######## lane_deskew_fifo_flat ########
==> lane_deskew_fifo_flat/met3.png <==
Scale bar: 100 µm.
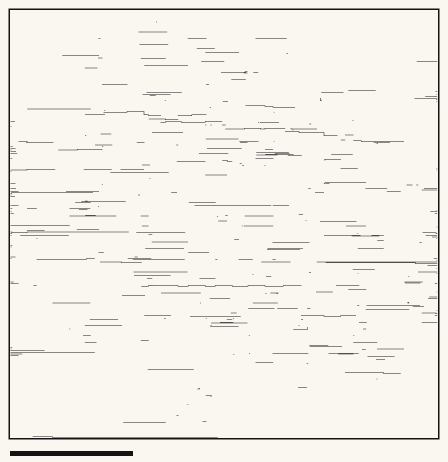

File: src/rtl/lane_deskew_fifo_if.sv
// Per-lane word path between block sync, the deskew FIFO and the lane collector.
//   in_data / in_data_valid / in_data_sync : received word from the descrambler
//   in_pop                                  : head pop request from the collector
//   out_canpop / out_issync / out_rxdata / out_rxdata_valid : FWFT head status
// master : upstream + collector side (drives in_*), slave : the deskew FIFO.
interface lane_deskew_fifo_if #(
    parameter int unsigned DATA_W = 64
);
    logic [DATA_W-1:0] in_data;
    logic              in_data_valid;
    logic              in_data_sync;
    logic              in_pop;
    logic              out_canpop;
    logic              out_issync;
    logic [DATA_W-1:0] out_rxdata;
    logic              out_rxdata_valid;

    modport master (
        output in_data, in_data_valid, in_data_sync, in_pop,
        input  out_canpop, out_issync, out_rxdata, out_rxdata_valid
    );

    modport slave (
        input  in_data, in_data_valid, in_data_sync, in_pop,
        output out_canpop, out_issync, out_rxdata, out_rxdata_valid
    );
endinterface

File: src/rtl/lane_deskew_fifo.sv
// Per-lane deskew FIFO: buffers received words, qualifies them against periodic
// alignment markers and presents a first-word-fall-through head to the collector.
// Marker-spacing violations and overflow flush the buffer, pulse out_dissync and
// send the lane back to hunting for a marker.
// Ports:
//   clk, reset_n   : clock, asynchronous active-low reset
//   in_enable      : global clock enable, all state holds while low
//   in_block_lock  : block lock from block sync, low flushes and blocks writes
//   in_softreset   : flush request from the collector
//   bus            : word in / FWFT head out (lane_deskew_fifo_if.slave)
//   out_dissync    : one-cycle alignment-loss pulse
//   out_level      : current occupancy
//   out_aligned    : lane is locked to the marker grid
module lane_deskew_fifo #(
    parameter int unsigned DATA_W      = 64,
    parameter int unsigned DEPTH_LOG2  = 4,
    parameter int unsigned SYNC_PERIOD = 2048,
    parameter int unsigned CNT_W       = 16
) (
    input  logic                  clk,
    input  logic                  reset_n,
    input  logic                  in_enable,
    input  logic                  in_block_lock,
    input  logic                  in_softreset,
    lane_deskew_fifo_if.slave     bus,
    output logic                  out_dissync,
    output logic [DEPTH_LOG2:0]   out_level,
    output logic                  out_aligned
);
    localparam int unsigned PTR_W = DEPTH_LOG2 + 1;
    localparam int unsigned DEPTH = 1 << DEPTH_LOG2;

    typedef enum logic {HUNT, LOCKED} state_t;

    state_t             state;
    logic [PTR_W-1:0]   wr_ptr;
    logic [PTR_W-1:0]   rd_ptr;
    logic [CNT_W-1:0]   cnt;

    logic [DATA_W-1:0]  mem_data [DEPTH];
    logic               mem_sync [DEPTH];

    logic empty;
    logic full;
    logic at_end;
    logic flush_req;
    logic wr_en;
    logic pop_en;
    logic evt;

    // Occupancy flags: pointer MSB tells full from empty.
    assign empty  = (wr_ptr == rd_ptr);
    assign full   = (wr_ptr[DEPTH_LOG2] != rd_ptr[DEPTH_LOG2]) &&
                    (wr_ptr[DEPTH_LOG2-1:0] == rd_ptr[DEPTH_LOG2-1:0]);
    assign at_end = (cnt == CNT_W'(SYNC_PERIOD - 1));
    assign flush_req = in_softreset || !in_block_lock;

    // Write qualification: a marker is legal exactly when the spacing counter
    // sits on the last slot of the period, a data word exactly when it does not.
    always_comb begin
        wr_en  = 1'b0;
        evt    = 1'b0;
        if (bus.in_data_valid) begin
            if (state == HUNT) begin
                wr_en = bus.in_data_sync;
            end else if (full && !bus.in_pop) begin
                evt = 1'b1;
            end else if (bus.in_data_sync == at_end) begin
                wr_en = 1'b1;
            end else begin
                evt = 1'b1;
            end
        end
        if (flush_req) begin
            wr_en = 1'b0;
            evt   = 1'b0;
        end
        pop_en = bus.in_pop && !empty && !flush_req && !evt;
    end

    // Control state, pointers, spacing counter and the dissync pulse.
    always_ff @(posedge clk or negedge reset_n) begin
        if (!reset_n) begin
            state       <= HUNT;
            wr_ptr      <= '0;
            rd_ptr      <= '0;
            cnt         <= '0;
            out_dissync <= 1'b0;
        end else if (in_enable) begin
            out_dissync <= 1'b0;
            if (flush_req || evt) begin
                state       <= HUNT;
                wr_ptr      <= '0;
                rd_ptr      <= '0;
                cnt         <= '0;
                out_dissync <= evt;
            end else begin
                if (wr_en) begin
                    wr_ptr <= wr_ptr + PTR_W'(1);
                    state  <= LOCKED;
                    cnt    <= bus.in_data_sync ? '0 : cnt + CNT_W'(1);
                end
                if (pop_en) begin
                    rd_ptr <= rd_ptr + PTR_W'(1);
                end
            end
        end
    end

    // Entry storage is not reset; only the pointers qualify it.
    always_ff @(posedge clk) begin
        if (in_enable && wr_en) begin
            mem_data[wr_ptr[DEPTH_LOG2-1:0]] <= bus.in_data;
            mem_sync[wr_ptr[DEPTH_LOG2-1:0]] <= bus.in_data_sync;
        end
    end

    // FWFT head, decoded straight from the registered pointers.
    assign bus.out_rxdata       = mem_data[rd_ptr[DEPTH_LOG2-1:0]];
    assign bus.out_issync       = mem_sync[rd_ptr[DEPTH_LOG2-1:0]] && !empty;
    assign bus.out_canpop       = !empty;
    assign bus.out_rxdata_valid = !empty;
    assign out_level            = wr_ptr - rd_ptr;
    assign out_aligned          = (state == LOCKED);
endmodule

File: src/flat_wrapper.sv
// flat-port wrapper written by rule: the top's interface ports become plain ports
module lane_deskew_fifo_flat 
#(
    parameter int unsigned DATA_W      = 64,
    parameter int unsigned DEPTH_LOG2  = 4,
    parameter int unsigned SYNC_PERIOD = 2048,
    parameter int unsigned CNT_W       = 16
)
  (clk, reset_n, in_enable, in_block_lock, in_softreset, out_dissync, out_level, out_aligned, bus_in_data, bus_in_data_valid, bus_in_data_sync, bus_in_pop, bus_out_canpop, bus_out_issync, bus_out_rxdata, bus_out_rxdata_valid);
  lane_deskew_fifo_if #(.DATA_W(DATA_W)) bus_i ();
  input  logic clk;
  input  logic reset_n;
  input  logic in_enable;
  input  logic in_block_lock;
  input  logic in_softreset;
  output logic out_dissync;
  output logic [DEPTH_LOG2:0] out_level;
  output logic out_aligned;
  input wire logic [$bits(bus_i.in_data)-1:0] bus_in_data;
  input wire logic [$bits(bus_i.in_data_valid)-1:0] bus_in_data_valid;
  input wire logic [$bits(bus_i.in_data_sync)-1:0] bus_in_data_sync;
  input wire logic [$bits(bus_i.in_pop)-1:0] bus_in_pop;
  output wire logic [$bits(bus_i.out_canpop)-1:0] bus_out_canpop;
  output wire logic [$bits(bus_i.out_issync)-1:0] bus_out_issync;
  output wire logic [$bits(bus_i.out_rxdata)-1:0] bus_out_rxdata;
  output wire logic [$bits(bus_i.out_rxdata_valid)-1:0] bus_out_rxdata_valid;
  assign bus_i.in_data = bus_in_data;
  assign bus_i.in_data_valid = bus_in_data_valid;
  assign bus_i.in_data_sync = bus_in_data_sync;
  assign bus_i.in_pop = bus_in_pop;
  assign bus_out_canpop = bus_i.out_canpop;
  assign bus_out_issync = bus_i.out_issync;
  assign bus_out_rxdata = bus_i.out_rxdata;
  assign bus_out_rxdata_valid = bus_i.out_rxdata_valid;
  lane_deskew_fifo #(.DATA_W(DATA_W), .DEPTH_LOG2(DEPTH_LOG2), .SYNC_PERIOD(SYNC_PERIOD), .CNT_W(CNT_W)) u_core (.clk(clk), .reset_n(reset_n), .in_enable(in_enable), .in_block_lock(in_block_lock), .in_softreset(in_softreset), .bus(bus_i), .out_dissync(out_dissync), .out_level(out_level), .out_aligned(out_aligned));
endmodule
File: config.mk
export PLATFORM = sky130hd
export DESIGN_NAME = lane_deskew_fifo_flat
export DESIGN_NICKNAME = d
export VERILOG_FILES = /design/src/rtl/lane_deskew_fifo_if.sv /design/src/rtl/lane_deskew_fifo.sv /design/src/flat_wrapper.sv
export SDC_FILE = /design/constraint.sdc
export NUM_CORES = 1
export LEC_CHECK = 0
export CORE_MARGIN = 2
export CORE_UTILIZATION = 35
export DETAILED_ROUTE_END_ITERATION = 16
export GPL_ROUTABILITY_DRIVEN = 0
export MAX_ROUTING_LAYER = met4
export PLACE_DENSITY = 0.49
export RECOVER_POWER = 25
export SLEW_MARGIN = 20
export SYNTH_ARGS = -nofsm -noshare
export SYNTH_HDL_FRONTEND = slang
export SYNTH_SLANG_ARGS = --single-unit
File: constraint.sdc
create_clock -name clk -period 12.4 [get_ports clk]
set_input_delay 2.48 -clock clk [delete_from_list [all_inputs] [get_ports clk]]
set_output_delay 2.48 -clock clk [all_outputs]
set_load 0.02 [all_outputs]
######## fpu_fp16_to_int ########
## config.mk

```make
export PLATFORM = sky130hd
export DESIGN_NAME = fpu_fp16_to_int
export DESIGN_NICKNAME = d
export VERILOG_FILES = /design/src/rtl/fpu_fp16_to_int.sv
export SDC_FILE = /design/constraint.sdc
export NUM_CORES = 1
export LEC_CHECK = 0
export CAP_MARGIN = 20
export CORE_MARGIN = 2
export CORE_UTILIZATION = 45
export DETAILED_ROUTE_END_ITERATION = 8
export PLACE_DENSITY = 0.62
export SLEW_MARGIN = 25
export SYNTH_ARGS = -nofsm -noshare
export SYNTH_HDL_FRONTEND = slang
export SYNTH_SLANG_ARGS = --single-unit
```

## constraint.sdc

```tcl
create_clock -name clk -period 7.7 [get_ports clk]
set_clock_uncertainty 0.1 [all_clocks]
set_input_delay 1.155 -clock clk [delete_from_list [all_inputs] [get_ports clk]]
set_output_delay 1.155 -clock clk [all_outputs]
set_load 0.005 [all_outputs]
```

## src/rtl/fpu_fp16_to_int.sv

```systemverilog
// FP16 to signed integer converter: two-stage valid/ready pipeline
// (decode, then denormalize / round / saturate / negate).
module fpu_fp16_to_int #(
    parameter int OUTW = 16
) (
    input  logic            clk,
    input  logic            rst_n,
    input  logic            inValid,
    output logic            inReady,
    input  logic [15:0]     fpIn,
    input  logic            roundMode,
    output logic            outValid,
    input  logic            outReady,
    output logic [OUTW-1:0] intOut,
    output logic            flagInvalid,
    output logic            flagOverflow,
    output logic            flagInexact
);

    localparam int MW = 32;
    localparam logic [MW-1:0] NEG_LIM = MW'(64'd1 << (OUTW - 1));
    localparam logic [MW-1:0] MAX_POS = NEG_LIM - MW'(1);

    typedef enum logic [2:0] {
        CL_ZERO,
        CL_DENORM,
        CL_NORMAL,
        CL_INF,
        CL_NAN
    } cls_e;

    // Stage 1 (decode) registers
    logic              s1Valid_q;
    logic              s1Sign_q;
    logic              s1Rtz_q;
    cls_e              s1Cls_q;
    logic signed [5:0] s1Exp_q;
    logic [10:0]       s1Sig_q;

    // Stage 2 (convert) registers
    logic              outValid_q;
    logic [OUTW-1:0]   intOut_q;
    logic              flagInv_q;
    logic              flagOvf_q;
    logic              flagInx_q;

    logic              s1Ready;
    logic              s2Ready;

    assign s2Ready  = !outValid_q || outReady;
    assign s1Ready  = !s1Valid_q || s2Ready;
    assign inReady  = rst_n && s1Ready;

    // ---------------- Stage 1 decode ----------------
    logic [4:0]        expF;
    logic [9:0]        fracF;
    cls_e              s1Cls_d;
    logic signed [5:0] s1Exp_d;
    logic [10:0]       s1Sig_d;

    always_comb begin
        expF  = fpIn[14:10];
        fracF = fpIn[9:0];
        if (expF == 5'd0)
            s1Cls_d = (fracF == 10'd0) ? CL_ZERO : CL_DENORM;
        else if (expF == 5'h1F)
            s1Cls_d = (fracF == 10'd0) ? CL_INF : CL_NAN;
        else
            s1Cls_d = CL_NORMAL;
        s1Exp_d = (expF == 5'd0) ? -6'sd14 : ($signed({1'b0, expF}) - 6'sd15);
        s1Sig_d = {expF != 5'd0, fracF};
    end

    // ---------------- Stage 2 convert ----------------
    logic [MW-1:0]   mag;
    logic [MW-1:0]   magR;
    logic [21:0]     shExt;
    logic [5:0]      lsh;
    logic [5:0]      rsh;
    logic            guard;
    logic            sticky;
    logic            rndInc;
    logic [OUTW-1:0] intOut_d;
    logic            flagInv_d;
    logic            flagOvf_d;
    logic            flagInx_d;

    always_comb begin
        mag    = '0;
        shExt  = '0;
        guard  = 1'b0;
        sticky = 1'b0;
        lsh    = 6'(s1Exp_q - 6'sd10);
        rsh    = 6'(6'sd10 - s1Exp_q);
        if (s1Exp_q >= 6'sd10) begin
            mag = {21'b0, s1Sig_q} << lsh;
        end else if (s1Exp_q >= -6'sd1) begin
            // Significand sits on top of 11 zero bits so guard/sticky fall out of the shift.
            shExt  = {s1Sig_q, 11'b0} >> rsh;
            mag    = {21'b0, shExt[21:11]};
            guard  = shExt[10];
            sticky = |shExt[9:0];
        end else begin
            sticky = |s1Sig_q;
        end
        rndInc = !s1Rtz_q && guard && (sticky || mag[0]);
        magR   = mag + MW'(rndInc);

        intOut_d  = '0;
        flagInv_d = 1'b0;
        flagOvf_d = 1'b0;
        flagInx_d = 1'b0;
        case (s1Cls_q)
            CL_NAN: begin
                intOut_d  = MAX_POS[OUTW-1:0];
                flagInv_d = 1'b1;
            end
            CL_INF: begin
                intOut_d  = s1Sign_q ? NEG_LIM[OUTW-1:0] : MAX_POS[OUTW-1:0];
                flagOvf_d = 1'b1;
            end
            CL_ZERO: begin
                intOut_d = '0;
            end
            default: begin
                if (!s1Sign_q && (magR > MAX_POS)) begin
                    intOut_d  = MAX_POS[OUTW-1:0];
                    flagOvf_d = 1'b1;
                end else if (s1Sign_q && (magR > NEG_LIM)) begin
                    intOut_d  = NEG_LIM[OUTW-1:0];
                    flagOvf_d = 1'b1;
                end else begin
                    intOut_d  = s1Sign_q ? (~magR[OUTW-1:0] + OUTW'(1)) : magR[OUTW-1:0];
                    flagInx_d = guard || sticky;
                end
            end
        endcase
    end

    always_ff @(posedge clk or negedge rst_n) begin
        if (!rst_n) begin
            s1Valid_q  <= 1'b0;
            s1Sign_q   <= 1'b0;
            s1Rtz_q    <= 1'b0;
            s1Cls_q    <= CL_ZERO;
            s1Exp_q    <= '0;
            s1Sig_q    <= '0;
            outValid_q <= 1'b0;
            intOut_q   <= '0;
            flagInv_q  <= 1'b0;
            flagOvf_q  <= 1'b0;
            flagInx_q  <= 1'b0;
        end else begin
            if (s1Ready) begin
                s1Valid_q <= inValid;
                if (inValid) begin
                    s1Sign_q <= fpIn[15];
                    s1Rtz_q  <= roundMode;
                    s1Cls_q  <= s1Cls_d;
                    s1Exp_q  <= s1Exp_d;
                    s1Sig_q  <= s1Sig_d;
                end
            end
            if (s2Ready) begin
                outValid_q <= s1Valid_q;
                if (s1Valid_q) begin
                    intOut_q  <= intOut_d;
                    flagInv_q <= flagInv_d;
                    flagOvf_q <= flagOvf_d;
                    flagInx_q <= flagInx_d;
                end
            end
        end
    end

    assign outValid     = outValid_q;
    assign intOut       = intOut_q;
    assign flagInvalid  = flagInv_q;
    assign flagOverflow = flagOvf_q;
    assign flagInexact  = flagInx_q;

endmodule

```


==> screenshots <==
Cell placement.
picture 1
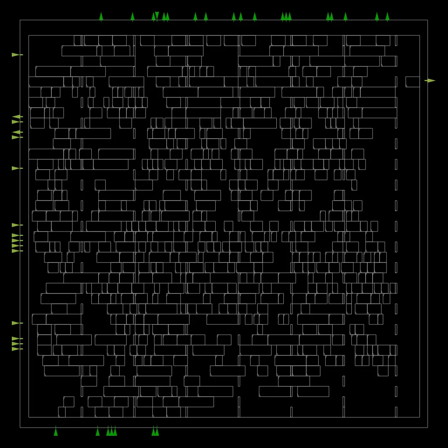
picture 2
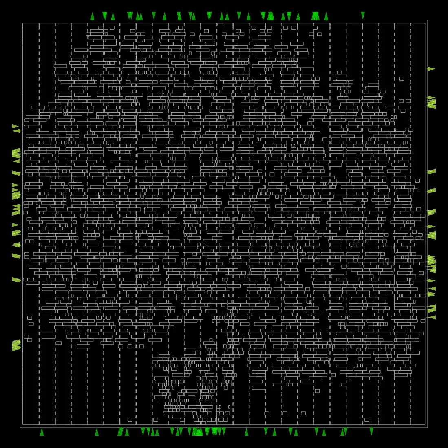
- fpu_fp16_to_int = picture 1
- lane_deskew_fifo_flat = picture 2
Of these, most sequential cells: picture 2
Of these, most cells: picture 2

==> lane_deskew_fifo_flat/metal_stack.png <==
Scale bar: 100 µm.
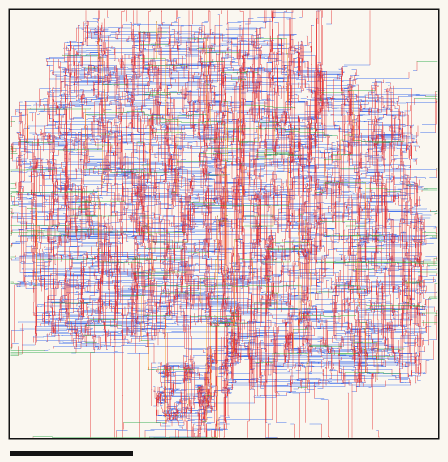
green -> met3  # wire length 4540 µm
red -> met2  # wire length 51.3 mm
blue -> met1  # wire length 46.1 mm
orange -> met4  # wire length 2290 µm

Notes on lane_deskew_fifo_flat/met3.png above:
share of all routed wire = 4.4%
wire length on this layer = 4540 µm
nets with wire on the layer = 153
Vias: 20800
met3 Track Usage GR: 2.87%
Detailed Route WL: 104000 µm

==> job_summary.md, lane_deskew_fifo_flat <==
### Yosys + OpenROAD results

| Metric | Value |
|---|---|
| Crit. Startpoint | `u_core.rd_ptr[0]` |
| Period utilization | `59.5%` |
| Synth area leaders | `edfxtp_1, mux4_2, mux2i_1` |
| Syn Area/Cell | `19.9 µm²` |
| M1 WL | `46100 µm` |
| Leakage | `14.8 nW` |
| Gr busiest metal | `met2` |
| Predominant post-synthesis flop cell | `edfxtp_1` |
| Final Max Slew Viols | `29` |
| Resized Gates After CTS | `0` |
| Hold endpoint | `u_core.cnt[4]` |
| WL met2 | `51300 µm` |
| Chip Width | `348 µm` |
| Basic Gates by Area | `2.01%` |
| Unique cell types | `55` |
| WL/cell | `26.8 µm` |
| Unrepaired setup endpoints after global routing | `no` |
| Status | `finished with violations` |
| Slew HR | `-8.59%` |
| Post-Syn Area | `0.0414 mm²` |
| Worst Slack Setup Final | `5.02 ns` |
| Hold_ws | `0.525 ns` |
| Worst Max-Slew Pin Slew | `1.63 ns` |
| Pre-CTS setup slack | `5.68 ns` |
| Aoi share | `5.69%` |
| Net Sw Power | `1.55 mW` |
| Violated checks | `max-capacitance violations, max-slew violations` |
| Area after DPL | `0.0447 mm²` |
| Combinational fraction of design power | `3.2%` |
| Final Hold Vio Count | `0` |
| Critical Path Source Type | `flop` |
| Max cap viols | `1` |
| Synth top cell by count | `edfxtp_1` |
| Internal | `6.01 mW` |
lane_deskew_fifo_flat: area by class of cell:
class                      count  area [µm²]
timing repair buffer         176        1710
tap                         1536        1920
antenna                       10        25.0
fill                       10300       69400
clock buffer                 137        2920
multi-input combinational    885        9060
sequential                  1068       31900
inverter                      13        50.0
clock inverter                72         757
lane_deskew_fifo_flat: layout by cell type, fill, tap and decap left out, types with 7 or more instances in the layout:
master | Yosys | layout
clkinv_2 | 0 | 25
bufinv_16 | 0 | 13
ha_1 | 10 | 10
nand2_1 | 76 | 76
dfrtp_1 | 28 | 24
a21oi_1 | 7 | 7
o21ai_0 | 70 | 70
clkbuf_1 | 57 | 25
inv_1 | 13 | 12
a221oi_1 | 128 | 128
a22oi_1 | 63 | 63
clkinv_1 | 0 | 24
dlygate4sd3_1 | 0 | 38
a211o_1 | 9 | 9
and3_4 | 0 | 16
and3_1 | 28 | 12
clkdlybuf4s50_1 | 0 | 107
diode_2 | 0 | 10
clkbuf_16 | 0 | 113
edfxtp_1 | 1040 | 1040
nand3_1 | 12 | 12
mux4_2 | 133 | 133
buf_4 | 2 | 27
mux2i_1 | 257 | 257
nor3_1 | 10 | 10
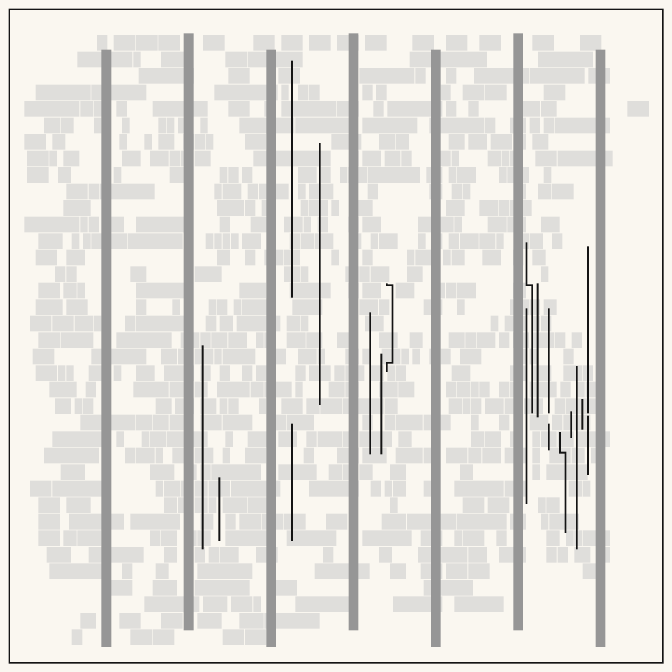
(fpu_fp16_to_int/met4.png)
Supply wires on this layer in gray. Cells faint in the background.
nets with wire on the layer = 19
wire length on this layer = 396 µm
share of all routed wire = 2.9%
longest straight run = 42.8 µm
main direction = vertical
Detailed Route WL: 13700 µm
Vias: 4765

==> job_summary.md, fpu_fp16_to_int <==
### Yosys + OpenROAD results

| Metric | Value |
|---|---|
| Combinational fraction of design power | `66.4%` |
| Gr busiest metal | `met2` |
| Finished Core Util | `51.5%` |
| Status | `finished, final reports clean` |
| Predominant post-synthesis flop cell | `dfrtp_1` |
| M1 WL | `6370 µm` |
| Yosys warning total | `0` |
| Class of the worst hold path | `reg2reg` |
| Met3 Wirelength | `768 µm` |
| Worst-path clk slew | `0.09 ns` |
| First-pass GRT wire length | `22700 µm` |
| Sequential-to-total area share from yosys stat | `22.4%` |
| Power of the clock network | `0.148 mW` |
| RePlAce Congestion | `0.989` |
| # fillers | `1047` |
| Top comb family, area | `AND-OR/OR-AND gates` |
| Final nets | `622` |
| # diodes | `0` |
| Die ar. | `0.0115 mm²` |
| CP Data Required Time | `7.85 ns` |
==> fpu_fp16_to_int: critical path, cell delays in order (launching register included) <==
cell	delay [ns]
dfrtp_1	0.83
inv_1	0.33
ha_1	0.95
nand2_1	0.24
nor3_1	0.44
a311oi_2	0.14
nor2_1	0.15
ha_1	0.26
nor3b_4	0.39
nor2_1	0.15
or4_4	0.59
nor4b_4	0.42
a21o_1	0.43
o21a_1	0.18
a221o_1	0.13
==> fpu_fp16_to_int: cell families after synthesis <==
group	after synthesis
and+or+nand+nor	205
AOI/OAI and AO/OA	180
muxes	57
buffers and inverters	55
DFF	43
xor gates and xnor gates	28
adders and majority gates	11
==> fpu_fp16_to_int: final cells by class <==
type,count,area (µm²),share of cell area (%)
multi-input cells,481,3510,65.8
clock buffers,6,72.6,1.36
flip-flops and latches,43,1080,20.2
well taps,136,170,3.19
repair buffers,46,443,8.30
inverters,13,48.8,0.914
clock inverters,2,12.5,0.234
==> fpu_fp16_to_int: flip-flops by register name, summed over array words and instances (netlist names), 3 cells and up <==
name     flops
intOut      16
s1Sig_q     11
s1Exp_q      6
s1Cls_q      3

######## point_throw_sequencer_flat ########
==> point_throw_sequencer_flat/final_placement.png <==
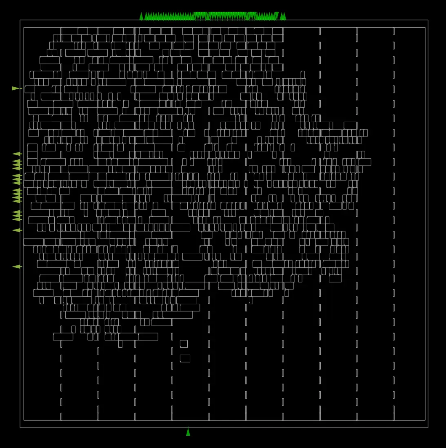

--- src/rtl/train_pkg.sv ---
// Shared FSM state type, default point count and 50 MHz coil timing constants
// for the point throw sequencer.
package train_pkg;

  typedef enum logic [1:0] {
    IDLE  = 2'd0,
    FIRE  = 2'd1,
    GAP   = 2'd2,
    CHECK = 2'd3
  } seq_state_e;

  localparam int N_POINTS_DEFAULT  = 12;
  localparam int PULSE_100MS       = 5_000_000;
  localparam int GAP_50MS          = 2_500_000;
  localparam int MAX_RETRY_DEFAULT = 2;

  // One shared down-counter serves both FIRE and GAP, so size it for the longer one.
  function automatic int cnt_width(input int pulse_cycles, input int gap_cycles);
    return $clog2(((pulse_cycles > gap_cycles) ? pulse_cycles : gap_cycles) + 1);
  endfunction

endpackage

--- src/rtl/point_throw_sequencer_if.sv ---
// Bus between the interlocking/GPIO side and the point throw sequencer.
// detect/fault are present only when POINT_DETECT_EN is defined.
interface point_throw_sequencer_if #(
  parameter int N = train_pkg::N_POINTS_DEFAULT
);
  logic [N-1:0] route_req;
  logic [N-1:0] invert;
  logic [N-1:0] coil_normal;
  logic [N-1:0] coil_reverse;
  logic [N-1:0] pos_state;
  logic [N-1:0] pending;
  logic         busy;

`ifdef POINT_DETECT_EN
  logic [N-1:0] detect;
  logic [N-1:0] fault;

  modport master (
    output route_req, invert, detect,
    input  coil_normal, coil_reverse, pos_state, pending, busy, fault
  );

  modport slave (
    input  route_req, invert, detect,
    output coil_normal, coil_reverse, pos_state, pending, busy, fault
  );
`else
  modport master (
    output route_req, invert,
    input  coil_normal, coil_reverse, pos_state, pending, busy
  );

  modport slave (
    input  route_req, invert,
    output coil_normal, coil_reverse, pos_state, pending, busy
  );
`endif

endinterface

--- src/rtl/point_rr_arbiter.sv ---
// Combinational round-robin pick: first set bit of pending at or after rr_ptr,
// wrapping from N-1 back to 0.
module point_rr_arbiter #(
  parameter int N     = 12,
  parameter int IDX_W = $clog2(N)
) (
  input  logic [N-1:0]     pending_i,
  input  logic [IDX_W-1:0] rr_ptr_i,
  output logic [IDX_W-1:0] grant_idx_o,
  output logic             any_o
);
  localparam int SUM_W = IDX_W + 1;

  logic [IDX_W-1:0] cand_idx [N];
  logic [N-1:0]     cand_hit;

  // Candidate gi is the point gi places after rr_ptr, modulo N.
  for (genvar gi = 0; gi < N; gi++) begin : g_cand
    logic [SUM_W-1:0] sum;
    assign sum          = {1'b0, rr_ptr_i} + SUM_W'(gi);
    assign cand_idx[gi] = (sum >= SUM_W'(N)) ? IDX_W'(sum - SUM_W'(N)) : IDX_W'(sum);
    assign cand_hit[gi] = pending_i[cand_idx[gi]];
  end

  always_comb begin
    grant_idx_o = '0;
    any_o       = |cand_hit;
    for (int k = N - 1; k >= 0; k--) begin
      if (cand_hit[k]) begin
        grant_idx_o = cand_idx[k];
      end
    end
  end

endmodule

--- src/rtl/point_throw_sequencer.sv ---
// Serves per-point reverse requests round-robin, one coil pulse at a time with a recovery gap.
// Optional position check and retry/fault handling is enabled by defining POINT_DETECT_EN.
module point_throw_sequencer
  import train_pkg::*;
#(
  parameter int N_POINTS     = N_POINTS_DEFAULT,
  parameter int PULSE_CYCLES = PULSE_100MS,
  parameter int GAP_CYCLES   = GAP_50MS
`ifdef POINT_DETECT_EN
 ,parameter int MAX_RETRY    = MAX_RETRY_DEFAULT
`endif
) (
  input  logic                  CLOCK_50,
  input  logic                  reset,
  point_throw_sequencer_if.slave bus
);
  localparam int IDX_W = $clog2(N_POINTS);
  localparam int CNT_W = cnt_width(PULSE_CYCLES, GAP_CYCLES);
  localparam logic [CNT_W-1:0] PULSE_LOAD = CNT_W'(PULSE_CYCLES);
  localparam logic [CNT_W-1:0] GAP_LOAD   = CNT_W'(GAP_CYCLES);
  localparam logic [IDX_W-1:0] LAST_IDX   = IDX_W'(N_POINTS - 1);

  seq_state_e          state_q, state_d;
  logic [IDX_W-1:0]    idx_q, idx_d;
  logic [IDX_W-1:0]    rr_ptr_q, rr_ptr_d;
  logic                tgt_q, tgt_d;
  logic [CNT_W-1:0]    cnt_q, cnt_d;
  logic [N_POINTS-1:0] pos_state_q, pos_state_d;
  logic [N_POINTS-1:0] init_mask_q, init_mask_d;

  logic [N_POINTS-1:0] target;
  logic [N_POINTS-1:0] pending;
  logic [IDX_W-1:0]    grant_idx;
  logic [IDX_W-1:0]    idx_next;
  logic                any_pending;
  logic [N_POINTS-1:0] coil_normal;
  logic [N_POINTS-1:0] coil_reverse;
  logic                busy;

`ifdef POINT_DETECT_EN
  localparam int RETRY_W = (MAX_RETRY > 0) ? $clog2(MAX_RETRY + 1) : 1;
  localparam logic [RETRY_W-1:0] RETRY_LIMIT = RETRY_W'(MAX_RETRY);

  logic [RETRY_W-1:0]  retry_q, retry_d;
  logic [N_POINTS-1:0] fault_q, fault_d;
`endif

  // A point stays pending until its commanded position matches the polarity-trimmed request.
  assign target   = bus.route_req ^ bus.invert;
  assign pending  = init_mask_q | (target ^ pos_state_q);
  assign idx_next = (idx_q == LAST_IDX) ? '0 : idx_q + 1'b1;

  point_rr_arbiter #(
    .N     (N_POINTS),
    .IDX_W (IDX_W)
  ) u_arb (
    .pending_i   (pending),
    .rr_ptr_i    (rr_ptr_q),
    .grant_idx_o (grant_idx),
    .any_o       (any_pending)
  );

  always_ff @(posedge CLOCK_50) begin
    if (reset) begin
      state_q     <= IDLE;
      idx_q       <= '0;
      rr_ptr_q    <= '0;
      tgt_q       <= 1'b0;
      cnt_q       <= '0;
      pos_state_q <= '0;
      init_mask_q <= '1;
`ifdef POINT_DETECT_EN
      retry_q     <= '0;
      fault_q     <= '0;
`endif
    end else begin
      state_q     <= state_d;
      idx_q       <= idx_d;
      rr_ptr_q    <= rr_ptr_d;
      tgt_q       <= tgt_d;
      cnt_q       <= cnt_d;
      pos_state_q <= pos_state_d;
      init_mask_q <= init_mask_d;
`ifdef POINT_DETECT_EN
      retry_q     <= retry_d;
      fault_q     <= fault_d;
`endif
    end
  end

  always_comb begin
    state_d     = state_q;
    idx_d       = idx_q;
    rr_ptr_d    = rr_ptr_q;
    tgt_d       = tgt_q;
    cnt_d       = cnt_q;
    pos_state_d = pos_state_q;
    init_mask_d = init_mask_q;
`ifdef POINT_DETECT_EN
    retry_d     = retry_q;
    fault_d     = fault_q;
`endif
    case (state_q)
      IDLE: begin
        if (any_pending) begin
          idx_d   = grant_idx;
          tgt_d   = target[grant_idx];
          cnt_d   = PULSE_LOAD;
          state_d = FIRE;
        end
      end
      FIRE: begin
        // The latched direction is committed even if the request moved meanwhile;
        // any mismatch simply re-raises pending for a later turn.
        if (cnt_q == CNT_W'(1)) begin
          pos_state_d[idx_q] = tgt_q;
          init_mask_d[idx_q] = 1'b0;
          cnt_d              = GAP_LOAD;
          state_d            = GAP;
        end else begin
          cnt_d = cnt_q - 1'b1;
        end
      end
      GAP: begin
        if (cnt_q == CNT_W'(1)) begin
`ifdef POINT_DETECT_EN
          state_d  = CHECK;
`else
          rr_ptr_d = idx_next;
          state_d  = IDLE;
`endif
        end else begin
          cnt_d = cnt_q - 1'b1;
        end
      end
      CHECK: begin
`ifdef POINT_DETECT_EN
        if (bus.detect[idx_q] == tgt_q) begin
          retry_d        = '0;
          fault_d[idx_q] = 1'b0;
          rr_ptr_d       = idx_next;
          state_d        = IDLE;
        end else if (retry_q < RETRY_LIMIT) begin
          // Re-throw the same point without advancing the round-robin pointer.
          retry_d = retry_q + 1'b1;
          cnt_d   = PULSE_LOAD;
          state_d = FIRE;
        end else begin
          retry_d        = '0;
          fault_d[idx_q] = 1'b1;
          rr_ptr_d       = idx_next;
          state_d        = IDLE;
        end
`else
        state_d = IDLE;
`endif
      end
      default: state_d = IDLE;
    endcase
  end

  // Only the selected point's coil is driven, and only while in FIRE.
  always_comb begin
    coil_normal  = '0;
    coil_reverse = '0;
    busy         = (state_q != IDLE);
    if (state_q == FIRE) begin
      coil_reverse[idx_q] = tgt_q;
      coil_normal[idx_q]  = ~tgt_q;
    end
  end

  assign bus.coil_normal  = coil_normal;
  assign bus.coil_reverse = coil_reverse;
  assign bus.pos_state    = pos_state_q;
  assign bus.pending      = pending;
  assign bus.busy         = busy;
`ifdef POINT_DETECT_EN
  assign bus.fault        = fault_q;
`endif

endmodule

--- src/flat_wrapper.sv ---
// flat-port wrapper written by rule: the top's interface ports become plain ports
module point_throw_sequencer_flat import train_pkg::*;
#(
  parameter int N_POINTS     = N_POINTS_DEFAULT,
  parameter int PULSE_CYCLES = PULSE_100MS,
  parameter int GAP_CYCLES   = GAP_50MS

)
  (CLOCK_50, reset, bus_route_req, bus_invert, bus_coil_normal, bus_coil_reverse, bus_pos_state, bus_pending, bus_busy);
  point_throw_sequencer_if #(.N((12))) bus_i ();
  input  logic CLOCK_50;
  input  logic reset;
  input wire logic [$bits(bus_i.route_req)-1:0] bus_route_req;
  input wire logic [$bits(bus_i.invert)-1:0] bus_invert;
  output wire logic [$bits(bus_i.coil_normal)-1:0] bus_coil_normal;
  output wire logic [$bits(bus_i.coil_reverse)-1:0] bus_coil_reverse;
  output wire logic [$bits(bus_i.pos_state)-1:0] bus_pos_state;
  output wire logic [$bits(bus_i.pending)-1:0] bus_pending;
  output wire logic [$bits(bus_i.busy)-1:0] bus_busy;
  assign bus_i.route_req = bus_route_req;
  assign bus_i.invert = bus_invert;
  assign bus_coil_normal = bus_i.coil_normal;
  assign bus_coil_reverse = bus_i.coil_reverse;
  assign bus_pos_state = bus_i.pos_state;
  assign bus_pending = bus_i.pending;
  assign bus_busy = bus_i.busy;
  point_throw_sequencer #(.N_POINTS(N_POINTS), .PULSE_CYCLES(PULSE_CYCLES), .GAP_CYCLES(GAP_CYCLES)) u_core (.CLOCK_50(CLOCK_50), .reset(reset), .bus(bus_i));
endmodule
--- config.mk ---
export PLATFORM = sky130hd
export DESIGN_NAME = point_throw_sequencer_flat
export DESIGN_NICKNAME = d
export VERILOG_FILES = /design/src/rtl/train_pkg.sv /design/src/rtl/point_throw_sequencer_if.sv /design/src/rtl/point_rr_arbiter.sv /design/src/rtl/point_throw_sequencer.sv /design/src/flat_wrapper.sv
export SDC_FILE = /design/constraint.sdc
export NUM_CORES = 1
export LEC_CHECK = 0
export ABC_AREA = 1
export CAP_MARGIN = 0
export CORE_UTILIZATION = 25
export CTS_BUF_LIST = sky130_fd_sc_hd__clkbuf_8
export CTS_CLUSTER_SIZE = 12
export DETAILED_ROUTE_END_ITERATION = 7
export SYNTH_ARGS = -nofsm -noshare
export SYNTH_HDL_FRONTEND = slang
export SYNTH_HIERARCHICAL = 1
export SYNTH_SLANG_ARGS = --single-unit
--- constraint.sdc ---
create_clock -name CLOCK_50 -period 5.9 [get_ports CLOCK_50]
set_input_delay 1.18 -clock CLOCK_50 [delete_from_list [all_inputs] [get_ports CLOCK_50]]
set_output_delay 1.18 -clock CLOCK_50 [all_outputs]
set_load 0.01 [all_outputs]
######## hazard_ctrl ########
==> config.mk <==
export PLATFORM = sky130hd
export DESIGN_NAME = hazard_ctrl
export DESIGN_NICKNAME = d
export VERILOG_FILES = /design/src/rtl/riscv_pkg.sv /design/src/rtl/hazard_detect.sv /design/src/rtl/hazard_ctrl.sv
export SDC_FILE = /design/constraint.sdc
export NUM_CORES = 1
export LEC_CHECK = 0
export CORE_ASPECT_RATIO = 1.75
export CORE_MARGIN = 8
export CORE_UTILIZATION = 45
export DETAILED_ROUTE_END_ITERATION = 10
export GPL_ROUTABILITY_DRIVEN = 0
export PLACE_DENSITY = 0.85
export SYNTH_ARGS = -nofsm -noshare
export SYNTH_HDL_FRONTEND = slang
export SYNTH_HIERARCHICAL = 1
export SYNTH_SLANG_ARGS = --single-unit
==> constraint.sdc <==
create_clock -name clk_i -period 5 [get_ports clk_i]
set_input_delay 1 -clock clk_i [delete_from_list [all_inputs] [get_ports clk_i]]
set_output_delay 1 -clock clk_i [all_outputs]
set_load 0.02 [all_outputs]
==> src/rtl/riscv_pkg.sv <==
// Shared pipeline types: data width, forwarding select encoding, hazard FSM states
// and the forwarding priority function.
package riscv_pkg;

  localparam int XLEN = 32;

  typedef enum logic [1:0] {
    FWD_NONE = 2'd0,
    FWD_MEM  = 2'd1,
    FWD_WB   = 2'd2
  } fwd_sel_e;

  typedef enum logic [1:0] {
    RUN   = 2'd0,
    FLUSH = 2'd1,
    HOLD  = 2'd2
  } state_e;

  // The younger result (MEM) wins over WB, and x0 is never a forwarding source.
  function automatic fwd_sel_e fwd_pick(
    input logic       mem_wen,
    input logic [4:0] mem_rd,
    input logic       wb_wen,
    input logic [4:0] wb_rd,
    input logic [4:0] rs
  );
    if (mem_wen && (mem_rd != 5'd0) && (mem_rd == rs)) begin
      return FWD_MEM;
    end else if (wb_wen && (wb_rd != 5'd0) && (wb_rd == rs)) begin
      return FWD_WB;
    end
    return FWD_NONE;
  endfunction

endpackage

==> src/rtl/hazard_detect.sv <==
// Combinational load-use detection and operand forwarding selection.
module hazard_detect
  import riscv_pkg::*;
(
  input  logic [4:0] id_rs1_addr_i,
  input  logic [4:0] id_rs2_addr_i,
  input  logic       id_rs1_used_i,
  input  logic       id_rs2_used_i,
  input  logic [4:0] ex_rs1_addr_i,
  input  logic [4:0] ex_rs2_addr_i,
  input  logic [4:0] ex_rd_addr_i,
  input  logic       ex_rd_wrt_ena_i,
  input  logic       ex_is_load_i,
  input  logic [4:0] mem_rd_addr_i,
  input  logic       mem_rd_wrt_ena_i,
  input  logic [4:0] wb_rd_addr_i,
  input  logic       wb_rd_wrt_ena_i,
  output logic       load_use_o,
  output fwd_sel_e   fwd_rs1_sel_o,
  output fwd_sel_e   fwd_rs2_sel_o
);

  logic rs1_hit;
  logic rs2_hit;

  assign rs1_hit = id_rs1_used_i && (id_rs1_addr_i == ex_rd_addr_i);
  assign rs2_hit = id_rs2_used_i && (id_rs2_addr_i == ex_rd_addr_i);

  assign load_use_o = ex_is_load_i && ex_rd_wrt_ena_i && (ex_rd_addr_i != 5'd0)
                      && (rs1_hit || rs2_hit);

  assign fwd_rs1_sel_o = fwd_pick(mem_rd_wrt_ena_i, mem_rd_addr_i,
                                  wb_rd_wrt_ena_i, wb_rd_addr_i, ex_rs1_addr_i);
  assign fwd_rs2_sel_o = fwd_pick(mem_rd_wrt_ena_i, mem_rd_addr_i,
                                  wb_rd_wrt_ena_i, wb_rd_addr_i, ex_rs2_addr_i);

endmodule

==> src/rtl/hazard_ctrl.sv <==
// Pipeline hazard controller: stall/flush/redirect FSM, redirect capture while the
// memory is stalled, forwarding selects and stall/flush performance counters.
module hazard_ctrl
  import riscv_pkg::*;
(
  input  logic            clk_i,
  input  logic            rst_i,
  input  logic [4:0]      id_rs1_addr_i,
  input  logic [4:0]      id_rs2_addr_i,
  input  logic            id_rs1_used_i,
  input  logic            id_rs2_used_i,
  input  logic [4:0]      ex_rs1_addr_i,
  input  logic [4:0]      ex_rs2_addr_i,
  input  logic [4:0]      ex_rd_addr_i,
  input  logic            ex_rd_wrt_ena_i,
  input  logic            ex_is_load_i,
  input  logic [4:0]      mem_rd_addr_i,
  input  logic            mem_rd_wrt_ena_i,
  input  logic [4:0]      wb_rd_addr_i,
  input  logic            wb_rd_wrt_ena_i,
  input  logic            next_pc_ena_i,
  input  logic [XLEN-1:0] next_pc_i,
  input  logic            ext_stall_i,
  output logic            if_stall_o,
  output logic            id_stall_o,
  output logic            id_flush_o,
  output logic            ex_flush_o,
  output fwd_sel_e        fwd_rs1_sel_o,
  output fwd_sel_e        fwd_rs2_sel_o,
  output logic            pc_redirect_ena_o,
  output logic [XLEN-1:0] pc_redirect_o,
  output logic [31:0]     stall_cnt_o,
  output logic [31:0]     flush_cnt_o
);

  state_e          state_q, state_d;
  logic            pend_q, pend_d;
  logic [XLEN-1:0] tgt_q, tgt_d;
  logic [31:0]     stall_cnt_q, flush_cnt_q;

  logic            load_use;
  fwd_sel_e        fwd1_raw;
  fwd_sel_e        fwd2_raw;

  hazard_detect u_detect (
    .id_rs1_addr_i    (id_rs1_addr_i),
    .id_rs2_addr_i    (id_rs2_addr_i),
    .id_rs1_used_i    (id_rs1_used_i),
    .id_rs2_used_i    (id_rs2_used_i),
    .ex_rs1_addr_i    (ex_rs1_addr_i),
    .ex_rs2_addr_i    (ex_rs2_addr_i),
    .ex_rd_addr_i     (ex_rd_addr_i),
    .ex_rd_wrt_ena_i  (ex_rd_wrt_ena_i),
    .ex_is_load_i     (ex_is_load_i),
    .mem_rd_addr_i    (mem_rd_addr_i),
    .mem_rd_wrt_ena_i (mem_rd_wrt_ena_i),
    .wb_rd_addr_i     (wb_rd_addr_i),
    .wb_rd_wrt_ena_i  (wb_rd_wrt_ena_i),
    .load_use_o       (load_use),
    .fwd_rs1_sel_o    (fwd1_raw),
    .fwd_rs2_sel_o    (fwd2_raw)
  );

  assign fwd_rs1_sel_o = rst_i ? FWD_NONE : fwd1_raw;
  assign fwd_rs2_sel_o = rst_i ? FWD_NONE : fwd2_raw;

  always_comb begin
    state_d           = state_q;
    pend_d            = pend_q;
    tgt_d             = tgt_q;
    if_stall_o        = 1'b0;
    id_stall_o        = 1'b0;
    id_flush_o        = 1'b0;
    ex_flush_o        = 1'b0;
    pc_redirect_ena_o = 1'b0;
    pc_redirect_o     = '0;

    if (rst_i) begin
      state_d = RUN;
    end else if (ext_stall_i) begin
      if_stall_o = 1'b1;
      id_stall_o = 1'b1;
      state_d    = HOLD;
      if (next_pc_ena_i && !pend_q) begin
        pend_d = 1'b1;
        tgt_d  = next_pc_i;
      end
    end else begin
      case (state_q)
        RUN, HOLD: begin
          if (pend_q) begin
            // A redirect captured during the stall is issued on the first free cycle.
            pc_redirect_ena_o = 1'b1;
            pc_redirect_o     = tgt_q;
            id_flush_o        = 1'b1;
            ex_flush_o        = 1'b1;
            pend_d            = 1'b0;
            tgt_d             = '0;
            state_d           = FLUSH;
          end else if (state_q == HOLD) begin
            state_d = RUN;
          end else if (next_pc_ena_i) begin
            pc_redirect_ena_o = 1'b1;
            pc_redirect_o     = next_pc_i;
            id_flush_o        = 1'b1;
            ex_flush_o        = 1'b1;
            state_d           = FLUSH;
          end else if (load_use) begin
            if_stall_o = 1'b1;
            id_stall_o = 1'b1;
            ex_flush_o = 1'b1;
          end
        end
        FLUSH: begin
          id_flush_o = 1'b1;
          state_d    = RUN;
        end
        default: state_d = RUN;
      endcase
    end
  end

  always_ff @(posedge clk_i) begin
    if (rst_i) begin
      state_q     <= RUN;
      pend_q      <= 1'b0;
      tgt_q       <= '0;
      stall_cnt_q <= '0;
      flush_cnt_q <= '0;
    end else begin
      state_q     <= state_d;
      pend_q      <= pend_d;
      tgt_q       <= tgt_d;
      stall_cnt_q <= stall_cnt_q + {31'd0, if_stall_o};
      flush_cnt_q <= flush_cnt_q + {31'd0, (id_flush_o | ex_flush_o)};
    end
  end

  assign stall_cnt_o = stall_cnt_q;
  assign flush_cnt_o = flush_cnt_q;

endmodule

######## mem_port_arbiter ########
<file path="src/rtl/mem_port_arbiter.sv">
// ---------------------------------------------------------------------------
// mem_port_arbiter
//
// Shares one single-port instruction/data memory between the multicycle CPU
// core (fetch/load/store) and a debug/program-loader port. Each access runs
// IDLE -> ACCESS (MEM_LAT cycles) -> RESP (1 cycle) -> IDLE. When both sides
// request in the same IDLE cycle, the side that did not own the previous
// transaction wins. The losing requester simply keeps its request high and is
// served in the next IDLE.
//
// Optional feature macro: DBG_LOCK_EN
//   defined   : adds input i_dbg_lock. While it is high in IDLE only the debug
//               port can be granted; CPU requests are ignored.
//   undefined : no i_dbg_lock port, plain round-robin.
//
// Parameters
//   ADDR_W   address width, passed to memory unchanged
//   DATA_W   data width
//   MEM_LAT  memory read latency in ACCESS cycles (>= 1)
//
// Ports
//   i_clk        system clock, rising edge
//   i_reset      synchronous, active-low reset
//   i_cpu_req    CPU request (level, held until o_cpu_ack)
//   i_cpu_we     1 = store, 0 = read/fetch
//   i_cpu_addr   CPU byte address
//   i_cpu_wdata  CPU store data
//   o_cpu_rdata  CPU read data, registered, held until the next CPU read
//   o_cpu_ack    one-cycle CPU completion pulse
//   i_dbg_*      / o_dbg_*  same as the CPU ports, for the debug port
//   i_dbg_lock   (DBG_LOCK_EN only) restrict grants to the debug port
//   o_mem_addr   address to memory
//   o_mem_wdata  write data to memory
//   o_mem_read   memory read strobe
//   o_mem_write  memory write strobe
//   i_mem_rdata  memory read data
//   o_owner      current grant: 00 none, 01 CPU, 10 debug
//
// state    | meaning
// ---------+-------------------------------------------------------------
// S_IDLE   | no transaction; sample requests and pick a winner
// S_ACCESS | memory access for the latched requester, MEM_LAT cycles
// S_RESP   | ack pulse to the latched requester, then back to IDLE
// ---------------------------------------------------------------------------
module mem_port_arbiter #(
  parameter int ADDR_W  = 32,
  parameter int DATA_W  = 32,
  parameter int MEM_LAT = 1
) (
  input  logic              i_clk,
  input  logic              i_reset,
  // CPU port
  input  logic              i_cpu_req,
  input  logic              i_cpu_we,
  input  logic [ADDR_W-1:0] i_cpu_addr,
  input  logic [DATA_W-1:0] i_cpu_wdata,
  output logic [DATA_W-1:0] o_cpu_rdata,
  output logic              o_cpu_ack,
  // debug / program-loader port
  input  logic              i_dbg_req,
  input  logic              i_dbg_we,
  input  logic [ADDR_W-1:0] i_dbg_addr,
  input  logic [DATA_W-1:0] i_dbg_wdata,
  output logic [DATA_W-1:0] o_dbg_rdata,
  output logic              o_dbg_ack,
`ifdef DBG_LOCK_EN
  input  logic              i_dbg_lock,
`endif
  // memory side
  output logic [ADDR_W-1:0] o_mem_addr,
  output logic [DATA_W-1:0] o_mem_wdata,
  output logic              o_mem_read,
  output logic              o_mem_write,
  input  logic [DATA_W-1:0] i_mem_rdata,
  output logic [1:0]        o_owner
);

  // Wide enough to hold MEM_LAT itself; the counter is loaded with MEM_LAT
  // and the last ACCESS cycle is the one where it reads 1.
  localparam int CNT_W = $clog2(MEM_LAT + 1);

  localparam logic [1:0] OWN_NONE = 2'b00;
  localparam logic [1:0] OWN_CPU  = 2'b01;
  localparam logic [1:0] OWN_DBG  = 2'b10;

  typedef enum logic [1:0] {
    S_IDLE   = 2'd0,
    S_ACCESS = 2'd1,
    S_RESP   = 2'd2
  } state_t;

  state_t              r_state;
  state_t              w_state_nxt;

  logic [CNT_W-1:0]    r_cnt;
  logic [1:0]          r_grant;
  logic                r_we;
  logic [ADDR_W-1:0]   r_addr;
  logic [DATA_W-1:0]   r_wdata;
  logic                r_last_dbg;
  logic [DATA_W-1:0]   r_cpu_rdata;
  logic [DATA_W-1:0]   r_dbg_rdata;
  logic                r_cpu_ack;
  logic                r_dbg_ack;

  logic                w_lock;
  logic                w_grant_cpu;
  logic                w_grant_dbg;
  logic                w_grant_any;
  logic                w_last_access;
  logic                w_first_access;

`ifdef DBG_LOCK_EN
  assign w_lock = i_dbg_lock;
`else
  assign w_lock = 1'b0;
`endif

  // Winner selection for the current IDLE cycle. Under lock the CPU request
  // is masked completely, so the FSM stays idle if only the CPU asks.
  always_comb begin
    w_grant_cpu = 1'b0;
    w_grant_dbg = 1'b0;
    if (w_lock) begin
      w_grant_dbg = i_dbg_req;
    end else if (i_cpu_req && i_dbg_req) begin
      // tie: whoever did not own the previous transaction
      if (r_last_dbg) begin
        w_grant_cpu = 1'b1;
      end else begin
        w_grant_dbg = 1'b1;
      end
    end else begin
      w_grant_cpu = i_cpu_req;
      w_grant_dbg = i_dbg_req;
    end
  end

  assign w_grant_any    = w_grant_cpu | w_grant_dbg;
  assign w_last_access  = (r_cnt == CNT_W'(1));
  assign w_first_access = (r_cnt == CNT_W'(MEM_LAT));

  // state register
  always_ff @(posedge i_clk) begin
    if (!i_reset) begin
      r_state <= S_IDLE;
    end else begin
      r_state <= w_state_nxt;
    end
  end

  // next-state logic
  always_comb begin
    w_state_nxt = r_state;
    case (r_state)
      S_IDLE: begin
        if (w_grant_any) begin
          w_state_nxt = S_ACCESS;
        end
      end
      S_ACCESS: begin
        if (w_last_access) begin
          w_state_nxt = S_RESP;
        end
      end
      S_RESP: begin
        w_state_nxt = S_IDLE;
      end
      default: begin
        w_state_nxt = S_IDLE;
      end
    endcase
  end

  // Transaction latch, latency counter, read-data and ack registers.
  // A reset in ACCESS discards the transaction: the ack reg never gets set.
  always_ff @(posedge i_clk) begin
    if (!i_reset) begin
      r_cnt       <= '0;
      r_grant     <= OWN_NONE;
      r_we        <= 1'b0;
      r_addr      <= '0;
      r_wdata     <= '0;
      r_last_dbg  <= 1'b1;
      r_cpu_rdata <= '0;
      r_dbg_rdata <= '0;
      r_cpu_ack   <= 1'b0;
      r_dbg_ack   <= 1'b0;
    end else begin
      r_cpu_ack <= 1'b0;
      r_dbg_ack <= 1'b0;
      case (r_state)
        S_IDLE: begin
          if (w_grant_any) begin
            r_cnt   <= CNT_W'(MEM_LAT);
            r_grant <= w_grant_cpu ? OWN_CPU : OWN_DBG;
            r_we    <= w_grant_cpu ? i_cpu_we    : i_dbg_we;
            r_addr  <= w_grant_cpu ? i_cpu_addr  : i_dbg_addr;
            r_wdata <= w_grant_cpu ? i_cpu_wdata : i_dbg_wdata;
          end
        end
        S_ACCESS: begin
          if (w_last_access) begin
            r_cnt      <= '0;
            r_last_dbg <= (r_grant == OWN_DBG);
            if (r_grant == OWN_CPU) begin
              r_cpu_ack <= 1'b1;
              if (!r_we) begin
                r_cpu_rdata <= i_mem_rdata;
              end
            end else begin
              r_dbg_ack <= 1'b1;
              if (!r_we) begin
                r_dbg_rdata <= i_mem_rdata;
              end
            end
          end else begin
            r_cnt <= r_cnt - CNT_W'(1);
          end
        end
        default: begin
        end
      endcase
    end
  end

  // Output decode, from registered state only (no path from the request
  // inputs). The write strobe is limited to the first ACCESS cycle so a
  // multi-cycle access writes memory exactly once.
  always_comb begin
    o_owner     = OWN_NONE;
    o_mem_addr  = '0;
    o_mem_wdata = '0;
    o_mem_read  = 1'b0;
    o_mem_write = 1'b0;
    case (r_state)
      S_ACCESS: begin
        o_owner     = r_grant;
        o_mem_addr  = r_addr;
        o_mem_wdata = r_wdata;
        o_mem_read  = ~r_we;
        o_mem_write = r_we & w_first_access;
      end
      S_RESP: begin
        o_owner = r_grant;
      end
      default: begin
      end
    endcase
  end

  assign o_cpu_rdata = r_cpu_rdata;
  assign o_dbg_rdata = r_dbg_rdata;
  assign o_cpu_ack   = r_cpu_ack;
  assign o_dbg_ack   = r_dbg_ack;

endmodule

</file>
<file path="config.mk">
export PLATFORM = sky130hd
export DESIGN_NAME = mem_port_arbiter
export DESIGN_NICKNAME = d
export VERILOG_FILES = /design/src/rtl/mem_port_arbiter.sv
export SDC_FILE = /design/constraint.sdc
export NUM_CORES = 1
export LEC_CHECK = 0
export CORE_ASPECT_RATIO = 0.9
export CORE_MARGIN = 5
export CORE_UTILIZATION = 45
export CTS_BUF_LIST = sky130_fd_sc_hd__clkbuf_8
export DETAILED_ROUTE_END_ITERATION = 10
export GPL_TIMING_DRIVEN = 1
export HOLD_SLACK_MARGIN = 0.06
export PLACE_DENSITY = 0.95
export SKIP_CTS_REPAIR_TIMING = 1
export SYNTH_ARGS = -nofsm -noshare
export SYNTH_HDL_FRONTEND = slang
export SYNTH_SLANG_ARGS = --single-unit
</file>
<file path="constraint.sdc">
create_clock -name i_clk -period 3.85 [get_ports i_clk]
set_clock_uncertainty 0.05 [all_clocks]
set_input_delay 0.385 -clock i_clk [delete_from_list [all_inputs] [get_ports i_clk]]
set_output_delay 0.385 -clock i_clk [all_outputs]
set_load 0.005 [all_outputs]
</file>
######## intersection_ctrl ########
==> src/rtl/intersection_ctrl.sv <==
// Two-road intersection controller: NS/EW greens with demand-driven dwell,
// yellow and all-red clearance, and a pedestrian walk phase between greens.
module intersection_ctrl #(
    parameter int unsigned GREEN_MIN = 4,
    parameter int unsigned GREEN_MAX = 12,
    parameter int unsigned YELLOW_T  = 2,
    parameter int unsigned ALLRED_T  = 1,
    parameter int unsigned WALK_T    = 3
) (
    input  logic       clk,
    input  logic       reset,
    input  logic       req_ns,
    input  logic       req_ew,
    input  logic       ped_req,
    output logic [1:0] light_ns,
    output logic [1:0] light_ew,
    output logic       walk,
    output logic [2:0] phase
);

    localparam int unsigned TW = 8;

    // Last timer value of each dwell (a dwell of N occupies timer values 0..N-1)
    localparam logic [TW-1:0] GMIN_LAST   = TW'(GREEN_MIN - 1);
    localparam logic [TW-1:0] GMAX_LAST   = TW'(GREEN_MAX - 1);
    localparam logic [TW-1:0] YELLOW_LAST = TW'(YELLOW_T - 1);
    localparam logic [TW-1:0] ALLRED_LAST = TW'(ALLRED_T - 1);
    localparam logic [TW-1:0] WALK_LAST   = TW'(WALK_T - 1);

    localparam logic [1:0] LAMP_G = 2'b00;
    localparam logic [1:0] LAMP_Y = 2'b01;
    localparam logic [1:0] LAMP_R = 2'b10;

    typedef enum logic [2:0] {
        NS_GREEN  = 3'd0,
        NS_YELLOW = 3'd1,
        ALLRED_A  = 3'd2,
        EW_GREEN  = 3'd3,
        EW_YELLOW = 3'd4,
        ALLRED_B  = 3'd5,
        PED_WALK  = 3'd6
    } state_e;

    state_e          state_q, state_d;
    logic [TW-1:0]   timer_q, timer_d;
    logic            ped_pend_q, ped_pend_d;
    logic            dir_q, dir_d;       // 1: EW_GREEN follows the walk, 0: NS_GREEN
    logic [1:0]      light_ns_q, light_ns_d;
    logic [1:0]      light_ew_q, light_ew_d;
    logic            walk_q, walk_d;

    // State, timer, pedestrian latch and registered lamp outputs
    always_ff @(posedge clk or negedge reset) begin
        if (!reset) begin
            state_q    <= NS_GREEN;
            timer_q    <= '0;
            ped_pend_q <= 1'b0;
            dir_q      <= 1'b0;
            light_ns_q <= LAMP_G;
            light_ew_q <= LAMP_R;
            walk_q     <= 1'b0;
        end else begin
            state_q    <= state_d;
            timer_q    <= timer_d;
            ped_pend_q <= ped_pend_d;
            dir_q      <= dir_d;
            light_ns_q <= light_ns_d;
            light_ew_q <= light_ew_d;
            walk_q     <= walk_d;
        end
    end

    // Next-state, dwell timer, pedestrian latch and lamp decode of the next state
    always_comb begin
        state_d    = state_q;
        dir_d      = dir_q;
        ped_pend_d = ped_pend_q;
        light_ns_d = LAMP_R;
        light_ew_d = LAMP_R;
        walk_d     = 1'b0;

        unique case (state_q)
            NS_GREEN: begin
                if (((timer_q >= GMIN_LAST) && (req_ew || ped_pend_q)) || (timer_q == GMAX_LAST))
                    state_d = NS_YELLOW;
            end
            NS_YELLOW: begin
                if (timer_q == YELLOW_LAST) state_d = ALLRED_A;
            end
            ALLRED_A: begin
                if (timer_q == ALLRED_LAST) begin
                    if (ped_pend_q) begin
                        state_d = PED_WALK;
                        dir_d   = 1'b1;
                    end else begin
                        state_d = EW_GREEN;
                    end
                end
            end
            EW_GREEN: begin
                if (((timer_q >= GMIN_LAST) && (req_ns || ped_pend_q)) || (timer_q == GMAX_LAST))
                    state_d = EW_YELLOW;
            end
            EW_YELLOW: begin
                if (timer_q == YELLOW_LAST) state_d = ALLRED_B;
            end
            ALLRED_B: begin
                if (timer_q == ALLRED_LAST) begin
                    if (ped_pend_q) begin
                        state_d = PED_WALK;
                        dir_d   = 1'b0;
                    end else begin
                        state_d = NS_GREEN;
                    end
                end
            end
            PED_WALK: begin
                if (timer_q == WALK_LAST) state_d = dir_q ? EW_GREEN : NS_GREEN;
            end
            default: state_d = ALLRED_B;
        endcase

        // Button presses latch outside the walk; entering the walk consumes the latch
        if (ped_req && (state_q != PED_WALK)) ped_pend_d = 1'b1;
        if ((state_d == PED_WALK) && (state_q != PED_WALK)) ped_pend_d = 1'b0;

        timer_d = (state_d != state_q) ? '0 : timer_q + TW'(1);

        unique case (state_d)
            NS_GREEN:  light_ns_d = LAMP_G;
            NS_YELLOW: light_ns_d = LAMP_Y;
            EW_GREEN:  light_ew_d = LAMP_G;
            EW_YELLOW: light_ew_d = LAMP_Y;
            PED_WALK:  walk_d     = 1'b1;
            default:   ;
        endcase
    end

    assign light_ns = light_ns_q;
    assign light_ew = light_ew_q;
    assign walk     = walk_q;
    assign phase    = state_q;

endmodule
==> config.mk <==
export PLATFORM = sky130hd
export DESIGN_NAME = intersection_ctrl
export DESIGN_NICKNAME = d
export VERILOG_FILES = /design/src/rtl/intersection_ctrl.sv
export SDC_FILE = /design/constraint.sdc
export NUM_CORES = 1
export LEC_CHECK = 0
export ABC_CLOCK_PERIOD_IN_PS = 2300
export CAP_MARGIN = 20
export CORE_UTILIZATION = 58
export CTS_BUF_LIST = sky130_fd_sc_hd__clkbuf_2
export DETAILED_ROUTE_END_ITERATION = 6
export PLACE_DENSITY = 0.93
export SETUP_SLACK_MARGIN = 0.2
export SLEW_MARGIN = 0
export SYNTH_ARGS = -nofsm -noshare
export SYNTH_HDL_FRONTEND = slang
export SYNTH_SLANG_ARGS = --single-unit
==> constraint.sdc <==
create_clock -name clk -period 2.3 [get_ports clk]
set_input_delay 0.23 -clock clk [delete_from_list [all_inputs] [get_ports clk]]
set_output_delay 0.23 -clock clk [all_outputs]
set_load 0.02 [all_outputs]
==> intersection_ctrl/met3.png <==
Scale bar: 10 µm.
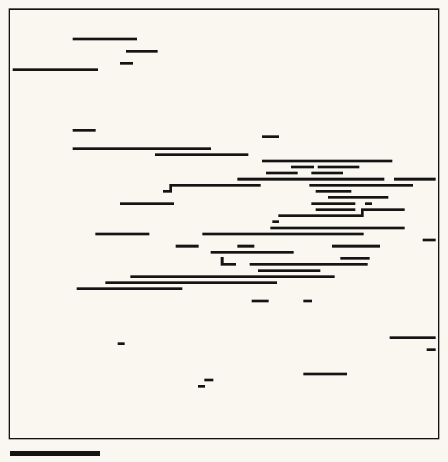
longest straight run = 22.5 µm
share of all routed wire = 7.7%
main direction = horizontal
nets with wire on the layer = 34
wire length on this layer = 308 µm
Detailed Route WL: 4000 µm
Vias: 1211
met3 Track Usage GR: 6.79%

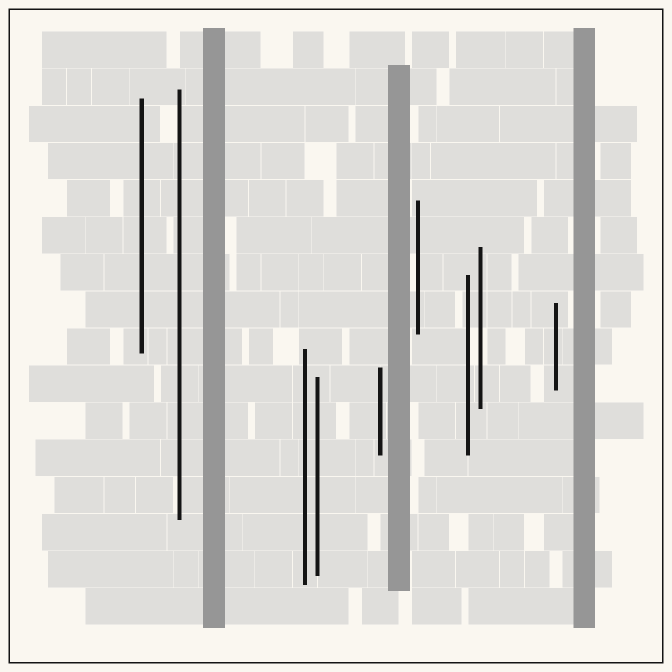
(intersection_ctrl/met4.png)
Supply wires on this layer in gray. Cells faint in the background.
longest straight run = 31.3 µm
nets with wire on the layer = 9
wire length on this layer = 127 µm

==> job_summary.md, intersection_ctrl <==
### Yosys + OpenROAD results

| Metric | Value |
|---|---|
| Clock latency on the worst-skew pair | `0.31 ns` |
| # diodes | `0` |
| Final Hold Vio Count | `0` |
| Worst R2R Path Depth | `8` |
| Sequential-to-total area share from yosys stat | `37.1%` |
| CTS Buf Count | `3` |
| Top comb family, area | `simple AND/OR/NAND/NOR gates` |
| Worst EP arrival | `2.43 ns` |
| Post-route cell area | `0.00168 mm²` |
| Status | `finished, final reports clean` |
| MI comb cells | `98` |
| Leakage | `0.700 nW` |
| Critical Path Sink Type | `flop` |
| Clk cell area share | `1.19%` |
| Finished Core Util | `85.7%` |
| Via density | `6.58` |
| Core area | `0.00196 mm²` |
| Number of flip-flops in the largest register | `8` |
| Class of the worst hold path | `in2async` |
| Async set-reset flop share out of synthesis | `100%` |
| Flop area | `455 µm²` |
[intersection_ctrl: how the worst max path moves through the flow]
| stage | from | end | slack [ns] | cells past startpoint |
|---|---|---|---|---|
| final | timer_q[1] | timer_q[7] | 0.12 | 8 |
| after global routing | timer_q[4] | timer_q[1] | 0.03 | 9 |
| after CTS | timer_q[5] | timer_q[5] | 0.20 | 7 |
| after detailed placement | timer_q[5] | timer_q[5] | 0.07 | 6 |
| after global placement | req_ns | timer_q[5] | 0.14 | 7 |
| after floorplan | timer_q[1] | timer_q[0] | 0.24 | 10 |
[intersection_ctrl: per-layer routing]
| layer | global-route usage [%] | part of all wire [%] |
|---|---|---|
| met3 | 6.79 | 7.7 |
| met5 | 0 | 0 |
| met4 | 20.6 | 3.2 |
| met1 | 43.4 | 39 |
| met2 | 58.9 | 50 |
[intersection_ctrl: report_power, final]
group | switching (mW) | leakage [nW] | internal (mW) | total [mW]
clock network | 0.0952 | 0.0166 | 0.0460 | 0.141
registers | 0.122 | 0.224 | 0.416 | 0.538
logic | 0.765 | 0.460 | 0.618 | 1.38
total | 0.982 | 0.700 | 1.08 | 2.06
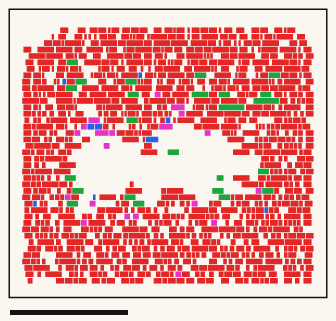
(mem_port_arbiter/drive_strength.png)
Scale bar: 50 µm.
magenta -> drive 3 to 4  # cells 20, most used buf_4
green -> drive 6 and up  # cells 24, most used clkbuf_8
red -> drive 1 or less  # cells 953, most used clkdlybuf4s50_1
blue -> drive 2  # cells 9, most used clkinv_2
synthesis-to-layout area growth: 53.4%
Worst Slack Setup Final: 0.870 ns
bufs w/o clock: 310
post-route cell area: 0.00953 mm²

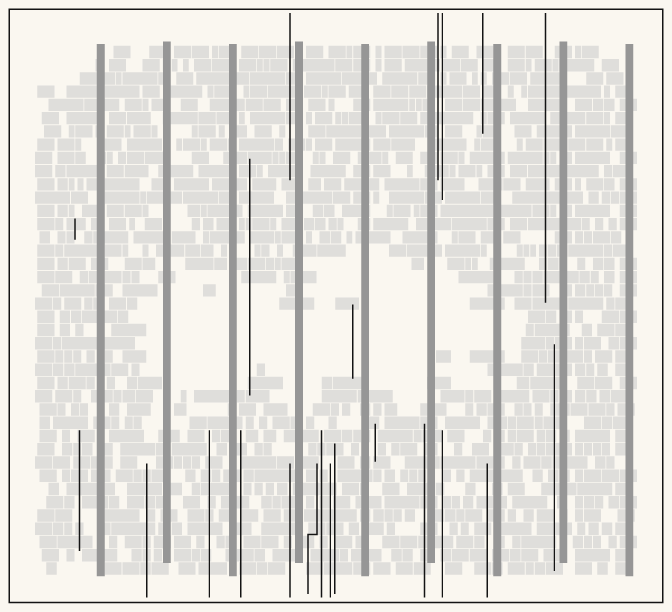
(mem_port_arbiter/met4.png)
Supply wires on this layer in gray. Cells faint in the background.
wire length on this layer = 674 µm
longest straight run = 59.2 µm
main direction = vertical

==> job_summary.md, mem_port_arbiter <==
### Yosys + OpenROAD results

| Metric | Value |
|---|---|
| Layout cell share with drive strength beyond 1 | `5.27%` |
| CP Buf/Inv Count | `2` |
| Hold_sp | `i_cpu_req` |
| Status | `finished, final reports clean` |
| Hold Path Cell Cnt | `3` |
| Post-synth top cells | `dfxtp_1, nand2_1, o21ai_1` |
| Port buffer count | `299` |
| Seq pwr share | `38.4%` |
| Critical Path Source Type | `flop` |
| Detailed Route WL | `22000 µm` |
| Sequential group power | `1.90 mW` |
| Yosys top cell area share | `44.1%` |
| VDD IR max | `0.322 mV` |
| Switch share | `34.5%` |
| Initial antenna violation count | `0` |
| Number of cells in Yosys stat | `740` |
| Crit Path Category | `reg2out` |
| Vias | `6458` |
| Tot Pwr | `4.96 mW` |
| Yosys top cell by area | `dfxtp_1` |
| Post-Syn Area | `0.00621 mm²` |
| Chip Width | `134 µm` |
| Synth top cell by count | `dfxtp_1` |
| Critical path's top delay family | `adder cells` |
| Slowest-stage cell, CP | `ha_2` |
| CTS Buf Count | `17` |
| Synth Register Bits | `137` |
| Tool warnings | `29` |
| Worst Path Max Fanout | `66` |
| Combinational fraction of design power | `37.8%` |
| Critical Path Sink Type | `primary output` |
| Core area | `0.0135 mm²` |
| Sequential-to-total area share from yosys stat | `44.1%` |
| Post-Syn Nets | `910` |
| Worst Max-Slew Pin Slew | `1.06 ns` |
| Largest net degree at the start of global routing | `92` |
## mem_port_arbiter: metal layers
metal	global-route usage, %	vias up	part of all wire [%]
met5	0	-	0
met4	9.64	0	3.1
met3	7.09	46	8.6
met2	45.0	314	50
met1	30.6	3007	39
li1	-	3091	-
## mem_port_arbiter: per-stage QoR
| step | util, % | setup slack (ns) |
|---|---|---|
| floorplan | - | 2.25 |
| detailed placement | 67.8 | 1.31 |
| global route | 70.8 | 0.647 |
| global placement | 67.8 | 1.35 |
| CTS | 70.8 | 0.823 |
| finish | 70.8 | 0.870 |
## mem_port_arbiter: logic make-up (layout without fill, tap and decap cells)
group                    count (synthesis)  in the layout  synth area share (%)
buffers and inverters                   80            346                  6.62
flip-flops                             137            137                  44.1
AND-OR/OR-AND                          267            267                  23.1
AND/OR/NAND/NOR                        186            186                  14.7
adder cells (fa/ha/maj)                  4              4                 0.805
multiplexers                            66             66                  10.6
## mem_port_arbiter: state kept, by name, indices dropped and copies added, names as in the netlist
name	cells
o_cpu_ack	1
o_cpu_rdata	32
o_dbg_ack	1
o_dbg_rdata	32
r_addr	32
r_cnt	1
r_grant	2
r_last_dbg	1
r_state	2
r_wdata	32
r_we	1
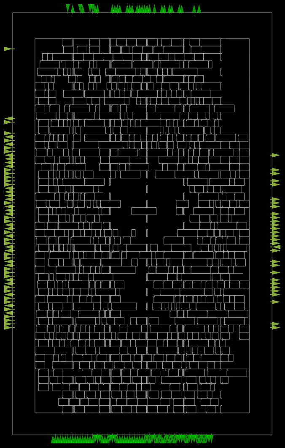
(hazard_ctrl/final_placement.png)
Final Non-Filler Cells: 929
# fillers: 931
core area: 0.0110 mm²
# Taps: 132

==> job_summary.md, hazard_ctrl <==
### Yosys + OpenROAD results

| Metric | Value |
|---|---|
| Status | `finished, final reports clean` |
| Tot Pwr | `1.72 mW` |
| Detailed Route WL | `16500 µm` |
| Final Hold Vio Count | `0` |
| Resized Gates After CTS | `0` |
| First-pass GRT wire length | `26400 µm` |
| Critical Path Max Stage Delay | `0.64 ns` |
| CP Data Required Time | `5.26 ns` |
| Via density | `5.86` |
| Crit Path Category | `in2reg` |
| Setup Viol. Count Final | `0` |
| Net Sw Power | `0.425 mW` |
| Max cap viols | `0` |
| Tool warnings | `26` |
| Worst Clk Skew | `0.00819 ns` |
| Worst EP arrival | `4.79 ns` |
| Internal | `1.30 mW` |
| Area after DPL | `0.00693 mm²` |
| Count of library flops with an enable pin | `0` |
| Die ar. | `0.0151 mm²` |
| Critical Path Source Type | `input port` |
| Unique cell types | `38` |
| CTS max path bufs | `2` |
| Crit path to | `flush_cnt_o[30]` |
| Period utilization | `90.6%` |
| TritonCTS clock tree | `built` |
| Met3 Track Usage GR | `5.37%` |
| Async set-reset flop share out of synthesis | `0%` |
| Overall Global Routing Usage | `21.6%` |
| Reg-to-Reg End | `flush_cnt_o[30]` |
| Largest net degree at the start of global routing | `87` |
| Setup Fix Bufs, Post-CTS | `0` |
| Post-route ant nets | `0` |
| Commonest Layout Cell | `clkdlybuf4s50_1` |
| Synth top cell by count | `dfxtp_1` |
| Hold buffers post-CTS | `0` |
| Post-route cell area | `0.00722 mm²` |
| Floorplan Utilization | `46.0%` |
[hazard_ctrl: kinds of logic after synthesis]
kind of cell / Yosys count / share of synthesized area [%]
compound gates: 147 / 17.2
xor+xnor: 54 / 9.31
fa+ha+maj: 4 / 0.985
buf+inv: 51 / 3.89
flops: 99 / 39.0
mux: 2 / 0.443
simple gates: 281 / 29.2
[hazard_ctrl: final cells by class]
class	instances	area [µm²]	area share, %
flip-flops and latches	99	1980	27.4
clock inverters	6	65.1	0.901
well taps	132	165	2.29
multi-input cells	488	2900	40.2
clock buffers	10	229	3.17
inverters	8	30.0	0.416
repair buffers	186	1850	25.6
[hazard_ctrl: critical path: cells and delay by family]
| family | cells | cell delay, ns |
|---|---|---|
| AND/OR/NAND/NOR | 7 | 1.97 |
| AND-OR/OR-AND | 3 | 0.67 |
| buffers and inverters | 1 | 0.52 |
| adder cells (fa/ha/maj) | 2 | 0.41 |
| XOR/XNOR | 1 | 0.22 |
[hazard_ctrl: flip-flops by register name (all words and copies together), names as in the netlist]
signal and count:
flush_cnt_o 32, pend_q 1, stall_cnt_o 32, state_q 2, tgt_q 32
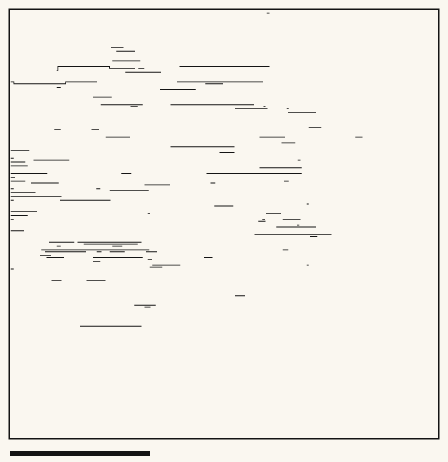
(point_throw_sequencer_flat/met3.png)
Scale bar: 50 µm.
nets with wire on the layer = 73
longest straight run = 38.2 µm
met3 Track Usage GR: 1.48%
Detailed Route WL: 18300 µm
Vias: 6215

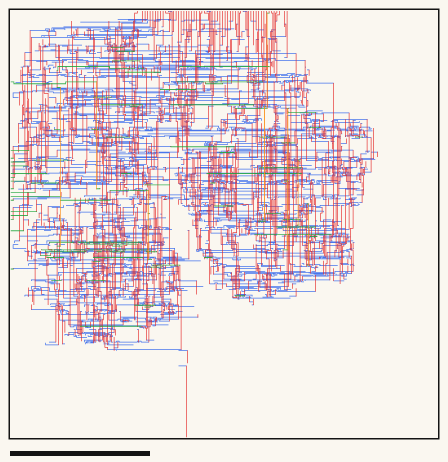
(point_throw_sequencer_flat/metal_stack.png)
Scale bar: 50 µm.
orange -> met4  # wire length 288 µm
green -> met3  # wire length 789 µm
blue -> met1  # wire length 9030 µm
red -> met2  # wire length 8160 µm

## Picture notes: point_throw_sequencer_flat/final_placement.png
# Taps: 280
Final Non-Filler Cells: 1325
row count: 54
# fillers: 2510

==> job_summary.md, point_throw_sequencer_flat <==
### Yosys + OpenROAD results

| Metric | Value |
|---|---|
| Hold_ws | `0.462 ns` |
| Slew HR | `47.8%` |
| Internal | `0.762 mW` |
| DRT Pass-1 Iters | `7` |
| Placed cells | `1309` |
| Gr busiest metal | `met2` |
| Worst R2R Path Depth | `27` |
| Status | `finished, final reports clean` |
| Critical Path Max Stage Delay | `0.47 ns` |
| CP Data Required Time | `6.18 ns` |
| Post-synth top cells | `nand2_1, inv_1, nor2_1, nand3_1, o21ai_0` |
| Hold endpoint | `u_core/cnt_q[1]` |
| Slowest-stage cell, CP | `clkdlybuf4s50_1` |
| # diodes | `0` |
| Mux cell area share | `0%` |
| Largest net degree at the start of global routing | `28` |
| Die Height | `152 µm` |
| Cells after Synth | `968` |
| Hold Path Cell Cnt | `2` |
| Setup Fix Bufs, Post-CTS | `0` |
| WL/cell | `13.8 µm` |
| Via density | `4.69` |
| Clock latency on the worst-skew pair | `0.35 ns` |
| Async set-reset flop share out of synthesis | `0%` |
| Chip Width | `152 µm` |
| Post-route cell area | `0.00691 mm²` |
| Worst Path Max Fanout | `18` |
| Final Max Slew Viols | `0` |
| Floorplan Utilization | `25.7%` |
| Biggest register | `u_core/cnt_q` |
point_throw_sequencer_flat: cell type report:
class                      instances  area (µm²)  area share [%]
timing repair buffer              81         793            11.5
multi-input combinational        749        3860            55.8
clock inverter                     7        93.8            1.36
sequential                        58        1160            16.8
clock buffer                       9         124            1.79
tap                              280         350            5.07
inverter                         141         532            7.70
point_throw_sequencer_flat: power groups by stage:
stage,Clock [mW],Combinational [mW],Sequential [mW]
2_1_floorplan,0,0.236,0.436
3_3_place_gp,0,0.316,0.442
3_5_place_dp,0,0.318,0.442
4_1_cts,0.413,0.321,0.433
5_1_grt,0.428,0.365,0.437
6_report,0.406,0.325,0.434
point_throw_sequencer_flat: layout by cell type, fill, tap and decap left out, types with 10 or more instances in the layout:
cell	count
or2_2	18
ha_1	32
nand2_1	257
o21ai_0	70
xor2_1	24
xnor2_1	10
nand3_1	70
nor2_1	115
o21ai_1	19
dfxtp_1	58
inv_1	130
nor2_2	11
a21oi_1	59
clkdlybuf4s50_1	74
point_throw_sequencer_flat: cells by family after synthesis:
family                   Yosys count
buffers and inverters            161
XOR/XNOR                          35
flip-flops                        58
AND/OR/NAND/NOR                  512
adder cells (fa/ha/maj)           32
AND-OR/OR-AND                    170


==> gallery <==
Wiring by layer.
shot_01.png
Scale bar: 10 µm.
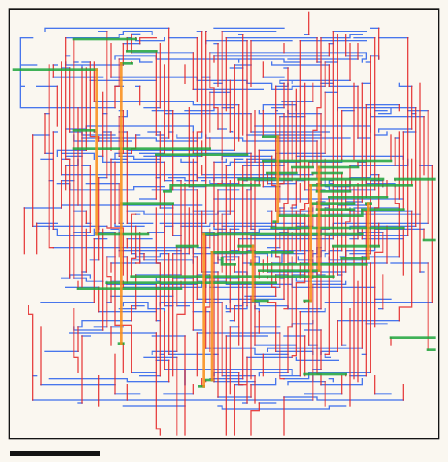
shot_02.png
Scale bar: 50 µm.
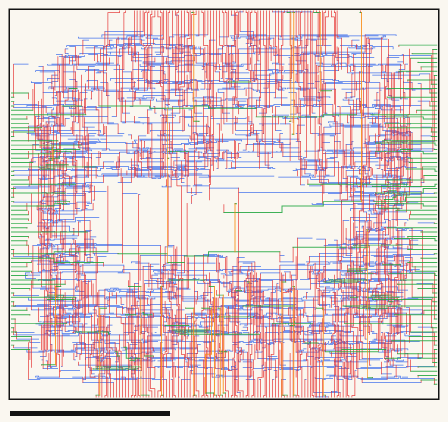
shot_03.png
Scale bar: 20 µm.
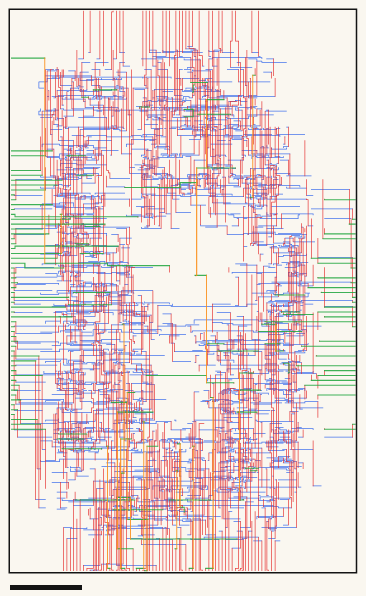
shot_04.png
Scale bar: 20 µm.
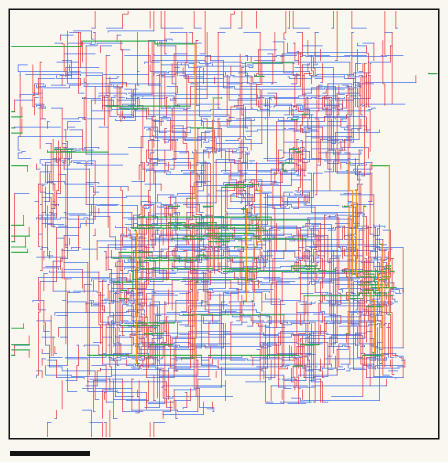
fpu_fp16_to_int: shot_04.png
mem_port_arbiter: shot_02.png
intersection_ctrl: shot_01.png
hazard_ctrl: shot_03.png
- least wire: shot_01.png


## Gallery

Signal wires on met4.
Supply wires on this layer in gray. Cells faint in the background.
image #1
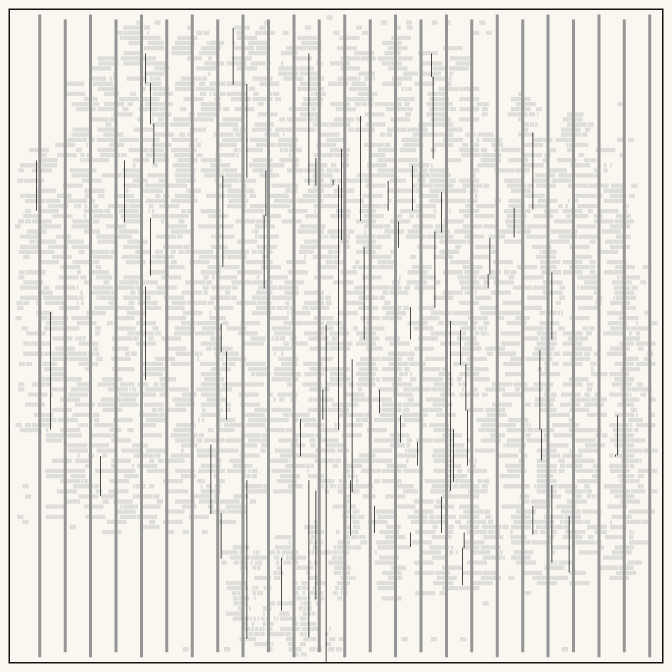
image #2
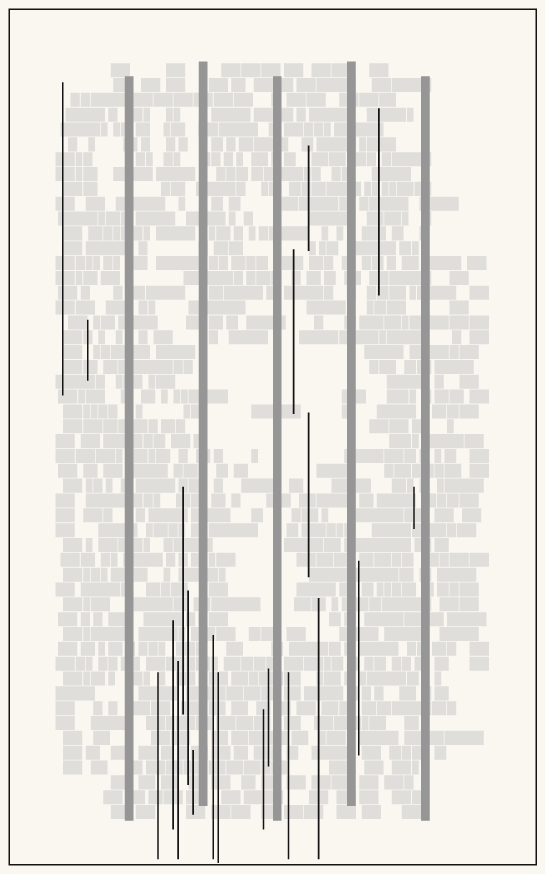
image #3
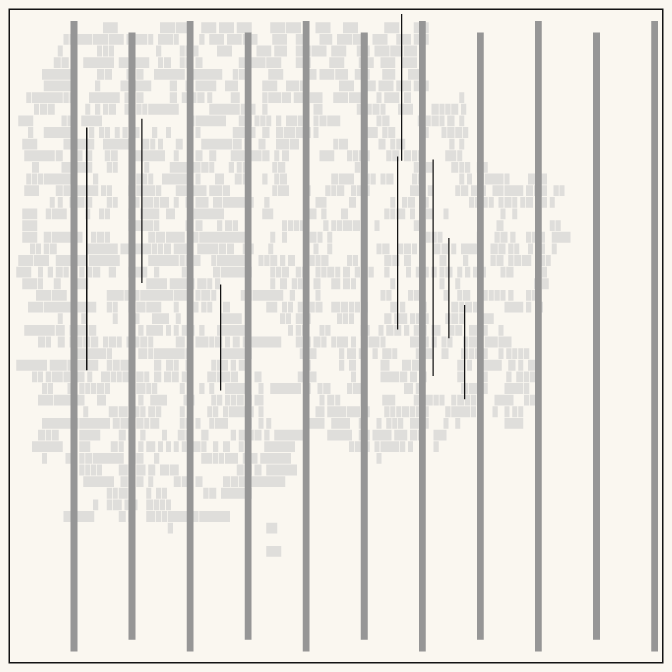
- image #1 = lane_deskew_fifo_flat
- image #3 = point_throw_sequencer_flat
- image #2 = hazard_ctrl

Power and IR drop assume default switching activity.
